######## design 1 ########
==> design_1/layers.png <==
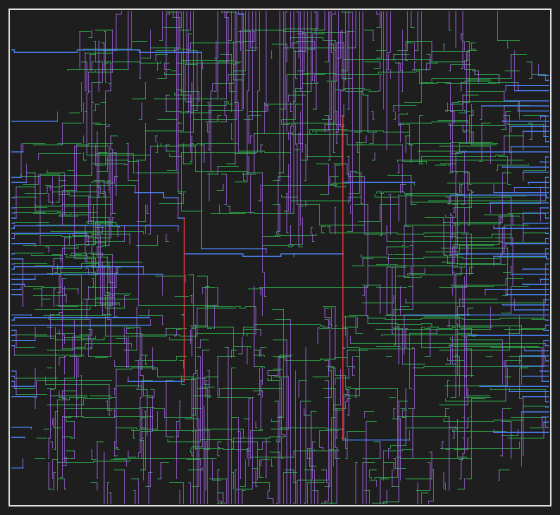

File: src/rtl/cpu_pipe_pkg.sv
// Shared pipeline-register constants: bubble encodings and reset PC for the CPU stage registers.
// Constants are held wide and sliced down to each stage's parameter widths.
package cpu_pipe_pkg;

    localparam int ADDR_W_DEF   = 16;
    localparam int DATA_W_DEF   = 16;
    localparam int CTRL_W_DEF   = 8;
    localparam int REGIDX_W_DEF = 4;
    localparam int CNT_W_DEF    = 8;

    // Wide patterns; a stage takes the low CTRL_W / REGIDX_W / ADDR_W bits.
    localparam logic [63:0] NEXT      = 64'h1;
    localparam logic [63:0] EMPTY     = 64'hB;
    localparam logic [63:0] idx_EMPTY = '1;
    localparam logic [63:0] PC_START  = 64'h0;

    typedef struct packed {
        logic [CTRL_W_DEF-1:0]   pcsrc;
        logic [CTRL_W_DEF-1:0]   wbsrc;
        logic [REGIDX_W_DEF-1:0] wbreg;
        logic                    mem_read;
        logic                    mem_write;
        logic                    zero;
        logic                    valid;
    } bubble_ctrl_t;

    // Control bundle of an empty slot at default widths, shared with ID/EXE and MEM/WB.
    localparam bubble_ctrl_t BUBBLE_CTRL = '{
        pcsrc:     NEXT[CTRL_W_DEF-1:0],
        wbsrc:     EMPTY[CTRL_W_DEF-1:0],
        wbreg:     idx_EMPTY[REGIDX_W_DEF-1:0],
        mem_read:  1'b0,
        mem_write: 1'b0,
        zero:      1'b0,
        valid:     1'b0
    };

    function automatic logic sat_full(input logic [63:0] cnt, input int w);
        logic [63:0] lim;
        lim = (w >= 64) ? '1 : ((64'd1 << w) - 64'd1);
        return cnt == lim;
    endfunction

endpackage

File: src/rtl/pipe_hold_reg.sv
// Generic stage register: synchronous clear-to-value beats load, otherwise hold.
module pipe_hold_reg #(
    parameter int WIDTH = 8
) (
    input  logic             clk,
    input  logic             clr,
    input  logic [WIDTH-1:0] clr_val,
    input  logic             load,
    input  logic [WIDTH-1:0] d,
    output logic [WIDTH-1:0] q
);

    always_ff @(posedge clk) begin
        if (clr)
            q <= clr_val;
        else if (load)
            q <= d;
    end

endmodule

File: src/rtl/exmem_pipe_reg.sv
// EXE/MEM stage register with stall, flush, valid tracking and a saturating bubble counter.
// Control and data bundles live in separate hold registers because flush treats them differently.
module exmem_pipe_reg
    import cpu_pipe_pkg::*;
#(
    parameter int ADDR_W   = 16,
    parameter int DATA_W   = 16,
    parameter int CTRL_W   = 8,
    parameter int REGIDX_W = 4,
    parameter int CNT_W    = 8
) (
    input  logic                CLK,
    input  logic                RST,
    input  logic                boot,
    input  logic                stall,
    input  logic                flush,
    input  logic                valid_in,
    input  logic [CTRL_W-1:0]   PCSrc_in,
    input  logic [CTRL_W-1:0]   WBSrc_in,
    input  logic                MemRead_in,
    input  logic                MemWrite_in,
    input  logic                zero_in,
    input  logic [REGIDX_W-1:0] WBReg_in,
    input  logic [ADDR_W-1:0]   pc_branch8_in,
    input  logic [ADDR_W-1:0]   pc_branch11_in,
    input  logic [ADDR_W-1:0]   pc_jump_in,
    input  logic [DATA_W-1:0]   ALU_result_in,
    input  logic [DATA_W-1:0]   MemData_in,
    output logic [CTRL_W-1:0]   PCSrc_out,
    output logic [CTRL_W-1:0]   WBSrc_out,
    output logic                MemRead_out,
    output logic                MemWrite_out,
    output logic                zero_out,
    output logic [REGIDX_W-1:0] WBReg_out,
    output logic [ADDR_W-1:0]   pc_branch8_out,
    output logic [ADDR_W-1:0]   pc_branch11_out,
    output logic [ADDR_W-1:0]   pc_jump_out,
    output logic [DATA_W-1:0]   ALU_result_out,
    output logic [DATA_W-1:0]   MemData_out,
    output logic                valid_out,
    output logic [CNT_W-1:0]    bubble_cnt
);

    localparam int CTL_BITS = 2*CTRL_W + REGIDX_W + 4;
    localparam int DAT_BITS = 3*ADDR_W + 2*DATA_W;

    localparam logic [CTL_BITS-1:0] CTL_BUBBLE =
        {NEXT[CTRL_W-1:0], EMPTY[CTRL_W-1:0], idx_EMPTY[REGIDX_W-1:0], 4'b0000};
    localparam logic [DAT_BITS-1:0] DAT_RESET =
        {{3{PC_START[ADDR_W-1:0]}}, {(2*DATA_W){1'b0}}};

    logic                clr;
    logic                bubble_evt;
    logic                ctl_load;
    logic                dat_load;
    logic [CTL_BITS-1:0] ctl_in;
    logic [CTL_BITS-1:0] ctl_d;
    logic [CTL_BITS-1:0] ctl_q;
    logic [DAT_BITS-1:0] dat_in;
    logic [DAT_BITS-1:0] dat_q;

    // Reset and boot-hold share the same clear value; only RST touches the counter.
    assign clr        = RST | ~boot;
    assign bubble_evt = flush | (~stall & ~valid_in);
    assign ctl_load   = flush | ~stall;
    assign dat_load   = ~flush & ~stall;

    assign ctl_in = {PCSrc_in, WBSrc_in, WBReg_in, MemRead_in, MemWrite_in, zero_in, 1'b1};
    assign ctl_d  = bubble_evt ? CTL_BUBBLE : ctl_in;
    assign dat_in = {pc_branch8_in, pc_branch11_in, pc_jump_in, ALU_result_in, MemData_in};

    pipe_hold_reg #(.WIDTH(CTL_BITS)) u_ctl (
        .clk     (CLK),
        .clr     (clr),
        .clr_val (CTL_BUBBLE),
        .load    (ctl_load),
        .d       (ctl_d),
        .q       (ctl_q)
    );

    // Data holds through a flush so forwarding still sees the last real values.
    pipe_hold_reg #(.WIDTH(DAT_BITS)) u_dat (
        .clk     (CLK),
        .clr     (clr),
        .clr_val (DAT_RESET),
        .load    (dat_load),
        .d       (dat_in),
        .q       (dat_q)
    );

    assign {PCSrc_out, WBSrc_out, WBReg_out, MemRead_out, MemWrite_out, zero_out, valid_out} = ctl_q;
    assign {pc_branch8_out, pc_branch11_out, pc_jump_out, ALU_result_out, MemData_out} = dat_q;

    always_ff @(posedge CLK) begin
        if (RST)
            bubble_cnt <= '0;
        else if (boot && bubble_evt && (bubble_cnt != {CNT_W{1'b1}}))
            bubble_cnt <= bubble_cnt + 1'b1;
    end

    a_no_ghost_store: assert property (@(posedge CLK) !(MemWrite_out && !valid_out));

endmodule

File: config.mk
export PLATFORM = sky130hd
export DESIGN_NAME = exmem_pipe_reg
export DESIGN_NICKNAME = d
export VERILOG_FILES = /design/src/rtl/cpu_pipe_pkg.sv /design/src/rtl/pipe_hold_reg.sv /design/src/rtl/exmem_pipe_reg.sv
export SDC_FILE = /design/constraint.sdc
export NUM_CORES = 1
export LEC_CHECK = 0
export CELL_PAD_IN_SITES_DETAIL_PLACEMENT = 1
export CELL_PAD_IN_SITES_GLOBAL_PLACEMENT = 2
export CORE_AREA = 2 2 142 130
export DETAILED_ROUTE_END_ITERATION = 12
export DIE_AREA = 0 0 144 132
export PLACE_DENSITY_LB_ADDON = 0.15
export SLEW_MARGIN = 20
export SYNTH_ARGS = -nofsm -noshare
export SYNTH_HDL_FRONTEND = slang
export SYNTH_HIERARCHICAL = 1
export SYNTH_SLANG_ARGS = --single-unit
File: constraint.sdc
create_clock -name CLK -period 7.25 [get_ports CLK]
set_clock_uncertainty 0.05 [all_clocks]
set_input_delay 2.175 -clock CLK [delete_from_list [all_inputs] [get_ports CLK]]
set_output_delay 2.175 -clock CLK [all_outputs]
set_load 0.01 [all_outputs]
######## design 2 ########
<file path="src/rtl/serial_pkg.sv">
// serial_pkg: shared widths, state encoding, idle level and 7-segment table for serial_frame_tx.
package serial_pkg;
    localparam int PORT_W = 2;
    localparam int LEN_W  = 4;
    localparam int DATA_W = 16;
    localparam logic IDLE_LVL = 1'b1;
    typedef enum logic [2:0] {
        S_IDLE,
        S_START,
        S_PORT,
        S_LEN,
        S_DATA,
        S_PARITY,
        S_DONE
    } state_e;
    // Active-high segments, bit order gfedcba.
    localparam logic [6:0] SEG_HEX [16] = '{
        7'h3F, 7'h06, 7'h5B, 7'h4F, 7'h66, 7'h6D, 7'h7D, 7'h07,
        7'h7F, 7'h6F, 7'h77, 7'h7C, 7'h39, 7'h5E, 7'h79, 7'h71
    };
    function automatic logic [6:0] hex_to_seg(input logic [LEN_W-1:0] v);
        return SEG_HEX[v];
    endfunction
endpackage

</file>
<file path="src/rtl/serial_frame_tx_if.sv">
// serial_frame_tx_if: request fields and serial line/status outputs of serial_frame_tx.
interface serial_frame_tx_if;
    import serial_pkg::*;
    logic              clkEn;
    logic              start;
    logic [PORT_W-1:0] portSel;
    logic [LEN_W-1:0]  dataLen;
    logic [DATA_W-1:0] dataIn;
    logic              SerOut;
    logic              Busy;
    logic              Done;
    logic [6:0]        SSD_Out;
    modport master (
        output clkEn, start, portSel, dataLen, dataIn,
        input  SerOut, Busy, Done, SSD_Out
    );
    modport slave (
        input  clkEn, start, portSel, dataLen, dataIn,
        output SerOut, Busy, Done, SSD_Out
    );
endinterface

</file>
<file path="src/rtl/bit_counter.sv">
// bit_counter: loadable down-counter that saturates at zero and flags it.
module bit_counter #(
    parameter int W = 4
) (
    input  logic         clk,
    input  logic         rst,
    input  logic         en,
    input  logic         load,
    input  logic [W-1:0] load_val,
    output logic [W-1:0] cnt,
    output logic         zero
);
    logic [W-1:0] cnt_q, cnt_d;
    assign zero = (cnt_q == '0);
    assign cnt  = cnt_q;
    always_comb cnt_d = load ? load_val : (zero ? cnt_q : cnt_q - W'(1));
    always_ff @(posedge clk or negedge rst) begin
        if (!rst)
            cnt_q <= '0;
        else if (en)
            cnt_q <= cnt_d;
    end
endmodule

</file>
<file path="src/rtl/serial_frame_tx.sv">
// serial_frame_tx: framed serial transmitter (start, port, length, data, done); outputs are
// registered from the current state. Define TX_PARITY_EN to append an even-parity bit.
module serial_frame_tx
    import serial_pkg::*;
(
    input  logic             clk,
    input  logic             rst,
    serial_frame_tx_if.slave bus
);
    state_e            state_q, state_d;
    logic [PORT_W-1:0] port_q, port_d;
    logic [LEN_W-1:0]  len_q, len_d;
    logic [DATA_W-1:0] sh_q, sh_d;
    logic              ser_q, ser_d;
    logic              busy_q, busy_d;
    logic              done_q, done_d;
    logic [6:0]        ssd_q, ssd_d;
    logic              cnt_load;
    logic [LEN_W-1:0]  cnt_val, cnt;
    logic              cnt_zero;
    logic              bit_cur;
`ifdef TX_PARITY_EN
    logic              par_q, par_d;
    localparam state_e AFTER_DATA = S_PARITY;
`else
    localparam state_e AFTER_DATA = S_DONE;
`endif

    // Counter holds the number of bits still to send after the current one.
    bit_counter #(.W(LEN_W)) u_cnt (
        .clk      (clk),
        .rst      (rst),
        .en       (bus.clkEn),
        .load     (cnt_load),
        .load_val (cnt_val),
        .cnt      (cnt),
        .zero     (cnt_zero)
    );

    always_comb begin
        state_d  = state_q;
        port_d   = port_q;
        len_d    = len_q;
        sh_d     = sh_q;
        cnt_load = 1'b0;
        cnt_val  = '0;
        bit_cur  = IDLE_LVL;
        case (state_q)
            S_IDLE: if (bus.start) begin
                state_d = S_START;
                port_d  = bus.portSel;
                len_d   = bus.dataLen;
                sh_d    = bus.dataIn;
            end
            S_START: begin
                bit_cur  = 1'b0;
                state_d  = S_PORT;
                cnt_load = 1'b1;
                cnt_val  = LEN_W'(PORT_W - 1);
            end
            S_PORT: begin
                bit_cur = port_q[cnt[0]];
                if (cnt_zero) begin
                    state_d  = S_LEN;
                    cnt_load = 1'b1;
                    cnt_val  = LEN_W'(LEN_W - 1);
                end
            end
            S_LEN: begin
                bit_cur = len_q[cnt[1:0]];
                if (cnt_zero) begin
                    state_d  = (len_q != '0) ? S_DATA : AFTER_DATA;
                    cnt_load = (len_q != '0);
                    cnt_val  = len_q - LEN_W'(1);
                end
            end
            S_DATA: begin
                bit_cur = sh_q[0];
                sh_d    = sh_q >> 1;
                if (cnt_zero)
                    state_d = AFTER_DATA;
            end
`ifdef TX_PARITY_EN
            S_PARITY: begin
                bit_cur = par_q;
                state_d = S_DONE;
            end
`endif
            S_DONE: state_d = S_IDLE;
            default: state_d = S_IDLE;
        endcase
        ser_d  = bit_cur;
        busy_d = (state_q != S_IDLE);
        done_d = (state_q == S_DONE);
        ssd_d  = hex_to_seg((state_q == S_DATA) ? cnt + LEN_W'(1) : '0);
    end

`ifdef TX_PARITY_EN
    always_comb par_d = (state_q inside {S_PORT, S_LEN, S_DATA}) ? par_q ^ bit_cur :
                        (state_q == S_IDLE) ? 1'b0 : par_q;
    always_ff @(posedge clk or negedge rst) begin
        if (!rst)
            par_q <= 1'b0;
        else if (bus.clkEn)
            par_q <= par_d;
    end
`endif

    always_ff @(posedge clk or negedge rst) begin
        if (!rst) begin
            state_q <= S_IDLE;
            port_q  <= '0;
            len_q   <= '0;
            sh_q    <= '0;
            ser_q   <= IDLE_LVL;
            busy_q  <= 1'b0;
            done_q  <= 1'b0;
            ssd_q   <= hex_to_seg('0);
        end else if (bus.clkEn) begin
            state_q <= state_d;
            port_q  <= port_d;
            len_q   <= len_d;
            sh_q    <= sh_d;
            ser_q   <= ser_d;
            busy_q  <= busy_d;
            done_q  <= done_d;
            ssd_q   <= ssd_d;
        end
    end

    assign bus.SerOut  = ser_q;
    assign bus.Busy    = busy_q;
    assign bus.Done    = done_q;
    assign bus.SSD_Out = ssd_q;
endmodule

</file>
<file path="src/flat_wrapper.sv">
// flat-port wrapper written by rule: the top's interface ports become plain ports
module serial_frame_tx_flat import serial_pkg::*;
  (clk, rst, bus_clkEn, bus_start, bus_portSel, bus_dataLen, bus_dataIn, bus_SerOut, bus_Busy, bus_Done, bus_SSD_Out);
  serial_frame_tx_if bus_i ();
  input  logic clk;
  input  logic rst;
  input wire logic [$bits(bus_i.clkEn)-1:0] bus_clkEn;
  input wire logic [$bits(bus_i.start)-1:0] bus_start;
  input wire logic [$bits(bus_i.portSel)-1:0] bus_portSel;
  input wire logic [$bits(bus_i.dataLen)-1:0] bus_dataLen;
  input wire logic [$bits(bus_i.dataIn)-1:0] bus_dataIn;
  output wire logic [$bits(bus_i.SerOut)-1:0] bus_SerOut;
  output wire logic [$bits(bus_i.Busy)-1:0] bus_Busy;
  output wire logic [$bits(bus_i.Done)-1:0] bus_Done;
  output wire logic [$bits(bus_i.SSD_Out)-1:0] bus_SSD_Out;
  assign bus_i.clkEn = bus_clkEn;
  assign bus_i.start = bus_start;
  assign bus_i.portSel = bus_portSel;
  assign bus_i.dataLen = bus_dataLen;
  assign bus_i.dataIn = bus_dataIn;
  assign bus_SerOut = bus_i.SerOut;
  assign bus_Busy = bus_i.Busy;
  assign bus_Done = bus_i.Done;
  assign bus_SSD_Out = bus_i.SSD_Out;
  serial_frame_tx u_core (.clk(clk), .rst(rst), .bus(bus_i));
endmodule
</file>
<file path="config.mk">
export PLATFORM = sky130hd
export DESIGN_NAME = serial_frame_tx_flat
export DESIGN_NICKNAME = d
export VERILOG_FILES = /design/src/rtl/serial_pkg.sv /design/src/rtl/serial_frame_tx_if.sv /design/src/rtl/bit_counter.sv /design/src/rtl/serial_frame_tx.sv /design/src/flat_wrapper.sv
export SDC_FILE = /design/constraint.sdc
export NUM_CORES = 1
export LEC_CHECK = 0
export ABC_AREA = 1
export CORE_ASPECT_RATIO = 2
export CORE_MARGIN = 4
export CORE_UTILIZATION = 51
export CTS_CLUSTER_DIAMETER = 60
export DETAILED_ROUTE_END_ITERATION = 10
export PLACE_DENSITY = 0.82
export SYNTH_ARGS = -nofsm -noshare
export SYNTH_HDL_FRONTEND = slang
export SYNTH_SLANG_ARGS = --single-unit
</file>
<file path="constraint.sdc">
create_clock -name clk -period 4.4 [get_ports clk]
set_clock_uncertainty 0.2 [all_clocks]
set_input_delay 0.66 -clock clk [delete_from_list [all_inputs] [get_ports clk]]
set_output_delay 0.66 -clock clk [all_outputs]
set_load 0.02 [all_outputs]
</file>
######## design 3 ########
<file path="src/rtl/regfile_port_ctrl.sv">
// Regfile port sequencer: zero-fills x1..x(NUM_REGS-1) after reset, then shares the
// write port and the rs2 read port between core writeback and a debug/loader master.
`timescale 1ns/1ps

module regfile_port_ctrl #(
  parameter int NUM_REGS   = 32,
  parameter int ADDR_W     = 5,
  parameter int DATA_W     = 32,
  parameter int MAX_WAIT   = 4,
  parameter int INIT_CLEAR = 1
) (
  input  logic              i_clk,
  input  logic              i_rst_n,
  input  logic              i_core_wren,
  input  logic [ADDR_W-1:0] i_core_rd_addr,
  input  logic [DATA_W-1:0] i_core_rd_data,
  input  logic [ADDR_W-1:0] i_core_rs2_addr,
  input  logic              i_dbg_valid,
  input  logic              i_dbg_we,
  input  logic [ADDR_W-1:0] i_dbg_addr,
  input  logic [DATA_W-1:0] i_dbg_wdata,
  output logic              o_dbg_ready,
  output logic              o_dbg_rsp_valid,
  output logic [DATA_W-1:0] o_dbg_rsp_rdata,
  output logic              o_core_stall,
  output logic              o_init_done,
  output logic              o_rf_rd_wren,
  output logic [ADDR_W-1:0] o_rf_rd_addr,
  output logic [DATA_W-1:0] o_rf_rd_data,
  output logic [ADDR_W-1:0] o_rf_rs2_addr,
  input  logic [DATA_W-1:0] i_rf_rs2_data
);

  localparam int WAIT_W = $clog2(MAX_WAIT + 1);

  typedef enum logic [1:0] {
    RST_HOLD,
    INIT,
    RUN
  } state_t;

  state_t            state;
  logic [ADDR_W-1:0] clr_idx;
  logic [WAIT_W-1:0] wait_cnt;
  logic              rsp_valid;
  logic [DATA_W-1:0] rsp_rdata;
  logic              init_done;

  logic in_run;
  logic slot_free;
  logic wait_expired;
  logic grant_rd;
  logic grant_wr;
  logic grant_forced;

  // A debug write borrows the write port when the core is not using it, or
  // takes it by force (stalling the core) once it has waited MAX_WAIT cycles.
  assign in_run       = (state == RUN);
  assign slot_free    = ~i_core_wren | (i_core_rd_addr == '0);
  assign wait_expired = (wait_cnt == WAIT_W'(MAX_WAIT));
  assign grant_rd     = in_run & i_dbg_valid & ~i_dbg_we;
  assign grant_wr     = in_run & i_dbg_valid & i_dbg_we & (slot_free | wait_expired);
  assign grant_forced = grant_wr & ~slot_free;

  assign o_dbg_rsp_valid = rsp_valid;
  assign o_dbg_rsp_rdata = rsp_rdata;
  assign o_init_done     = init_done;

  always_comb begin
    // NOTE: every output gets a default before the case so no latch is inferred.
    o_dbg_ready   = 1'b0;
    o_core_stall  = 1'b1;
    o_rf_rd_wren  = 1'b0;
    o_rf_rd_addr  = '0;
    o_rf_rd_data  = '0;
    o_rf_rs2_addr = '0;
    case (state)
      INIT: begin
        o_rf_rd_wren = 1'b1;
        o_rf_rd_addr = clr_idx;
      end
      RUN: begin
        o_dbg_ready   = grant_rd | grant_wr;
        o_core_stall  = grant_rd | grant_forced;
        o_rf_rs2_addr = grant_rd ? i_dbg_addr : i_core_rs2_addr;
        if (grant_wr) begin
          o_rf_rd_wren = (i_dbg_addr != '0);
          o_rf_rd_addr = i_dbg_addr;
          o_rf_rd_data = i_dbg_wdata;
        end else if (!grant_rd) begin
          // While a read slot is stolen the core is frozen and its write is ignored.
          o_rf_rd_wren = i_core_wren;
          o_rf_rd_addr = i_core_rd_addr;
          o_rf_rd_data = i_core_rd_data;
        end
      end
      default: ;
    endcase
  end

  // NOTE: sequential state uses non-blocking assignments so every flop samples pre-edge values.
  always_ff @(posedge i_clk or negedge i_rst_n) begin
    if (!i_rst_n) begin
      state     <= RST_HOLD;
      clr_idx   <= ADDR_W'(1);
      wait_cnt  <= '0;
      rsp_valid <= 1'b0;
      rsp_rdata <= '0;
      init_done <= 1'b0;
    end else begin
      rsp_valid <= grant_rd;
      if (grant_rd) begin
        rsp_rdata <= (i_dbg_addr == '0) ? '0 : i_rf_rs2_data;
      end
      case (state)
        RST_HOLD: begin
          if (INIT_CLEAR != 0) begin
            state <= INIT;
          end else begin
            state     <= RUN;
            init_done <= 1'b1;
          end
        end
        INIT: begin
          clr_idx <= clr_idx + ADDR_W'(1);
          if (clr_idx == ADDR_W'(NUM_REGS - 1)) begin
            state     <= RUN;
            init_done <= 1'b1;
          end
        end
        RUN: begin
          if (!i_dbg_valid || grant_rd || grant_wr) begin
            wait_cnt <= '0;
          end else if (!wait_expired) begin
            wait_cnt <= wait_cnt + WAIT_W'(1);
          end
        end
        default: state <= RST_HOLD;
      endcase
    end
  end

endmodule

</file>
<file path="config.mk">
export PLATFORM = sky130hd
export DESIGN_NAME = regfile_port_ctrl
export DESIGN_NICKNAME = d
export VERILOG_FILES = /design/src/rtl/regfile_port_ctrl.sv
export SDC_FILE = /design/constraint.sdc
export NUM_CORES = 1
export LEC_CHECK = 0
export CORE_MARGIN = 10
export CORE_UTILIZATION = 38
export DETAILED_ROUTE_END_ITERATION = 12
export PLACE_DENSITY = 0.88
export REMOVE_ABC_BUFFERS = 1
export SLEW_MARGIN = 15
export SYNTH_ARGS = -nofsm -noshare
export SYNTH_HDL_FRONTEND = slang
export SYNTH_SLANG_ARGS = --single-unit
</file>
<file path="constraint.sdc">
create_clock -name i_clk -period 2.95 [get_ports i_clk]
set_input_delay 0.7375 -clock i_clk [delete_from_list [all_inputs] [get_ports i_clk]]
set_output_delay 0.7375 -clock i_clk [all_outputs]
set_load 0.005 [all_outputs]
</file>
######## design 4 ########
===== src/rtl/user_credits_rd_mc.sv =====
// user_credits_rd_mc
//   Credit-limited merge of N_CHAN read-request channels onto one request
//   port. Each accepted request is converted to a beat count and queued per
//   channel; a per-channel IDLE/READ FSM retires requests as read beats
//   (rxfer) arrive, returning one credit per completed request.
//
// Ports
//   aclk, areset        clock, synchronous active-high reset
//   s_req_valid/ready   per-channel request handshake
//   s_req_len           per-channel byte length, channel i at [i*LEN_BITS +: LEN_BITS]
//   m_req_valid/ready   merged request handshake (registered output)
//   m_req_len/chan      forwarded byte length and source channel
//   rxfer               per-channel read beat consumed this cycle
//   cred_cnt            per-channel outstanding-request count
//   err_zero_len        sticky: zero-length request seen
//   err_rxfer           sticky: rxfer seen while channel idle
module user_credits_rd_mc #(
  parameter int unsigned N_CHAN        = 4,
  parameter int unsigned DATA_BITS     = 512,
  parameter int unsigned LEN_BITS      = 28,
  parameter int unsigned N_OUTSTANDING = 8,
  localparam int unsigned CRED_BITS    = $clog2(N_OUTSTANDING + 1),
  localparam int unsigned CH_BITS      = (N_CHAN > 1) ? $clog2(N_CHAN) : 1
) (
  input  logic                        aclk,
  input  logic                        areset,
  input  logic [N_CHAN-1:0]           s_req_valid,
  output logic [N_CHAN-1:0]           s_req_ready,
  input  logic [N_CHAN*LEN_BITS-1:0]  s_req_len,
  output logic                        m_req_valid,
  input  logic                        m_req_ready,
  output logic [LEN_BITS-1:0]         m_req_len,
  output logic [CH_BITS-1:0]          m_req_chan,
  input  logic [N_CHAN-1:0]           rxfer,
  output logic [N_CHAN*CRED_BITS-1:0] cred_cnt,
  output logic [N_CHAN-1:0]           err_zero_len,
  output logic [N_CHAN-1:0]           err_rxfer
);

  localparam int unsigned BEAT_SHIFT = $clog2(DATA_BITS / 8);
  localparam int unsigned CNT_BITS   = LEN_BITS - BEAT_SHIFT;
  localparam int unsigned PTR_BITS   = $clog2(N_OUTSTANDING);
  localparam logic [CRED_BITS-1:0] CRED_MAX = CRED_BITS'(N_OUTSTANDING);

  typedef enum logic {IDLE = 1'b0, READ = 1'b1} state_t;

  logic [N_CHAN-1:0]   elig;
  logic [N_CHAN-1:0]   done;
  logic [N_CHAN-1:0]   grant_vec;
  logic [N_CHAN-1:0]   zero_acc;
  logic [LEN_BITS-1:0] len_arr [N_CHAN];

  logic                grant_any;
  logic [CH_BITS-1:0]  grant_idx;
  logic [CH_BITS-1:0]  rr_q, rr_d;
  logic                out_free;

  logic                m_valid_q, m_valid_d;
  logic [LEN_BITS-1:0] m_len_q, m_len_d;
  logic [CH_BITS-1:0]  m_chan_q, m_chan_d;

  // ---------------------------------------------------------------------
  // Round-robin arbiter feeding the single output register
  // ---------------------------------------------------------------------
  assign out_free = !m_valid_q || m_req_ready;

  always_comb begin
    logic [CH_BITS-1:0] idx;
    idx       = '0;
    grant_any = 1'b0;
    grant_idx = '0;
    grant_vec = '0;
    if (out_free && !areset) begin
      for (int unsigned k = 0; k < N_CHAN; k++) begin
        idx = CH_BITS'((32'(rr_q) + k) % N_CHAN);
        if (!grant_any && elig[idx]) begin
          grant_any = 1'b1;
          grant_idx = idx;
        end
      end
    end
    grant_vec[grant_idx] = grant_any;
  end

  always_comb begin
    rr_d = rr_q;
    if (grant_any) begin
      rr_d = (grant_idx == CH_BITS'(N_CHAN - 1)) ? '0 : grant_idx + CH_BITS'(1);
    end
  end

  always_comb begin
    m_valid_d = m_valid_q;
    m_len_d   = m_len_q;
    m_chan_d  = m_chan_q;
    if (grant_any) begin
      m_valid_d = 1'b1;
      m_len_d   = len_arr[grant_idx];
      m_chan_d  = grant_idx;
    end else if (m_req_ready) begin
      m_valid_d = 1'b0;
    end
  end

  always_ff @(posedge aclk) begin
    if (areset) begin
      rr_q      <= '0;
      m_valid_q <= 1'b0;
      m_len_q   <= '0;
      m_chan_q  <= '0;
    end else begin
      rr_q      <= rr_d;
      m_valid_q <= m_valid_d;
      m_len_q   <= m_len_d;
      m_chan_q  <= m_chan_d;
    end
  end

  assign m_req_valid = m_valid_q;
  assign m_req_len   = m_len_q;
  assign m_req_chan  = m_chan_q;

  // Zero-length requests are consumed outside arbitration: they never
  // compete for the output register nor move the round-robin pointer.
  assign s_req_ready = areset ? '0 : (grant_vec | zero_acc);

  // ---------------------------------------------------------------------
  // Per-channel beat FIFO, read FSM and credit counter
  // ---------------------------------------------------------------------
  for (genvar g = 0; g < N_CHAN; g++) begin : g_chan
    logic [LEN_BITS-1:0]  len;
    logic [CNT_BITS-1:0]  beats_m1;
    logic [CNT_BITS-1:0]  fifo_q [N_OUTSTANDING];
    logic [PTR_BITS-1:0]  wr_ptr_q, rd_ptr_q;
    logic [CRED_BITS-1:0] fifo_cnt_q;
    logic [CRED_BITS-1:0] cred_q, cred_d;
    logic [CNT_BITS-1:0]  cnt_q, cnt_d;
    state_t               state_q, state_d;
    logic                 fifo_full, fifo_empty;
    logic                 push, pop, done_c;
    logic                 err_z_q, err_r_q;

    assign len          = s_req_len[g*LEN_BITS +: LEN_BITS];
    assign len_arr[g]   = len;
    assign beats_m1     = CNT_BITS'((len - LEN_BITS'(1)) >> BEAT_SHIFT);
    assign fifo_full    = (fifo_cnt_q == CRED_MAX);
    assign fifo_empty   = (fifo_cnt_q == '0);
    assign zero_acc[g]  = s_req_valid[g] && (len == '0);
    // Fullness is judged on the current count: a same-cycle done pop does
    // not open a slot for a grant into an already full FIFO.
    assign elig[g]      = s_req_valid[g] && (len != '0) &&
                          ((cred_q < CRED_MAX) || done_c) && !fifo_full;
    assign push         = grant_vec[g];
    assign done[g]      = done_c;

    always_ff @(posedge aclk) begin
      if (areset) state_q <= IDLE;
      else        state_q <= state_d;
    end

    always_comb begin
      state_d = state_q;
      case (state_q)
        IDLE:    if (!fifo_empty) state_d = READ;
        READ:    if (done_c && fifo_empty) state_d = IDLE;
        default: state_d = IDLE;
      endcase
    end

    always_comb begin
      done_c = 1'b0;
      pop    = 1'b0;
      cnt_d  = cnt_q;
      case (state_q)
        IDLE: begin
          if (!fifo_empty) begin
            pop   = 1'b1;
            cnt_d = fifo_q[rd_ptr_q];
          end
        end
        READ: begin
          if (rxfer[g]) begin
            if (cnt_q == '0) begin
              done_c = 1'b1;
              if (!fifo_empty) begin
                pop   = 1'b1;
                cnt_d = fifo_q[rd_ptr_q];
              end
            end else begin
              cnt_d = cnt_q - CNT_BITS'(1);
            end
          end
        end
        default: ;
      endcase
    end

    always_comb begin
      cred_d = cred_q;
      if (push && !done_c)      cred_d = cred_q + CRED_BITS'(1);
      else if (done_c && !push) cred_d = cred_q - CRED_BITS'(1);
    end

    always_ff @(posedge aclk) begin
      if (push) fifo_q[wr_ptr_q] <= beats_m1;
    end

    always_ff @(posedge aclk) begin
      if (areset) begin
        wr_ptr_q   <= '0;
        rd_ptr_q   <= '0;
        fifo_cnt_q <= '0;
        cnt_q      <= '0;
        cred_q     <= '0;
        err_z_q    <= 1'b0;
        err_r_q    <= 1'b0;
      end else begin
        if (push) wr_ptr_q <= wr_ptr_q + PTR_BITS'(1);
        if (pop)  rd_ptr_q <= rd_ptr_q + PTR_BITS'(1);
        if (push && !pop)      fifo_cnt_q <= fifo_cnt_q + CRED_BITS'(1);
        else if (pop && !push) fifo_cnt_q <= fifo_cnt_q - CRED_BITS'(1);
        cnt_q  <= cnt_d;
        cred_q <= cred_d;
        if (zero_acc[g])                   err_z_q <= 1'b1;
        if (rxfer[g] && (state_q == IDLE)) err_r_q <= 1'b1;
      end
    end

    assign cred_cnt[g*CRED_BITS +: CRED_BITS] = cred_q;
    assign err_zero_len[g] = err_z_q;
    assign err_rxfer[g]    = err_r_q;
  end

endmodule

===== config.mk =====
export PLATFORM = sky130hd
export DESIGN_NAME = user_credits_rd_mc
export DESIGN_NICKNAME = d
export VERILOG_FILES = /design/src/rtl/user_credits_rd_mc.sv
export SDC_FILE = /design/constraint.sdc
export NUM_CORES = 1
export LEC_CHECK = 0
export ABC_AREA = 1
export CAP_MARGIN = 20
export CORE_MARGIN = 2
export CORE_UTILIZATION = 35
export CTS_CLUSTER_DIAMETER = 120
export CTS_CLUSTER_SIZE = 14
export DETAILED_ROUTE_END_ITERATION = 16
export DONT_BUFFER_PORTS = 1
export PLACE_DENSITY = 0.55
export SETUP_SLACK_MARGIN = 0.1
export SYNTH_ARGS = -nofsm -noshare
export SYNTH_HDL_FRONTEND = slang
export SYNTH_SLANG_ARGS = --single-unit

===== constraint.sdc =====
create_clock -name aclk -period 4.6 [get_ports aclk]
set_clock_uncertainty 0.1 [all_clocks]
set_input_delay 0.92 -clock aclk [delete_from_list [all_inputs] [get_ports aclk]]
set_output_delay 0.92 -clock aclk [all_outputs]
set_load 0.02 [all_outputs]

==> design_3/m1.png <==
Supply wires on this layer in grey.
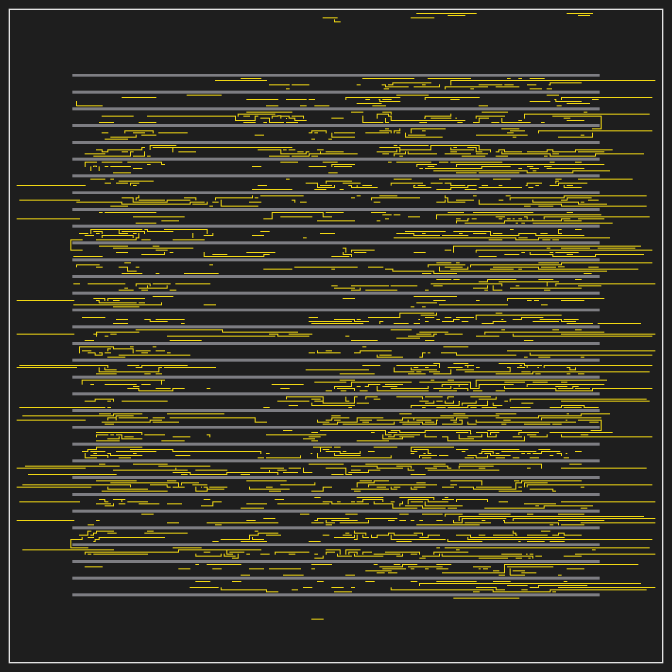
longest straight run: 35.9 um
nets with wire on the layer: 657

==> notes.md, design 3 <==
yosys + openroad results -> initial antenna violation count=0, CP Cell Sequence=dlygate4sd2_1 > inv_2 > a221o_4 > nand2_8 > buf_12 > buf_16 > mux2i_4 > buf_2, Worst Setup SP=i_core_rd_addr[4], slowest stage delay, CP=approximately 0.43 ns, Post-Synth Adder-Cell Area=0.0313, Hold Buf Count CTS=0, cell type with the largest total area=dfrtp_1, Antenna Violating Nets Remaining=0, sequential share of the synthesized area=0.394, largest class=buffers, H-tree depth=2, met1 Use GR=0.234, FF-to-FF setup slack=1.00 ns, Fin. Hold Viols=0, sw frac=0.270, PortBufs=194, Static Leak=between 2 and 3 nW, #FFs+latches synth=roughly 44, met3 WL=1.09 mm, sequential power=0.691 mW, Logic Gate Count=245, first-pass GRT wire length=19.4 mm, Die Ht=106 um, Flop area=1100 sq um, internal power=1.24 mW, status=finished, final reports clean, Worst R2R Start=state[0], Diodes inserted=0, Yosys top cell area share=0.385, RSZ-0062 raised after global routing=yes, final setup violation count=0, Area Overhead vs Synth=89.7%, PnR worst setup slack=~0.033 ns, nets=710, max frequency=343 MHz, metal2 WL=around 6.3 mm, Post-CTS Setup Bufs=10, Max-slew headroom=0.369, yosys aoi share=0.123, simple share=0.220, core area=7210 sq um, GPL Wtd Cong=0.905, PwrDens=between 300 and 400 nW/um^2, Clock Latency Late Sink=0.29 ns
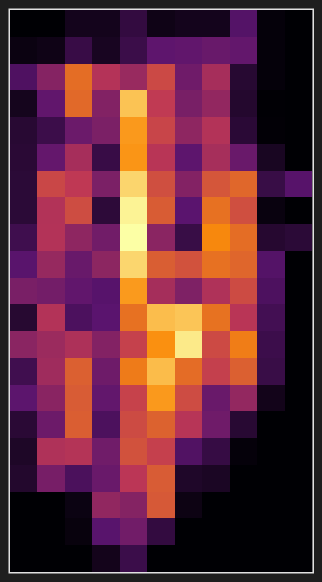
(design_2/route_heat.png)
The die is cut into 11 by 21 equal tiles; black is low, pale yellow is high, scaled to the fullest tile. Values are wire area over tile area, all layers added.
densest ninth of the die: centre
tiles over half the peak: 24%
nearly empty tiles: 22%
fullest tile: 0.47
drt wl/cell: 13.1 um
GR Util All Layers: 0.193
via count: 2164
DRT Wirelength: 5.22 mm

==> notes.md, design 2 <==
yosys + openroad results -> WHS=0.268 ns, core area=4600 sq um, logic share of the area=0.430, Yosys top cell area share=0.333, CTS Buf Count=5, Floorplan Nets=350, combinational gate power=around 0.76 mW, PwrDens=575 nW/um^2, metal2 WL=2.95 mm, hpwl dp=4.07 mm, CTS tree=yes, Max-slew headroom=0.432, TritonRoute pass-1 iters=4, Met1 Wirelength=1.95 mm, Hold Path Class=input port to async pin, clock sinks=39, Max IR drop VDD=between 0.3 and 0.4 mV, H-tree depth=2, DRC=0, sequential cell area share=0.347, Fin Setup TNS=0 ns, Antenna Violating Nets Remaining=0, Diodes inserted=0, max-cap violation count=0, RSZ-0062 raised after global routing=no, status=finished, final reports clean, GR Layer Usage met3=0.0222, Bufs on Longest Clock Path=2, Worst setup EP type=flip-flop
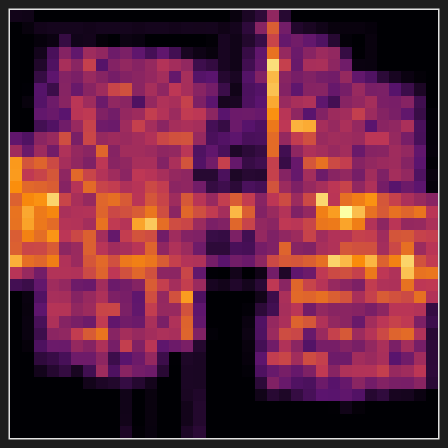
(design_4/route_heat.png)
The die is cut into 35 by 35 equal tiles; black is low, pale yellow is high, scaled to the fullest tile. Values are wire area over tile area, all layers added.
mean over tiles: 0.18
nearly empty tiles: 20%
tiles over half the peak: 20%
fullest tile: 0.59
emptiest ninth of the die: bottom centre

==> notes.md, design 4 <==
yosys + openroad results -> status=finished, final reports clean, Static Leak=16.5 nW, non-clk buf share=0.0444, Max IR drop VDD=between 0.4 and 0.5 mV, Worst setup EP type=output port, Logic Gate Count=2743, TritonRoute pass-1 iters=6, largest class=flip-flops and latches, final setup violation count=0, highest routed layer=met4, Cell Area, Synth=~41000 sq um, Yosys chip area=41300 sq um, RSZ-0062 raised after global routing=yes, Init Core Util=0.354, Multiplexer share=0, Post-Synth Adder-Cell Area=0.0172, #FFs+latches synth=905
==> design_1/placed.png <==
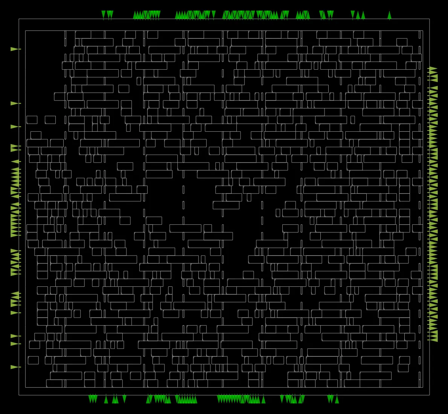
tap cells: 240
core area: 17400 sq um
Final Util: 0.489

## Picture notes: design_1/layers.png
| colour | layer | wire length |
|---|---|---|
| red | M4 | 182 um |
| blue | M3 | 1040 um |
| purple | M2 | 7030 um |
| green | M1 | 5210 um |
drt wl/cell: 15.6 um
GR Util All Layers: 0.140
DRT Wirelength: 13.5 mm
via count: 3510

==> notes.md, design 1 <==
yosys + openroad results -> status=finished, final reports clean, Yosys top cell area share=0.568, syn avg cell area=~19 sq um, Post-Synth Adder-Cell Area=0.00228, Synth top cell by count=edfxtp_1, Yosys chip area=5490 sq um, Worst setup EP type=flip-flop, die width=around 140 um, Clock Latency Late Sink=about 0.36 ns, largest net degree at the start of global routing=81, share of cells above drive strength 1=0.211, # Cells Yosys=296, Die Ht=132 um, clkbuf count=9, met2 Track Usage GR=0.254, Met1 Wirelength=between 5 and 6 mm, internal power=~1.3 mW, yosys warning tally=6, period utilisation layout=0.663, fin. max-slew vios=0, Area Overhead vs Synth=55.1%, Hold Crit Depth=2, sequential power=0.803 mW, FF-to-FF setup slack=5.53 ns, combinational gate power=0.363 mW, Worst Hold End=bubble_cnt[5], RSZ-0062 raised after global routing=no

######## design 5 ########
**config.mk**
```make
export PLATFORM = sky130hd
export DESIGN_NAME = rr_stream_mux_flat
export DESIGN_NICKNAME = d
export VERILOG_FILES = /design/src/rtl/rr_stream_mux_pkg.sv /design/src/rtl/rr_stream_mux_if.sv /design/src/rtl/rr_stream_mux_arb.sv /design/src/rtl/rr_stream_mux.sv /design/src/flat_wrapper.sv
export SDC_FILE = /design/constraint.sdc
export NUM_CORES = 1
export LEC_CHECK = 0
export ABC_AREA = 1
export CORE_ASPECT_RATIO = 0.9
export CORE_UTILIZATION = 50
export DETAILED_ROUTE_END_ITERATION = 7
export DONT_BUFFER_PORTS = 1
export PLACE_DENSITY_LB_ADDON = 0.15
export SKIP_LAST_GASP = 1
export SLEW_MARGIN = 15
export SYNTH_ARGS = -nofsm -noshare
export SYNTH_HDL_FRONTEND = slang
export SYNTH_HIERARCHICAL = 1
export SYNTH_SLANG_ARGS = --single-unit
export TNS_END_PERCENT = 10
```
**constraint.sdc**
```tcl
create_clock -name clk -period 2.6 [get_ports clk]
set_clock_uncertainty 0.1 [all_clocks]
set_input_delay 0.26 -clock clk [delete_from_list [all_inputs] [get_ports clk]]
set_output_delay 0.26 -clock clk [all_outputs]
set_load 0.005 [all_outputs]
```
**src/rtl/rr_stream_mux_pkg.sv**
```systemverilog
// Shared constants and the round-robin search used by the 4:1 stream mux
// and by its companion demux.
package rr_mux_pkg;

  localparam int NUM_CH = 4;
  localparam int SEL_W  = 2;

  // Returns {hit, grant}: the first asserted request in the order
  // last+1, last+2, last+3, last+4 (mod NUM_CH). hit=0 when req is empty.
  function automatic logic [SEL_W:0] next_rr(input logic [NUM_CH-1:0] req,
                                             input logic [SEL_W-1:0]  last);
    logic             hit;
    logic [SEL_W-1:0] grant;
    logic [SEL_W-1:0] idx;
    hit   = 1'b0;
    grant = '0;
    for (int i = 1; i <= NUM_CH; i++) begin
      // The SEL_W-bit sum wraps modulo NUM_CH for free.
      idx = last + SEL_W'(i);
      if (!hit && req[idx]) begin
        hit   = 1'b1;
        grant = idx;
      end
    end
    return {hit, grant};
  endfunction

endpackage

```
**src/rtl/rr_stream_mux_if.sv**
```systemverilog
// Bundle of the four input streams and the merged output stream.
// slave  = the mux itself; master = the producers/consumer around it.
interface rr_stream_mux_if
  import rr_mux_pkg::*;
#(
  parameter int WIDTH = 8
) ();

  logic [NUM_CH-1:0]       in_valid;
  logic [NUM_CH*WIDTH-1:0] in_data;
  logic [NUM_CH-1:0]       in_ready;
  logic                    out_valid;
  logic [WIDTH-1:0]        out_data;
  logic [SEL_W-1:0]        out_sel;
  logic                    out_ready;

  modport slave (
    input  in_valid, in_data, out_ready,
    output in_ready, out_valid, out_data, out_sel
  );

  modport master (
    output in_valid, in_data, out_ready,
    input  in_ready, out_valid, out_data, out_sel
  );

endinterface

```
**src/rtl/rr_stream_mux_arb.sv**
```systemverilog
// Combinational 4-way round-robin arbiter. Holds no state: the caller owns
// the last-grant register, so this block can be shared with the demux side.
module rr_arbiter4
  import rr_mux_pkg::*;
(
  input  logic [NUM_CH-1:0] i_req,
  input  logic [SEL_W-1:0]  i_last,
  output logic              o_hit,
  output logic [SEL_W-1:0]  o_grant,
  output logic [NUM_CH-1:0] o_onehot
);

  logic [SEL_W:0] w_result;

  assign w_result = next_rr(i_req, i_last);
  assign o_hit    = w_result[SEL_W];
  assign o_grant  = w_result[SEL_W-1:0];

  // Expand the winning index into a one-hot vector, empty when nothing won.
  always_comb begin
    o_onehot = '0;
    if (o_hit) o_onehot[o_grant] = 1'b1;
  end

endmodule

```
**src/rtl/rr_stream_mux.sv**
```systemverilog
// 4:1 round-robin stream merger with a single registered output stage.
// Each output beat carries the index of the channel it came from.
module rr_stream_mux
  import rr_mux_pkg::*;
#(
  parameter int WIDTH = 8
) (
  input  logic            clk,
  input  logic            rst,
  rr_stream_mux_if.slave  bus
);

  logic              r_out_valid;
  logic [WIDTH-1:0]  r_out_data;
  logic [SEL_W-1:0]  r_out_sel;
  logic [SEL_W-1:0]  r_last_grant;

  logic              w_hit;
  logic [SEL_W-1:0]  w_grant;
  logic [NUM_CH-1:0] w_onehot;
  logic              w_can_load;
  logic              w_take;

  rr_arbiter4 u_arb (
    .i_req    (bus.in_valid),
    .i_last   (r_last_grant),
    .o_hit    (w_hit),
    .o_grant  (w_grant),
    .o_onehot (w_onehot)
  );

  // The output register may refill in the same cycle it drains.
  assign w_can_load = !r_out_valid || bus.out_ready;
  // in_ready is held low during reset even though the state is already cleared.
  assign w_take     = w_hit && w_can_load && !rst;

  // Accept strobe goes only to the granted channel, and only when we can load.
  always_comb begin
    // NOTE: default first so every path assigns in_ready and no latch is inferred.
    bus.in_ready = '0;
    if (w_take) bus.in_ready = w_onehot;
  end

  // Output register and last-grant pointer; priority starts at channel 0.
  always_ff @(posedge clk or posedge rst) begin
    if (rst) begin
      r_out_valid  <= 1'b0;
      r_out_data   <= '0;
      r_out_sel    <= '0;
      r_last_grant <= SEL_W'(NUM_CH - 1);
    end else if (w_take) begin
      // NOTE: non-blocking so every register samples pre-edge values.
      r_out_valid  <= 1'b1;
      r_out_data   <= bus.in_data[w_grant*WIDTH +: WIDTH];
      r_out_sel    <= w_grant;
      r_last_grant <= w_grant;
    end else if (bus.out_ready) begin
      // Drained with nothing new: data/sel keep their last values.
      r_out_valid  <= 1'b0;
    end
  end

  assign bus.out_valid = r_out_valid;
  assign bus.out_data  = r_out_data;
  assign bus.out_sel   = r_out_sel;

endmodule

```
**src/flat_wrapper.sv**
```systemverilog
// flat-port wrapper written by rule: the top's interface ports become plain ports
module rr_stream_mux_flat import rr_mux_pkg::*;
#(
  parameter int WIDTH = 8
)
  (clk, rst, bus_in_valid, bus_in_data, bus_out_ready, bus_in_ready, bus_out_valid, bus_out_data, bus_out_sel);
  rr_stream_mux_if #(.WIDTH(WIDTH)) bus_i ();
  input  logic clk;
  input  logic rst;
  input wire logic [$bits(bus_i.in_valid)-1:0] bus_in_valid;
  input wire logic [$bits(bus_i.in_data)-1:0] bus_in_data;
  input wire logic [$bits(bus_i.out_ready)-1:0] bus_out_ready;
  output wire logic [$bits(bus_i.in_ready)-1:0] bus_in_ready;
  output wire logic [$bits(bus_i.out_valid)-1:0] bus_out_valid;
  output wire logic [$bits(bus_i.out_data)-1:0] bus_out_data;
  output wire logic [$bits(bus_i.out_sel)-1:0] bus_out_sel;
  assign bus_i.in_valid = bus_in_valid;
  assign bus_i.in_data = bus_in_data;
  assign bus_i.out_ready = bus_out_ready;
  assign bus_in_ready = bus_i.in_ready;
  assign bus_out_valid = bus_i.out_valid;
  assign bus_out_data = bus_i.out_data;
  assign bus_out_sel = bus_i.out_sel;
  rr_stream_mux #(.WIDTH(WIDTH)) u_core (.clk(clk), .rst(rst), .bus(bus_i));
endmodule
```
######## design 6 ########
`config.mk`:
```
export PLATFORM = sky130hd
export DESIGN_NAME = layer_mac_sequencer
export DESIGN_NICKNAME = d
export VERILOG_FILES = /design/src/rtl/layer_mac_sequencer.sv
export SDC_FILE = /design/constraint.sdc
export NUM_CORES = 1
export LEC_CHECK = 0
export CORE_AREA = 4 4 120 122
export DETAILED_ROUTE_END_ITERATION = 6
export DIE_AREA = 0 0 124 126
export GPL_ROUTABILITY_DRIVEN = 1
export PLACE_DENSITY = 0.82
export SLEW_MARGIN = 10
export SYNTH_ARGS = -nofsm -noshare
export SYNTH_HDL_FRONTEND = slang
export SYNTH_SLANG_ARGS = --single-unit
```
`constraint.sdc`:
```
create_clock -name clk -period 2.4 [get_ports clk]
set_clock_uncertainty 0.15 [all_clocks]
set_input_delay 0.48 -clock clk [delete_from_list [all_inputs] [get_ports clk]]
set_output_delay 0.48 -clock clk [all_outputs]
set_load 0.02 [all_outputs]
```
`src/rtl/layer_mac_sequencer.sv`:
```
// Time-multiplexed sequencer for one fully-connected layer.
// Streams input/weight pairs through one external multiplier and one external
// adder, folds in the bias, applies an optional ReLU and writes one result per
// node. All floating-point arithmetic lives outside this block.
module layer_mac_sequencer #(
    parameter int unsigned NUM_IN    = 15,
    parameter int unsigned NUM_NODES = 32,
    parameter int unsigned IN_AW     = 4,
    parameter int unsigned W_AW      = 10,
    parameter int unsigned N_AW      = 5,
    parameter int unsigned RELU      = 1
) (
    input  logic             clk,
    input  logic             rst_n,
    input  logic             start,
    output logic             busy,
    output logic             done,
    output logic [IN_AW-1:0] in_addr,
    input  logic [31:0]      in_data,
    output logic [W_AW-1:0]  w_addr,
    input  logic [31:0]      w_data,
    output logic [31:0]      mult_x,
    output logic [31:0]      mult_y,
    input  logic [31:0]      mult_z,
    output logic [31:0]      add_a,
    output logic [31:0]      add_b,
    input  logic [31:0]      add_out,
    output logic [N_AW-1:0]  out_addr,
    output logic [31:0]      out_data,
    output logic             out_valid
);

    typedef enum logic [2:0] {
        StIdle,
        StRun,
        StBias,
        StFin,
        StDone
    } state_e;

    localparam logic [IN_AW-1:0] K_LAST    = IN_AW'(NUM_IN - 1);
    localparam logic [N_AW-1:0]  NODE_LAST = N_AW'(NUM_NODES - 1);
    localparam bit               RELU_ON   = (RELU != 0);

    state_e            state_q, state_d;
    logic [IN_AW-1:0]  k_q, k_d;
    logic [N_AW-1:0]   node_q, node_d;
    logic [W_AW-1:0]   wcnt_q, wcnt_d;
    logic [31:0]       acc_q, acc_d;
    logic [31:0]       out_data_q, out_data_d;
    logic [N_AW-1:0]   out_addr_q, out_addr_d;
    logic              out_valid_q, out_valid_d;
    logic [31:0]       relu_val;

    // State, counters, accumulator and registered result.
    always_ff @(posedge clk or negedge rst_n) begin
        if (!rst_n) begin
            state_q     <= StIdle;
            k_q         <= '0;
            node_q      <= '0;
            wcnt_q      <= '0;
            acc_q       <= 32'h0;
            out_data_q  <= 32'h0;
            out_addr_q  <= '0;
            out_valid_q <= 1'b0;
        end else begin
            state_q     <= state_d;
            k_q         <= k_d;
            node_q      <= node_d;
            wcnt_q      <= wcnt_d;
            acc_q       <= acc_d;
            out_data_q  <= out_data_d;
            out_addr_q  <= out_addr_d;
            out_valid_q <= out_valid_d;
        end
    end

    // Sign-bit clamp; -0.0 also maps to +0.
    assign relu_val = (RELU_ON && add_out[31]) ? 32'h0 : add_out;

    // Next-state, counter updates and adder operand steering.
    always_comb begin
        state_d     = state_q;
        k_d         = k_q;
        node_d      = node_q;
        wcnt_d      = wcnt_q;
        acc_d       = acc_q;
        out_data_d  = out_data_q;
        out_addr_d  = out_addr_q;
        out_valid_d = 1'b0;
        add_a       = 32'h0;
        add_b       = 32'h0;

        unique case (state_q)
            StIdle: begin
                if (start) begin
                    state_d = StRun;
                    node_d  = '0;
                    k_d     = '0;
                    wcnt_d  = '0;
                    acc_d   = 32'h0;
                end
            end

            StRun: begin
                wcnt_d = wcnt_q + 1'b1;
                // Product of term k-1 arrives this cycle; term 0 has none yet.
                if (k_q != '0) begin
                    add_a = acc_q;
                    add_b = mult_z;
                    acc_d = add_out;
                end
                if (k_q == K_LAST) begin
                    k_d     = '0;
                    state_d = StBias;
                end else begin
                    k_d = k_q + 1'b1;
                end
            end

            StBias: begin
                // Fold in the last product while the bias address is issued.
                wcnt_d  = wcnt_q + 1'b1;
                add_a   = acc_q;
                add_b   = mult_z;
                acc_d   = add_out;
                state_d = StFin;
            end

            StFin: begin
                add_a       = acc_q;
                add_b       = w_data;
                out_data_d  = relu_val;
                out_addr_d  = node_q;
                out_valid_d = 1'b1;
                acc_d       = 32'h0;
                k_d         = '0;
                if (node_q == NODE_LAST) begin
                    wcnt_d  = '0;
                    state_d = StDone;
                end else begin
                    node_d  = node_q + 1'b1;
                    state_d = StRun;
                end
            end

            StDone: begin
                state_d = StIdle;
            end

            default: begin
                state_d = StIdle;
            end
        endcase
    end

    // Status, address and multiplier operand outputs.
    always_comb begin
        busy      = (state_q != StIdle);
        done      = (state_q == StDone);
        in_addr   = k_q;
        w_addr    = wcnt_q;
        mult_x    = in_data;
        mult_y    = w_data;
        out_addr  = out_addr_q;
        out_data  = out_data_q;
        out_valid = out_valid_q;
    end

endmodule

```
######## design 7 ########
## src/rtl/ov5640_pkg.sv

```systemverilog
// Shared definitions for the OV5640 power sequencer and the SCCB loader:
// state encoding, microsecond-to-cycle conversion and default delays.
// The OV5640_DVDD_SEQ_EN macro adds the DVDD rail states and default.
package ov5640_pkg;

  typedef enum logic [2:0] {
    S_OFF      = 3'd0,
    S_PWR_WAIT = 3'd1,
    S_RST_WAIT = 3'd2,
    S_SETTLE   = 3'd3,
    S_READY    = 3'd4,
    S_DOWN     = 3'd5
`ifdef OV5640_DVDD_SEQ_EN
    ,
    S_DVDD_WAIT = 3'd6,
    S_DVDD_OFF  = 3'd7
`endif
  } ov5640_state_e;

  // Default delays, also used by the SCCB loader.
  localparam int OV5640_CLK_HZ_DEF    = 100_000_000;
  localparam int OV5640_T_PWR_US_DEF  = 6000;
  localparam int OV5640_T_RST_US_DEF  = 2000;
  localparam int OV5640_T_SETTLE_DEF  = 20000;
  localparam int OV5640_T_DOWN_US_DEF = 1000;
`ifdef OV5640_DVDD_SEQ_EN
  localparam int OV5640_T_DVDD_US_DEF = 1000;
`endif

  // Whole MHz times microseconds. Sub-MHz clocks give 0 cycles, and the
  // sequencer rejects 0 at elaboration.
  function automatic int us_to_cyc(input int clk_hz, input int us);
    return (clk_hz / 1_000_000) * us;
  endfunction

  function automatic int max_int(input int a, input int b);
    return (a > b) ? a : b;
  endfunction

endpackage

```

## src/rtl/ov5640_delay_timer.sv

```systemverilog
// Loadable down-counter. A one-cycle i_load pulse starts a delay of i_len
// cycles. The load cycle counts as the first cycle. o_expire is high during
// the last cycle, so a client that acts on it at the next edge spends
// exactly i_len cycles in the delay.
module ov5640_delay_timer #(
  parameter int CNT_W = 8
) (
  input  logic             i_clk,
  input  logic             i_rst_n,
  input  logic             i_load,
  input  logic [CNT_W-1:0] i_len,
  output logic             o_expire
);

  logic [CNT_W-1:0] r_cnt;

  // Cycles left after the load cycle; counts down and holds at zero.
  always_ff @(posedge i_clk) begin
    if (!i_rst_n) begin
      r_cnt <= '0;
    end else if (i_load) begin
      r_cnt <= i_len - CNT_W'(1);
    end else if (r_cnt != '0) begin
      r_cnt <= r_cnt - CNT_W'(1);
    end
  end

  // Last cycle of the delay. A length of one expires in the load cycle.
  always_comb begin
    if (i_load) begin
      o_expire = (i_len == CNT_W'(1));
    end else begin
      o_expire = (r_cnt == CNT_W'(1));
    end
  end

endmodule

```

## src/rtl/ov5640_power_seq.sv

```systemverilog
// OV5640 PWDN/RESETB power sequencer with request/ack handshake, abort of
// an in-flight power-up and re-entry. When OV5640_DVDD_SEQ_EN is defined,
// a DVDD enable output and the rail ramp-up/ramp-down states are added.
module ov5640_power_seq
  import ov5640_pkg::*;
#(
  parameter int CLK_FREQ_HZ = OV5640_CLK_HZ_DEF,
  parameter int T_PWR_US    = OV5640_T_PWR_US_DEF,
  parameter int T_RST_US    = OV5640_T_RST_US_DEF,
  parameter int T_SETTLE_US = OV5640_T_SETTLE_DEF,
  parameter int T_DOWN_US   = OV5640_T_DOWN_US_DEF
`ifdef OV5640_DVDD_SEQ_EN
  ,
  parameter int T_DVDD_US   = OV5640_T_DVDD_US_DEF
`endif
) (
  input  logic sys_clk,
  input  logic sys_rst_n,
  input  logic pwr_up_req,
  input  logic pwr_dn_req,
  output logic req_ack,
  output logic ov5640_pwdn,
  output logic ov5640_rstb,
`ifdef OV5640_DVDD_SEQ_EN
  output logic ov5640_dvdd_en,
`endif
  output logic ready,
  output logic busy,
  output logic seq_done
);

  localparam int T_PWR_CYC    = us_to_cyc(CLK_FREQ_HZ, T_PWR_US);
  localparam int T_RST_CYC    = us_to_cyc(CLK_FREQ_HZ, T_RST_US);
  localparam int T_SETTLE_CYC = us_to_cyc(CLK_FREQ_HZ, T_SETTLE_US);
  localparam int T_DOWN_CYC   = us_to_cyc(CLK_FREQ_HZ, T_DOWN_US);
`ifdef OV5640_DVDD_SEQ_EN
  localparam int T_DVDD_CYC   = us_to_cyc(CLK_FREQ_HZ, T_DVDD_US);
  localparam int MAX_CYC      = max_int(max_int(T_PWR_CYC, T_RST_CYC),
                                        max_int(max_int(T_SETTLE_CYC, T_DOWN_CYC), T_DVDD_CYC));
  localparam int MIN_OK       = (T_DVDD_CYC >= 1) ? 1 : 0;
`else
  localparam int MAX_CYC      = max_int(max_int(T_PWR_CYC, T_RST_CYC),
                                        max_int(T_SETTLE_CYC, T_DOWN_CYC));
  localparam int MIN_OK       = 1;
`endif
  localparam int CNT_W = $clog2(MAX_CYC) + 1;

  localparam logic [CNT_W-1:0] LEN_PWR    = CNT_W'(T_PWR_CYC);
  localparam logic [CNT_W-1:0] LEN_RST    = CNT_W'(T_RST_CYC);
  localparam logic [CNT_W-1:0] LEN_SETTLE = CNT_W'(T_SETTLE_CYC);
  localparam logic [CNT_W-1:0] LEN_DOWN   = CNT_W'(T_DOWN_CYC);
`ifdef OV5640_DVDD_SEQ_EN
  localparam logic [CNT_W-1:0] LEN_DVDD   = CNT_W'(T_DVDD_CYC);
`endif

  // A zero-cycle delay cannot be timed, so reject it at elaboration.
  if (T_PWR_CYC < 1 || T_RST_CYC < 1 || T_SETTLE_CYC < 1 || T_DOWN_CYC < 1 || MIN_OK == 0) begin : g_bad_delay
    $error("ov5640_power_seq: every derived delay must be at least one cycle");
  end

  ov5640_state_e    r_state;
  logic             r_req_ack;
  logic             r_pwdn;
  logic             r_rstb;
  logic             r_ready;
  logic             r_busy;
  logic             r_seq_done;
  logic             r_tmr_load;
  logic [CNT_W-1:0] r_tmr_len;
  logic             w_expire;
  logic             w_abort;
`ifdef OV5640_DVDD_SEQ_EN
  logic             r_dvdd_en;

  assign w_abort = pwr_dn_req && (r_state inside {S_DVDD_WAIT, S_PWR_WAIT, S_RST_WAIT, S_SETTLE, S_READY});
  assign ov5640_dvdd_en = r_dvdd_en;
`else
  assign w_abort = pwr_dn_req && (r_state inside {S_PWR_WAIT, S_RST_WAIT, S_SETTLE, S_READY});
`endif

  assign req_ack     = r_req_ack;
  assign ov5640_pwdn = r_pwdn;
  assign ov5640_rstb = r_rstb;
  assign ready       = r_ready;
  assign busy        = r_busy;
  assign seq_done    = r_seq_done;

  ov5640_delay_timer #(
    .CNT_W (CNT_W)
  ) u_timer (
    .i_clk    (sys_clk),
    .i_rst_n  (sys_rst_n),
    .i_load   (r_tmr_load),
    .i_len    (r_tmr_len),
    .o_expire (w_expire)
  );

  // Sequencer FSM. Each timed state is entered with a timer load and left on
  // expire. A power-down request in any powered state goes to S_DOWN.
  always_ff @(posedge sys_clk) begin
    if (!sys_rst_n) begin
      r_state    <= S_OFF;
      r_req_ack  <= 1'b0;
      r_pwdn     <= 1'b1;
      r_rstb     <= 1'b0;
      r_ready    <= 1'b0;
      r_busy     <= 1'b0;
      r_seq_done <= 1'b0;
      r_tmr_load <= 1'b0;
      r_tmr_len  <= '0;
`ifdef OV5640_DVDD_SEQ_EN
      r_dvdd_en  <= 1'b0;
`endif
    end else begin
      r_req_ack  <= 1'b0;
      r_seq_done <= 1'b0;
      r_tmr_load <= 1'b0;
      if (w_abort) begin
        // PWDN is left unchanged. RESETB is asserted straight away.
        r_state    <= S_DOWN;
        r_req_ack  <= 1'b1;
        r_rstb     <= 1'b0;
        r_ready    <= 1'b0;
        r_busy     <= 1'b1;
        r_tmr_load <= 1'b1;
        r_tmr_len  <= LEN_DOWN;
      end else begin
        case (r_state)
          S_OFF: begin
            if (pwr_up_req && !pwr_dn_req) begin
              r_req_ack  <= 1'b1;
              r_busy     <= 1'b1;
              r_tmr_load <= 1'b1;
`ifdef OV5640_DVDD_SEQ_EN
              r_state    <= S_DVDD_WAIT;
              r_dvdd_en  <= 1'b1;
              r_tmr_len  <= LEN_DVDD;
`else
              r_state    <= S_PWR_WAIT;
              r_tmr_len  <= LEN_PWR;
`endif
            end
          end
`ifdef OV5640_DVDD_SEQ_EN
          S_DVDD_WAIT: begin
            if (w_expire) begin
              r_state    <= S_PWR_WAIT;
              r_tmr_load <= 1'b1;
              r_tmr_len  <= LEN_PWR;
            end
          end
`endif
          S_PWR_WAIT: begin
            if (w_expire) begin
              r_state    <= S_RST_WAIT;
              r_pwdn     <= 1'b0;
              r_tmr_load <= 1'b1;
              r_tmr_len  <= LEN_RST;
            end
          end
          S_RST_WAIT: begin
            if (w_expire) begin
              r_state    <= S_SETTLE;
              r_rstb     <= 1'b1;
              r_tmr_load <= 1'b1;
              r_tmr_len  <= LEN_SETTLE;
            end
          end
          S_SETTLE: begin
            if (w_expire) begin
              r_state    <= S_READY;
              r_ready    <= 1'b1;
              r_busy     <= 1'b0;
              r_seq_done <= 1'b1;
            end
          end
          S_READY: begin
            r_state <= S_READY;
          end
          S_DOWN: begin
            if (w_expire) begin
              r_pwdn     <= 1'b1;
`ifdef OV5640_DVDD_SEQ_EN
              r_state    <= S_DVDD_OFF;
              r_dvdd_en  <= 1'b0;
              r_tmr_load <= 1'b1;
              r_tmr_len  <= LEN_DVDD;
`else
              r_state    <= S_OFF;
              r_busy     <= 1'b0;
              r_seq_done <= 1'b1;
`endif
            end
          end
`ifdef OV5640_DVDD_SEQ_EN
          S_DVDD_OFF: begin
            if (w_expire) begin
              r_state    <= S_OFF;
              r_busy     <= 1'b0;
              r_seq_done <= 1'b1;
            end
          end
`endif
          default: begin
            r_state <= S_OFF;
            r_pwdn  <= 1'b1;
            r_rstb  <= 1'b0;
            r_ready <= 1'b0;
            r_busy  <= 1'b0;
          end
        endcase
      end
    end
  end

endmodule

```

## config.mk

```make
export PLATFORM = sky130hd
export DESIGN_NAME = ov5640_power_seq
export DESIGN_NICKNAME = d
export VERILOG_FILES = /design/src/rtl/ov5640_pkg.sv /design/src/rtl/ov5640_delay_timer.sv /design/src/rtl/ov5640_power_seq.sv
export SDC_FILE = /design/constraint.sdc
export NUM_CORES = 1
export LEC_CHECK = 0
export ABC_AREA = 1
export CAP_MARGIN = 20
export CELL_PAD_IN_SITES_DETAIL_PLACEMENT = 1
export CELL_PAD_IN_SITES_GLOBAL_PLACEMENT = 1
export CORE_ASPECT_RATIO = 1.2
export CORE_MARGIN = 4
export CORE_UTILIZATION = 41
export CTS_CLUSTER_SIZE = 40
export DETAILED_ROUTE_END_ITERATION = 8
export GPL_TIMING_DRIVEN = 0
export PLACE_DENSITY = 0.8
export SLEW_MARGIN = 5
export SYNTH_ARGS = -nofsm -noshare
export SYNTH_HDL_FRONTEND = slang
export SYNTH_SLANG_ARGS = --single-unit
export TNS_END_PERCENT = 10
```

## constraint.sdc

```tcl
create_clock -name sys_clk -period 2.6 [get_ports sys_clk]
set_input_delay 0.52 -clock sys_clk [delete_from_list [all_inputs] [get_ports sys_clk]]
set_output_delay 0.52 -clock sys_clk [all_outputs]
set_load 0.02 [all_outputs]
```

######## design 8 ########
$ cat config.mk
export PLATFORM = sky130hd
export DESIGN_NAME = bcd_serial_adder
export DESIGN_NICKNAME = d
export VERILOG_FILES = /design/src/rtl/bcd_serial_adder.sv
export SDC_FILE = /design/constraint.sdc
export NUM_CORES = 1
export LEC_CHECK = 0
export CAP_MARGIN = 0
export CORE_MARGIN = 2
export CORE_UTILIZATION = 46
export CTS_CLUSTER_DIAMETER = 40
export DETAILED_ROUTE_END_ITERATION = 12
export PLACE_DENSITY = 0.82
export REMOVE_ABC_BUFFERS = 1
export SETUP_SLACK_MARGIN = 0.3
export SLEW_MARGIN = 0
export SYNTH_ARGS = -nofsm -noshare
export SYNTH_HDL_FRONTEND = slang
export SYNTH_SLANG_ARGS = --single-unit
$ cat constraint.sdc
create_clock -name clk -period 3.9 [get_ports clk]
set_input_delay 1.17 -clock clk [delete_from_list [all_inputs] [get_ports clk]]
set_output_delay 1.17 -clock clk [all_outputs]
set_load 0.05 [all_outputs]
$ cat src/rtl/bcd_serial_adder.sv
// Digit-serial BCD adder: one BCD digit per clock, least-significant digit first, with a start/busy/done handshake.
// Define BCD_SUB_EN to add the `sub` port for ten's-complement subtraction (a - b).
module bcd_serial_adder #(
   parameter int DIGITS = 4
) (
   input  logic                  clk,
   input  logic                  rst_n,
   input  logic                  start,
   input  logic [4*DIGITS-1:0]   a,
   input  logic [4*DIGITS-1:0]   b,
   input  logic                  c_in,
`ifdef BCD_SUB_EN
   input  logic                  sub,
`endif
   output logic [4*DIGITS-1:0]   s,
   output logic                  c_out,
   output logic                  busy,
   output logic                  done,
   output logic                  invalid
);

   localparam int IDX_W = (DIGITS > 1) ? $clog2(DIGITS) : 1;

   typedef enum logic [1:0] {
      IDLE = 2'd0,
      ADD  = 2'd1,
      DONE = 2'd2
   } state_t;

   state_t               state_q, state_d;
   logic [4*DIGITS-1:0]  a_q, a_d;
   logic [4*DIGITS-1:0]  b_q, b_d;
   logic [4*DIGITS-1:0]  s_q, s_d;
   logic [IDX_W-1:0]     idx_q, idx_d;
   logic                 carry_q, carry_d;
   logic                 c_out_q, c_out_d;
   logic                 busy_q, busy_d;
   logic                 done_q, done_d;
   logic                 invalid_q, invalid_d;
`ifdef BCD_SUB_EN
   logic                 sub_q, sub_d;
`endif

   logic [3:0]           dig_a;
   logic [3:0]           dig_b;
   logic [3:0]           dig_b_eff;
   logic [4:0]           dig_sum;

   // Single-digit add with decimal adjust: {carry, digit}. Digits >9 still follow the same rule.
   function automatic logic [4:0] bcd_digit_add(input logic [3:0] x, input logic [3:0] y,
                                                input logic cin);
      logic [4:0] raw;
      raw = {1'b0, x} + {1'b0, y} + {4'b0000, cin};
      if (raw > 5'd9)
         return {1'b1, raw[3:0] + 4'd6};
      return {1'b0, raw[3:0]};
   endfunction

   function automatic logic digit_bad(input logic [3:0] d);
      return (d > 4'd9);
   endfunction

   always_comb begin
      dig_a = 4'd0;
      dig_b = 4'd0;
      for (int k = 0; k < DIGITS; k++) begin
         if (idx_q == IDX_W'(k)) begin
            dig_a = a_q[4*k +: 4];
            dig_b = b_q[4*k +: 4];
         end
      end
`ifdef BCD_SUB_EN
      dig_b_eff = sub_q ? (4'd9 - dig_b) : dig_b;
`else
      dig_b_eff = dig_b;
`endif
      dig_sum = bcd_digit_add(dig_a, dig_b_eff, carry_q);
   end

   always_comb begin
      state_d   = state_q;
      a_d       = a_q;
      b_d       = b_q;
      s_d       = s_q;
      idx_d     = idx_q;
      carry_d   = carry_q;
      c_out_d   = c_out_q;
      busy_d    = busy_q;
      done_d    = 1'b0;
      invalid_d = invalid_q;
`ifdef BCD_SUB_EN
      sub_d     = sub_q;
`endif

      case (state_q)
         IDLE: begin
            if (start) begin
               a_d       = a;
               b_d       = b;
`ifdef BCD_SUB_EN
               sub_d     = sub;
               carry_d   = sub ? 1'b1 : c_in;
`else
               carry_d   = c_in;
`endif
               s_d       = '0;
               c_out_d   = 1'b0;
               invalid_d = 1'b0;
               idx_d     = '0;
               busy_d    = 1'b1;
               state_d   = ADD;
            end
         end

         ADD: begin
            for (int k = 0; k < DIGITS; k++) begin
               if (idx_q == IDX_W'(k))
                  s_d[4*k +: 4] = dig_sum[3:0];
            end
            carry_d = dig_sum[4];
            // Validity is judged on the operands as supplied, before any complementing.
            if (digit_bad(dig_a) || digit_bad(dig_b))
               invalid_d = 1'b1;
            if (idx_q == IDX_W'(DIGITS - 1)) begin
               c_out_d = dig_sum[4];
               state_d = DONE;
            end else begin
               idx_d = idx_q + 1'b1;
            end
         end

         DONE: begin
            busy_d  = 1'b0;
            done_d  = 1'b1;
            state_d = IDLE;
         end

         default: begin
            state_d = IDLE;
            busy_d  = 1'b0;
         end
      endcase
   end

   always_ff @(posedge clk or negedge rst_n) begin
      if (!rst_n) begin
         state_q   <= IDLE;
         a_q       <= '0;
         b_q       <= '0;
         s_q       <= '0;
         idx_q     <= '0;
         carry_q   <= 1'b0;
         c_out_q   <= 1'b0;
         busy_q    <= 1'b0;
         done_q    <= 1'b0;
         invalid_q <= 1'b0;
`ifdef BCD_SUB_EN
         sub_q     <= 1'b0;
`endif
      end else begin
         state_q   <= state_d;
         a_q       <= a_d;
         b_q       <= b_d;
         s_q       <= s_d;
         idx_q     <= idx_d;
         carry_q   <= carry_d;
         c_out_q   <= c_out_d;
         busy_q    <= busy_d;
         done_q    <= done_d;
         invalid_q <= invalid_d;
`ifdef BCD_SUB_EN
         sub_q     <= sub_d;
`endif
      end
   end

   assign s       = s_q;
   assign c_out   = c_out_q;
   assign busy    = busy_q;
   assign done    = done_q;
   assign invalid = invalid_q;

endmodule


==> screenshots <==
Met1 routing.
Supply wires on this layer in grey.
image #1
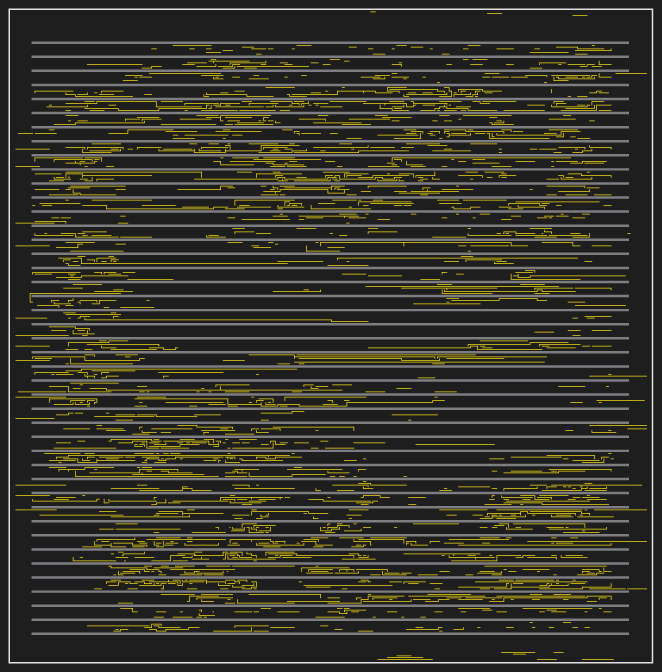
image #2
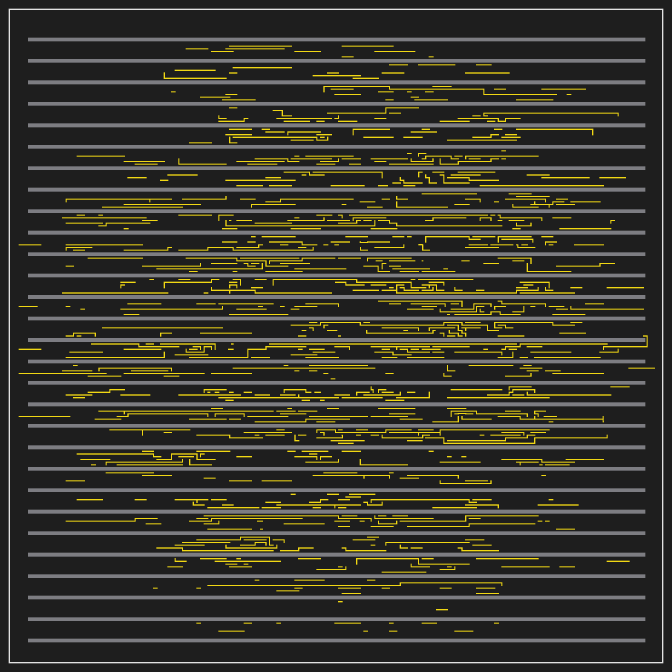
image #3
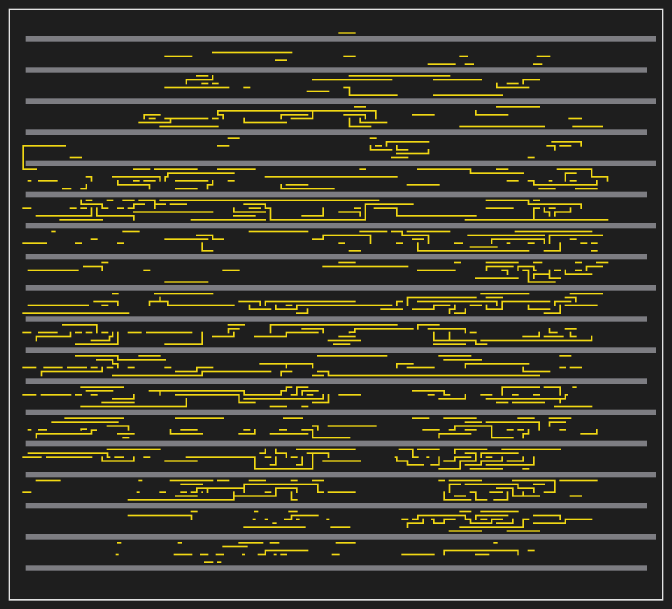
image #4
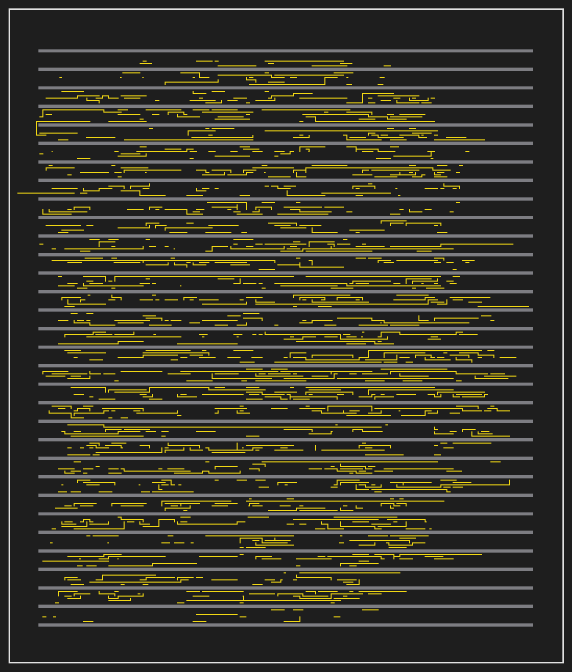
For design 5, see image #3.
For design 7, see image #4.
For design 8, see image #2.
For design 6, see image #1.

Key to image #2:
longest straight run: 31.3 um
share of all routed wire: 42%
nets with wire on the layer: 316
wire length on this layer: 2740 um
main direction: horizontal

==> design_6/layers.png <==
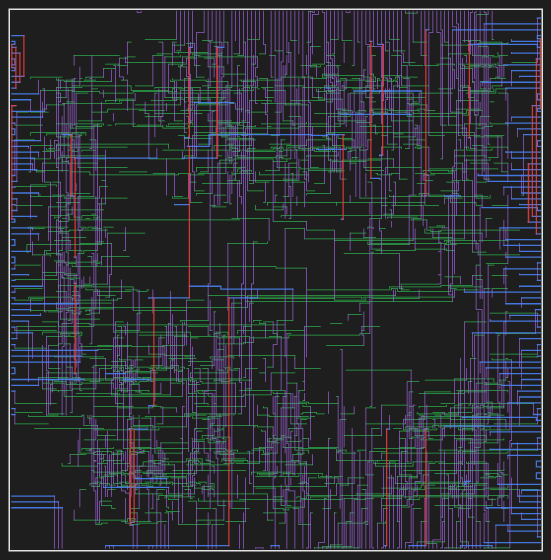
| colour | layer | wire length |
|---|---|---|
| red | M4 | 616 um |
| purple | M2 | 8490 um |
| green | M1 | 6280 um |
| blue | M3 | 1150 um |
via count: 4457
GR Util All Layers: 0.210
drt wl/cell: 18.7 um
DRT Wirelength: 16.5 mm

==> design_6/route_heat.png <==
The die is cut into 25 by 25 equal tiles; black is low, pale yellow is high, scaled to the fullest tile. Values are wire area over tile area, all layers added.
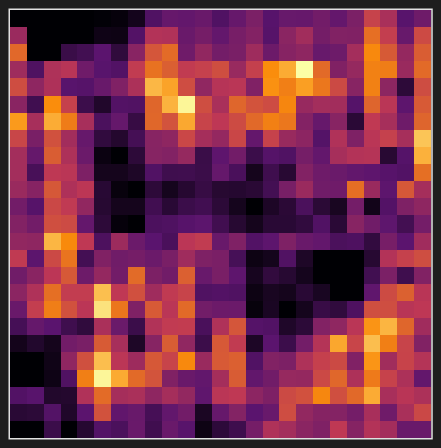
tiles over half the peak: 25%
fullest tile: 0.49
emptiest ninth of the die: centre

==> notes.md, design 6 <==
yosys + openroad results -> clkbuf count=10, failing checks=setup timing, placed cells=about 860, PnR worst setup slack=-0.317 ns, yosys aoi share=0.161, CP Cell Sequence=inv_2 > ha_4 > or3b_4 > nand3b_1 > a21oi_4 > buf_12 > a22o_1 > buf_2, final setup violation count=64, status=finished with violations, die width=124 um, WHS=0.317 ns, Worst EP required=roughly 1.8 ns, flip-flops with a built-in enable=0, worst-path fanout max=21, clk tree area frac=0.0423, hpwl dp=12.4 mm, cell type with the largest total area=dfrtp_1, sequential cell area share=0.297
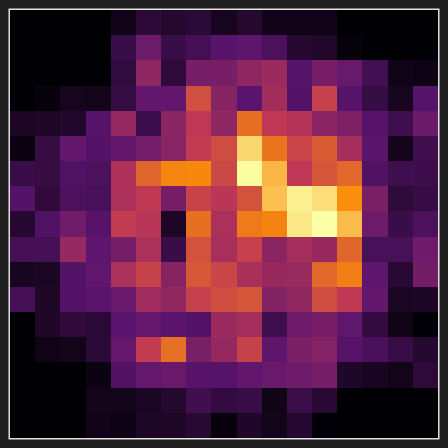
(design_8/route_heat.png)
The die is cut into 17 by 17 equal tiles; black is low, pale yellow is high, scaled to the fullest tile. Values are wire area over tile area, all layers added.
densest ninth of the die: centre
fullest tile: 0.59
nearly empty tiles: 15%
mean over tiles: 0.16

==> notes.md, design 8 <==
yosys + openroad results -> Yosys chip area=2840 sq um, share of cells above drive strength 1=0.177, PortBufs=between 50 and 60, worst-path fanout max=4, FF-to-FF setup slack=roughly 0.37 ns, via-per-instance ratio=5.52, clkbuf count=13, PnR worst setup slack=approximately 0.37 ns, # resized after CTS=6, max-cap violation count=0, Logic Gate Count=170, most frequent cells in the layout=dfrtp_1 (57), clkdlybuf4s50_1 (54), mux2_1 (31), WP depth=14, Worst path top cell family by delay=adder cells, Worst R2R Start=idx_q[0], top cells, area=dfrtp_1 (50%), mux2_1 (12%), nand2_1 (4.0%), number of DRC markers in iteration 0=148, dpl cell area=3510 sq um, Critical path destination=s[10], simple share=0.0973, worst r2r dst=s[10], via count=2219, most frequent logic cell in the layout=dfrtp_1, Worst setup EP type=flip-flop, first-pass GRT wire length=about 10 mm, Hold Crit Depth=2, GR Layer Usage met3=0.0391, Hold Path Class=flip-flop to flip-flop, final setup violation count=0, CP Cell Sequence=inv_2 > ha_4 > and3_4 > a21oi_2 > o21ai_1 > mux2i_1 > fa_2 > fa_2 > xor2_4 > ha_4 > a22o_4 > o311ai_4 > mux2_4 > o21ai_2, Multiplexer share=0.153, Fin. Hold Viols=0, drt wl/cell=16.3 um, GRT Max-Usage Layer=met2, GPL Wtd Cong=0.855, GRT overflow=0, status=finished, final reports clean
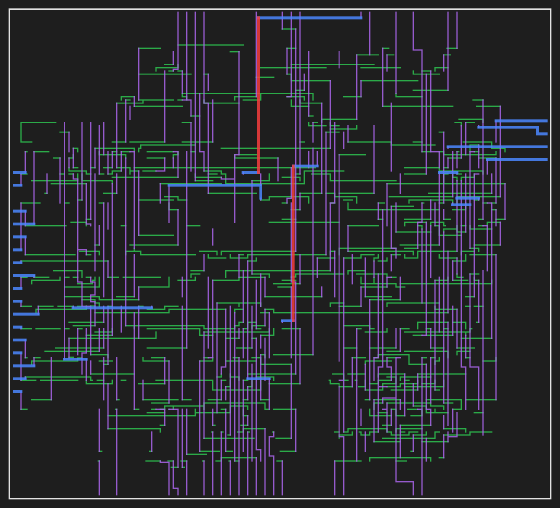
(design_5/layers.png)
| colour | layer | wire length |
|---|---|---|
| blue | M3 | 95.7 um |
| purple | M2 | 1660 um |
| green | M1 | 1240 um |
| red | M4 | 32.6 um |
via count: 1344
DRT Wirelength: 3.03 mm
GR Util All Layers: 0.210
drt wl/cell: 11.6 um

==> notes.md, design 5 <==
yosys + openroad results -> top cells, area=nand2_1 (25%), dfrtp_1 (20%), inv_1 (13%), RSZ-0062 raised after global routing=yes, cell type with the largest total area=nand2_1, clk tree area frac=0.0185, failing checks=DRC, via-per-instance ratio=5.15, Setup crit start kind=flip-flop, placed cells=254, sequential cells=13, Buf+Inv Stages, Crit Path=3, Post-Synth Adder-Cell Area=0, asr flop ratio synth=1.00, Fin. Hold Viols=0, status=finished with violations, Diodes inserted=0, non-clk buf share=0.0335, period utilisation layout=0.956, pre-CTS WS=0.187 ns, PortBufs=0, CP Cell Sequence=inv_2 > nand2_1 > nand2_2 > nand2_2 > nand2_1 > nand2_1 > nand2_1 > inv_1 > nand2_2 > nor2_1 > inv_1 > nor2_1, Init Core Util=0.542, Hold Crit Depth=3, yosys aoi share=0.0221, Cell Area, Synth=1360 sq um, GRT Max-Usage Layer=met2, Non-clk invs=53, Cell Rows=17, DRC=2, WHS=0.0785 ns, GPL Wtd Cong=0.879, post-route cell area=1420 sq um, CTS Buf Count=3, Buffers excl. clock=6, Hold Buf Count CTS=1, Largest logic family=simple AND/OR/NAND/NOR gates, hpwl dp=roughly 2.4 mm, reg2reg path depth=15, dpl cell area=1360 sq um, nets=about 270
==> design_7/route_heat.png <==
The die is cut into 16 by 19 equal tiles; black is low, pale yellow is high, scaled to the fullest tile. Values are wire area over tile area, all layers added.
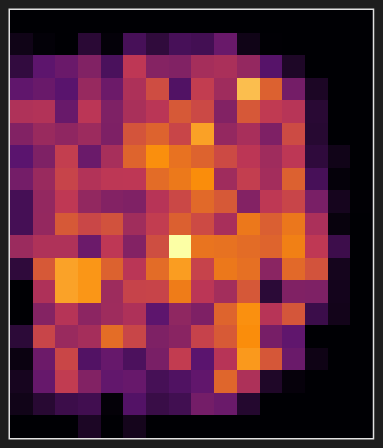
tiles over half the peak: 27%
densest ninth of the die: centre
mean over tiles: 0.14
via count: 2631
drt wl/cell: 14.5 um
GR Util All Layers: 0.211

==> notes.md, design 7 <==
yosys + openroad results -> metal2 WL=3.96 mm, Worst R2R Start=r_tmr_len[8], Buf+Inv Stages, Crit Path=4, CP Cell Sequence=clkdlybuf4s50_1 > clkbuf_1 > inv_1 > clkbuf_1 > a311oi_1, Worst path top cell family by delay=buffers and inverters, Worst Min Path Start=ov5640_rstb, top cells, area=dfxtp_1 (33%), nand2_1 (12%), nor2_1 (9.3%), most used cell, CP=clkbuf_1, # Cells Yosys=405, status=finished, final reports clean, Critical path destination=u_timer.r_cnt[4], io pins=10


==> screenshots <==
Signal metal coverage by tile.
picture 1
The die is cut into 11 by 10 equal tiles; black is low, pale yellow is high, scaled to the fullest tile. Values are wire area over tile area, all layers added.
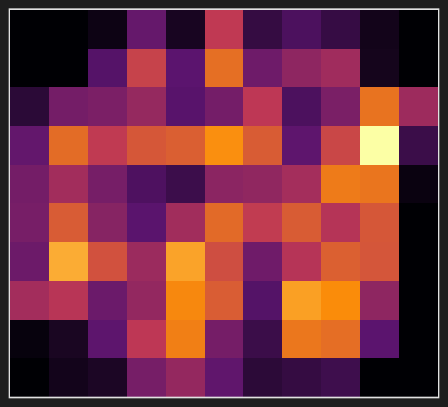
picture 2
The die is cut into 29 by 26 equal tiles; black is low, pale yellow is high, scaled to the fullest tile. Values are wire area over tile area, all layers added.
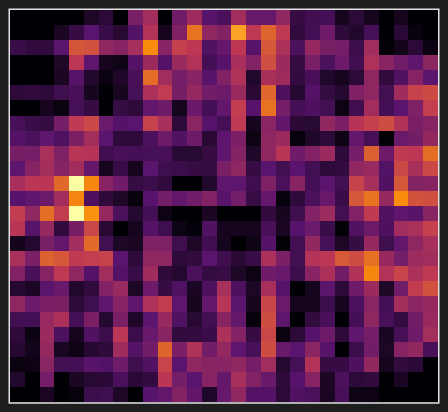
picture 3
The die is cut into 21 by 21 equal tiles; black is low, pale yellow is high, scaled to the fullest tile. Values are wire area over tile area, all layers added.
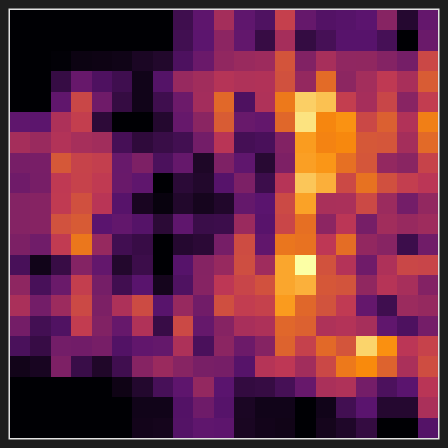
- design 3 = picture 3
- design 1 = picture 2
- design 5 = picture 1


==> gallery <==
Wiring by layer.
Plate I
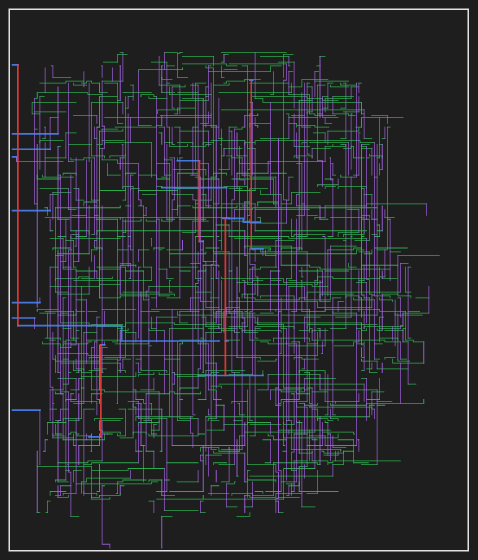
Plate II
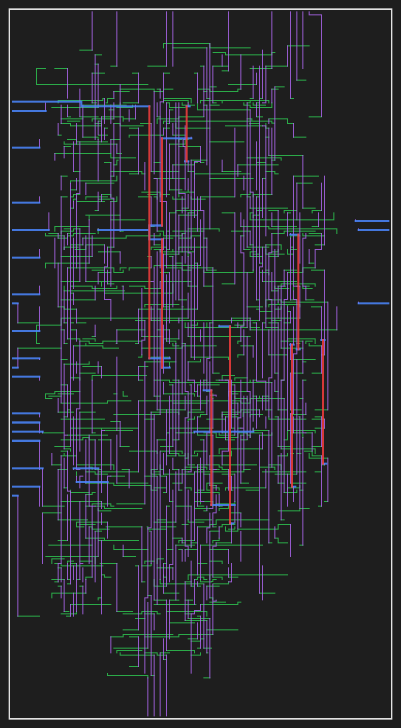
Plate III
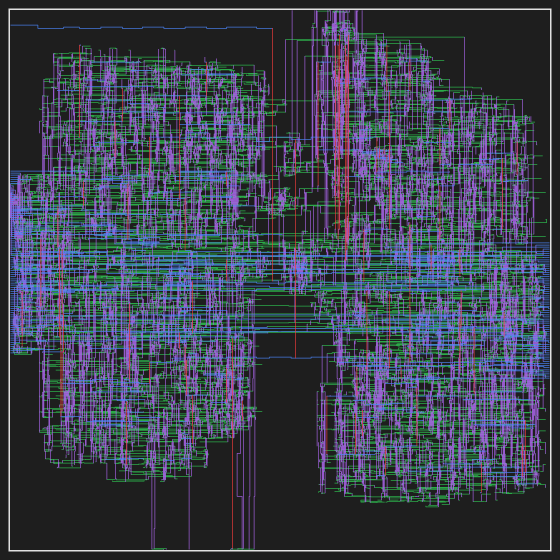
Plate IV
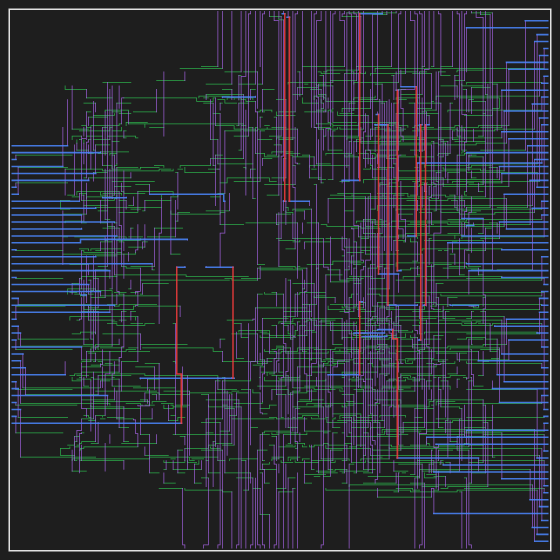
Plate V
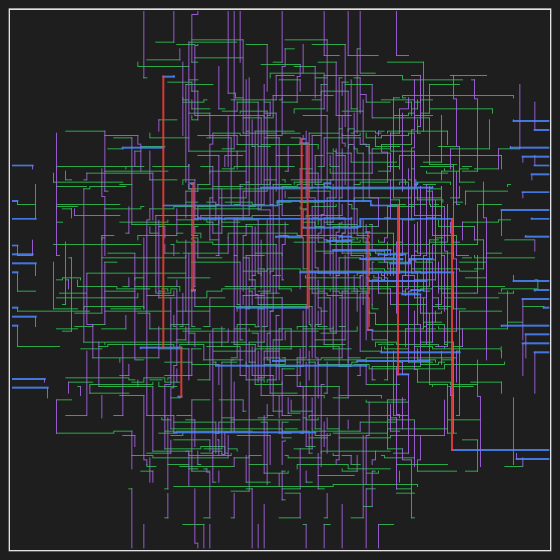
- design 8 = Plate V
- design 7 = Plate I
- design 2 = Plate II
- design 4 = Plate III
- design 3 = Plate IV

Power is estimated from default activity; no workload was simulated.
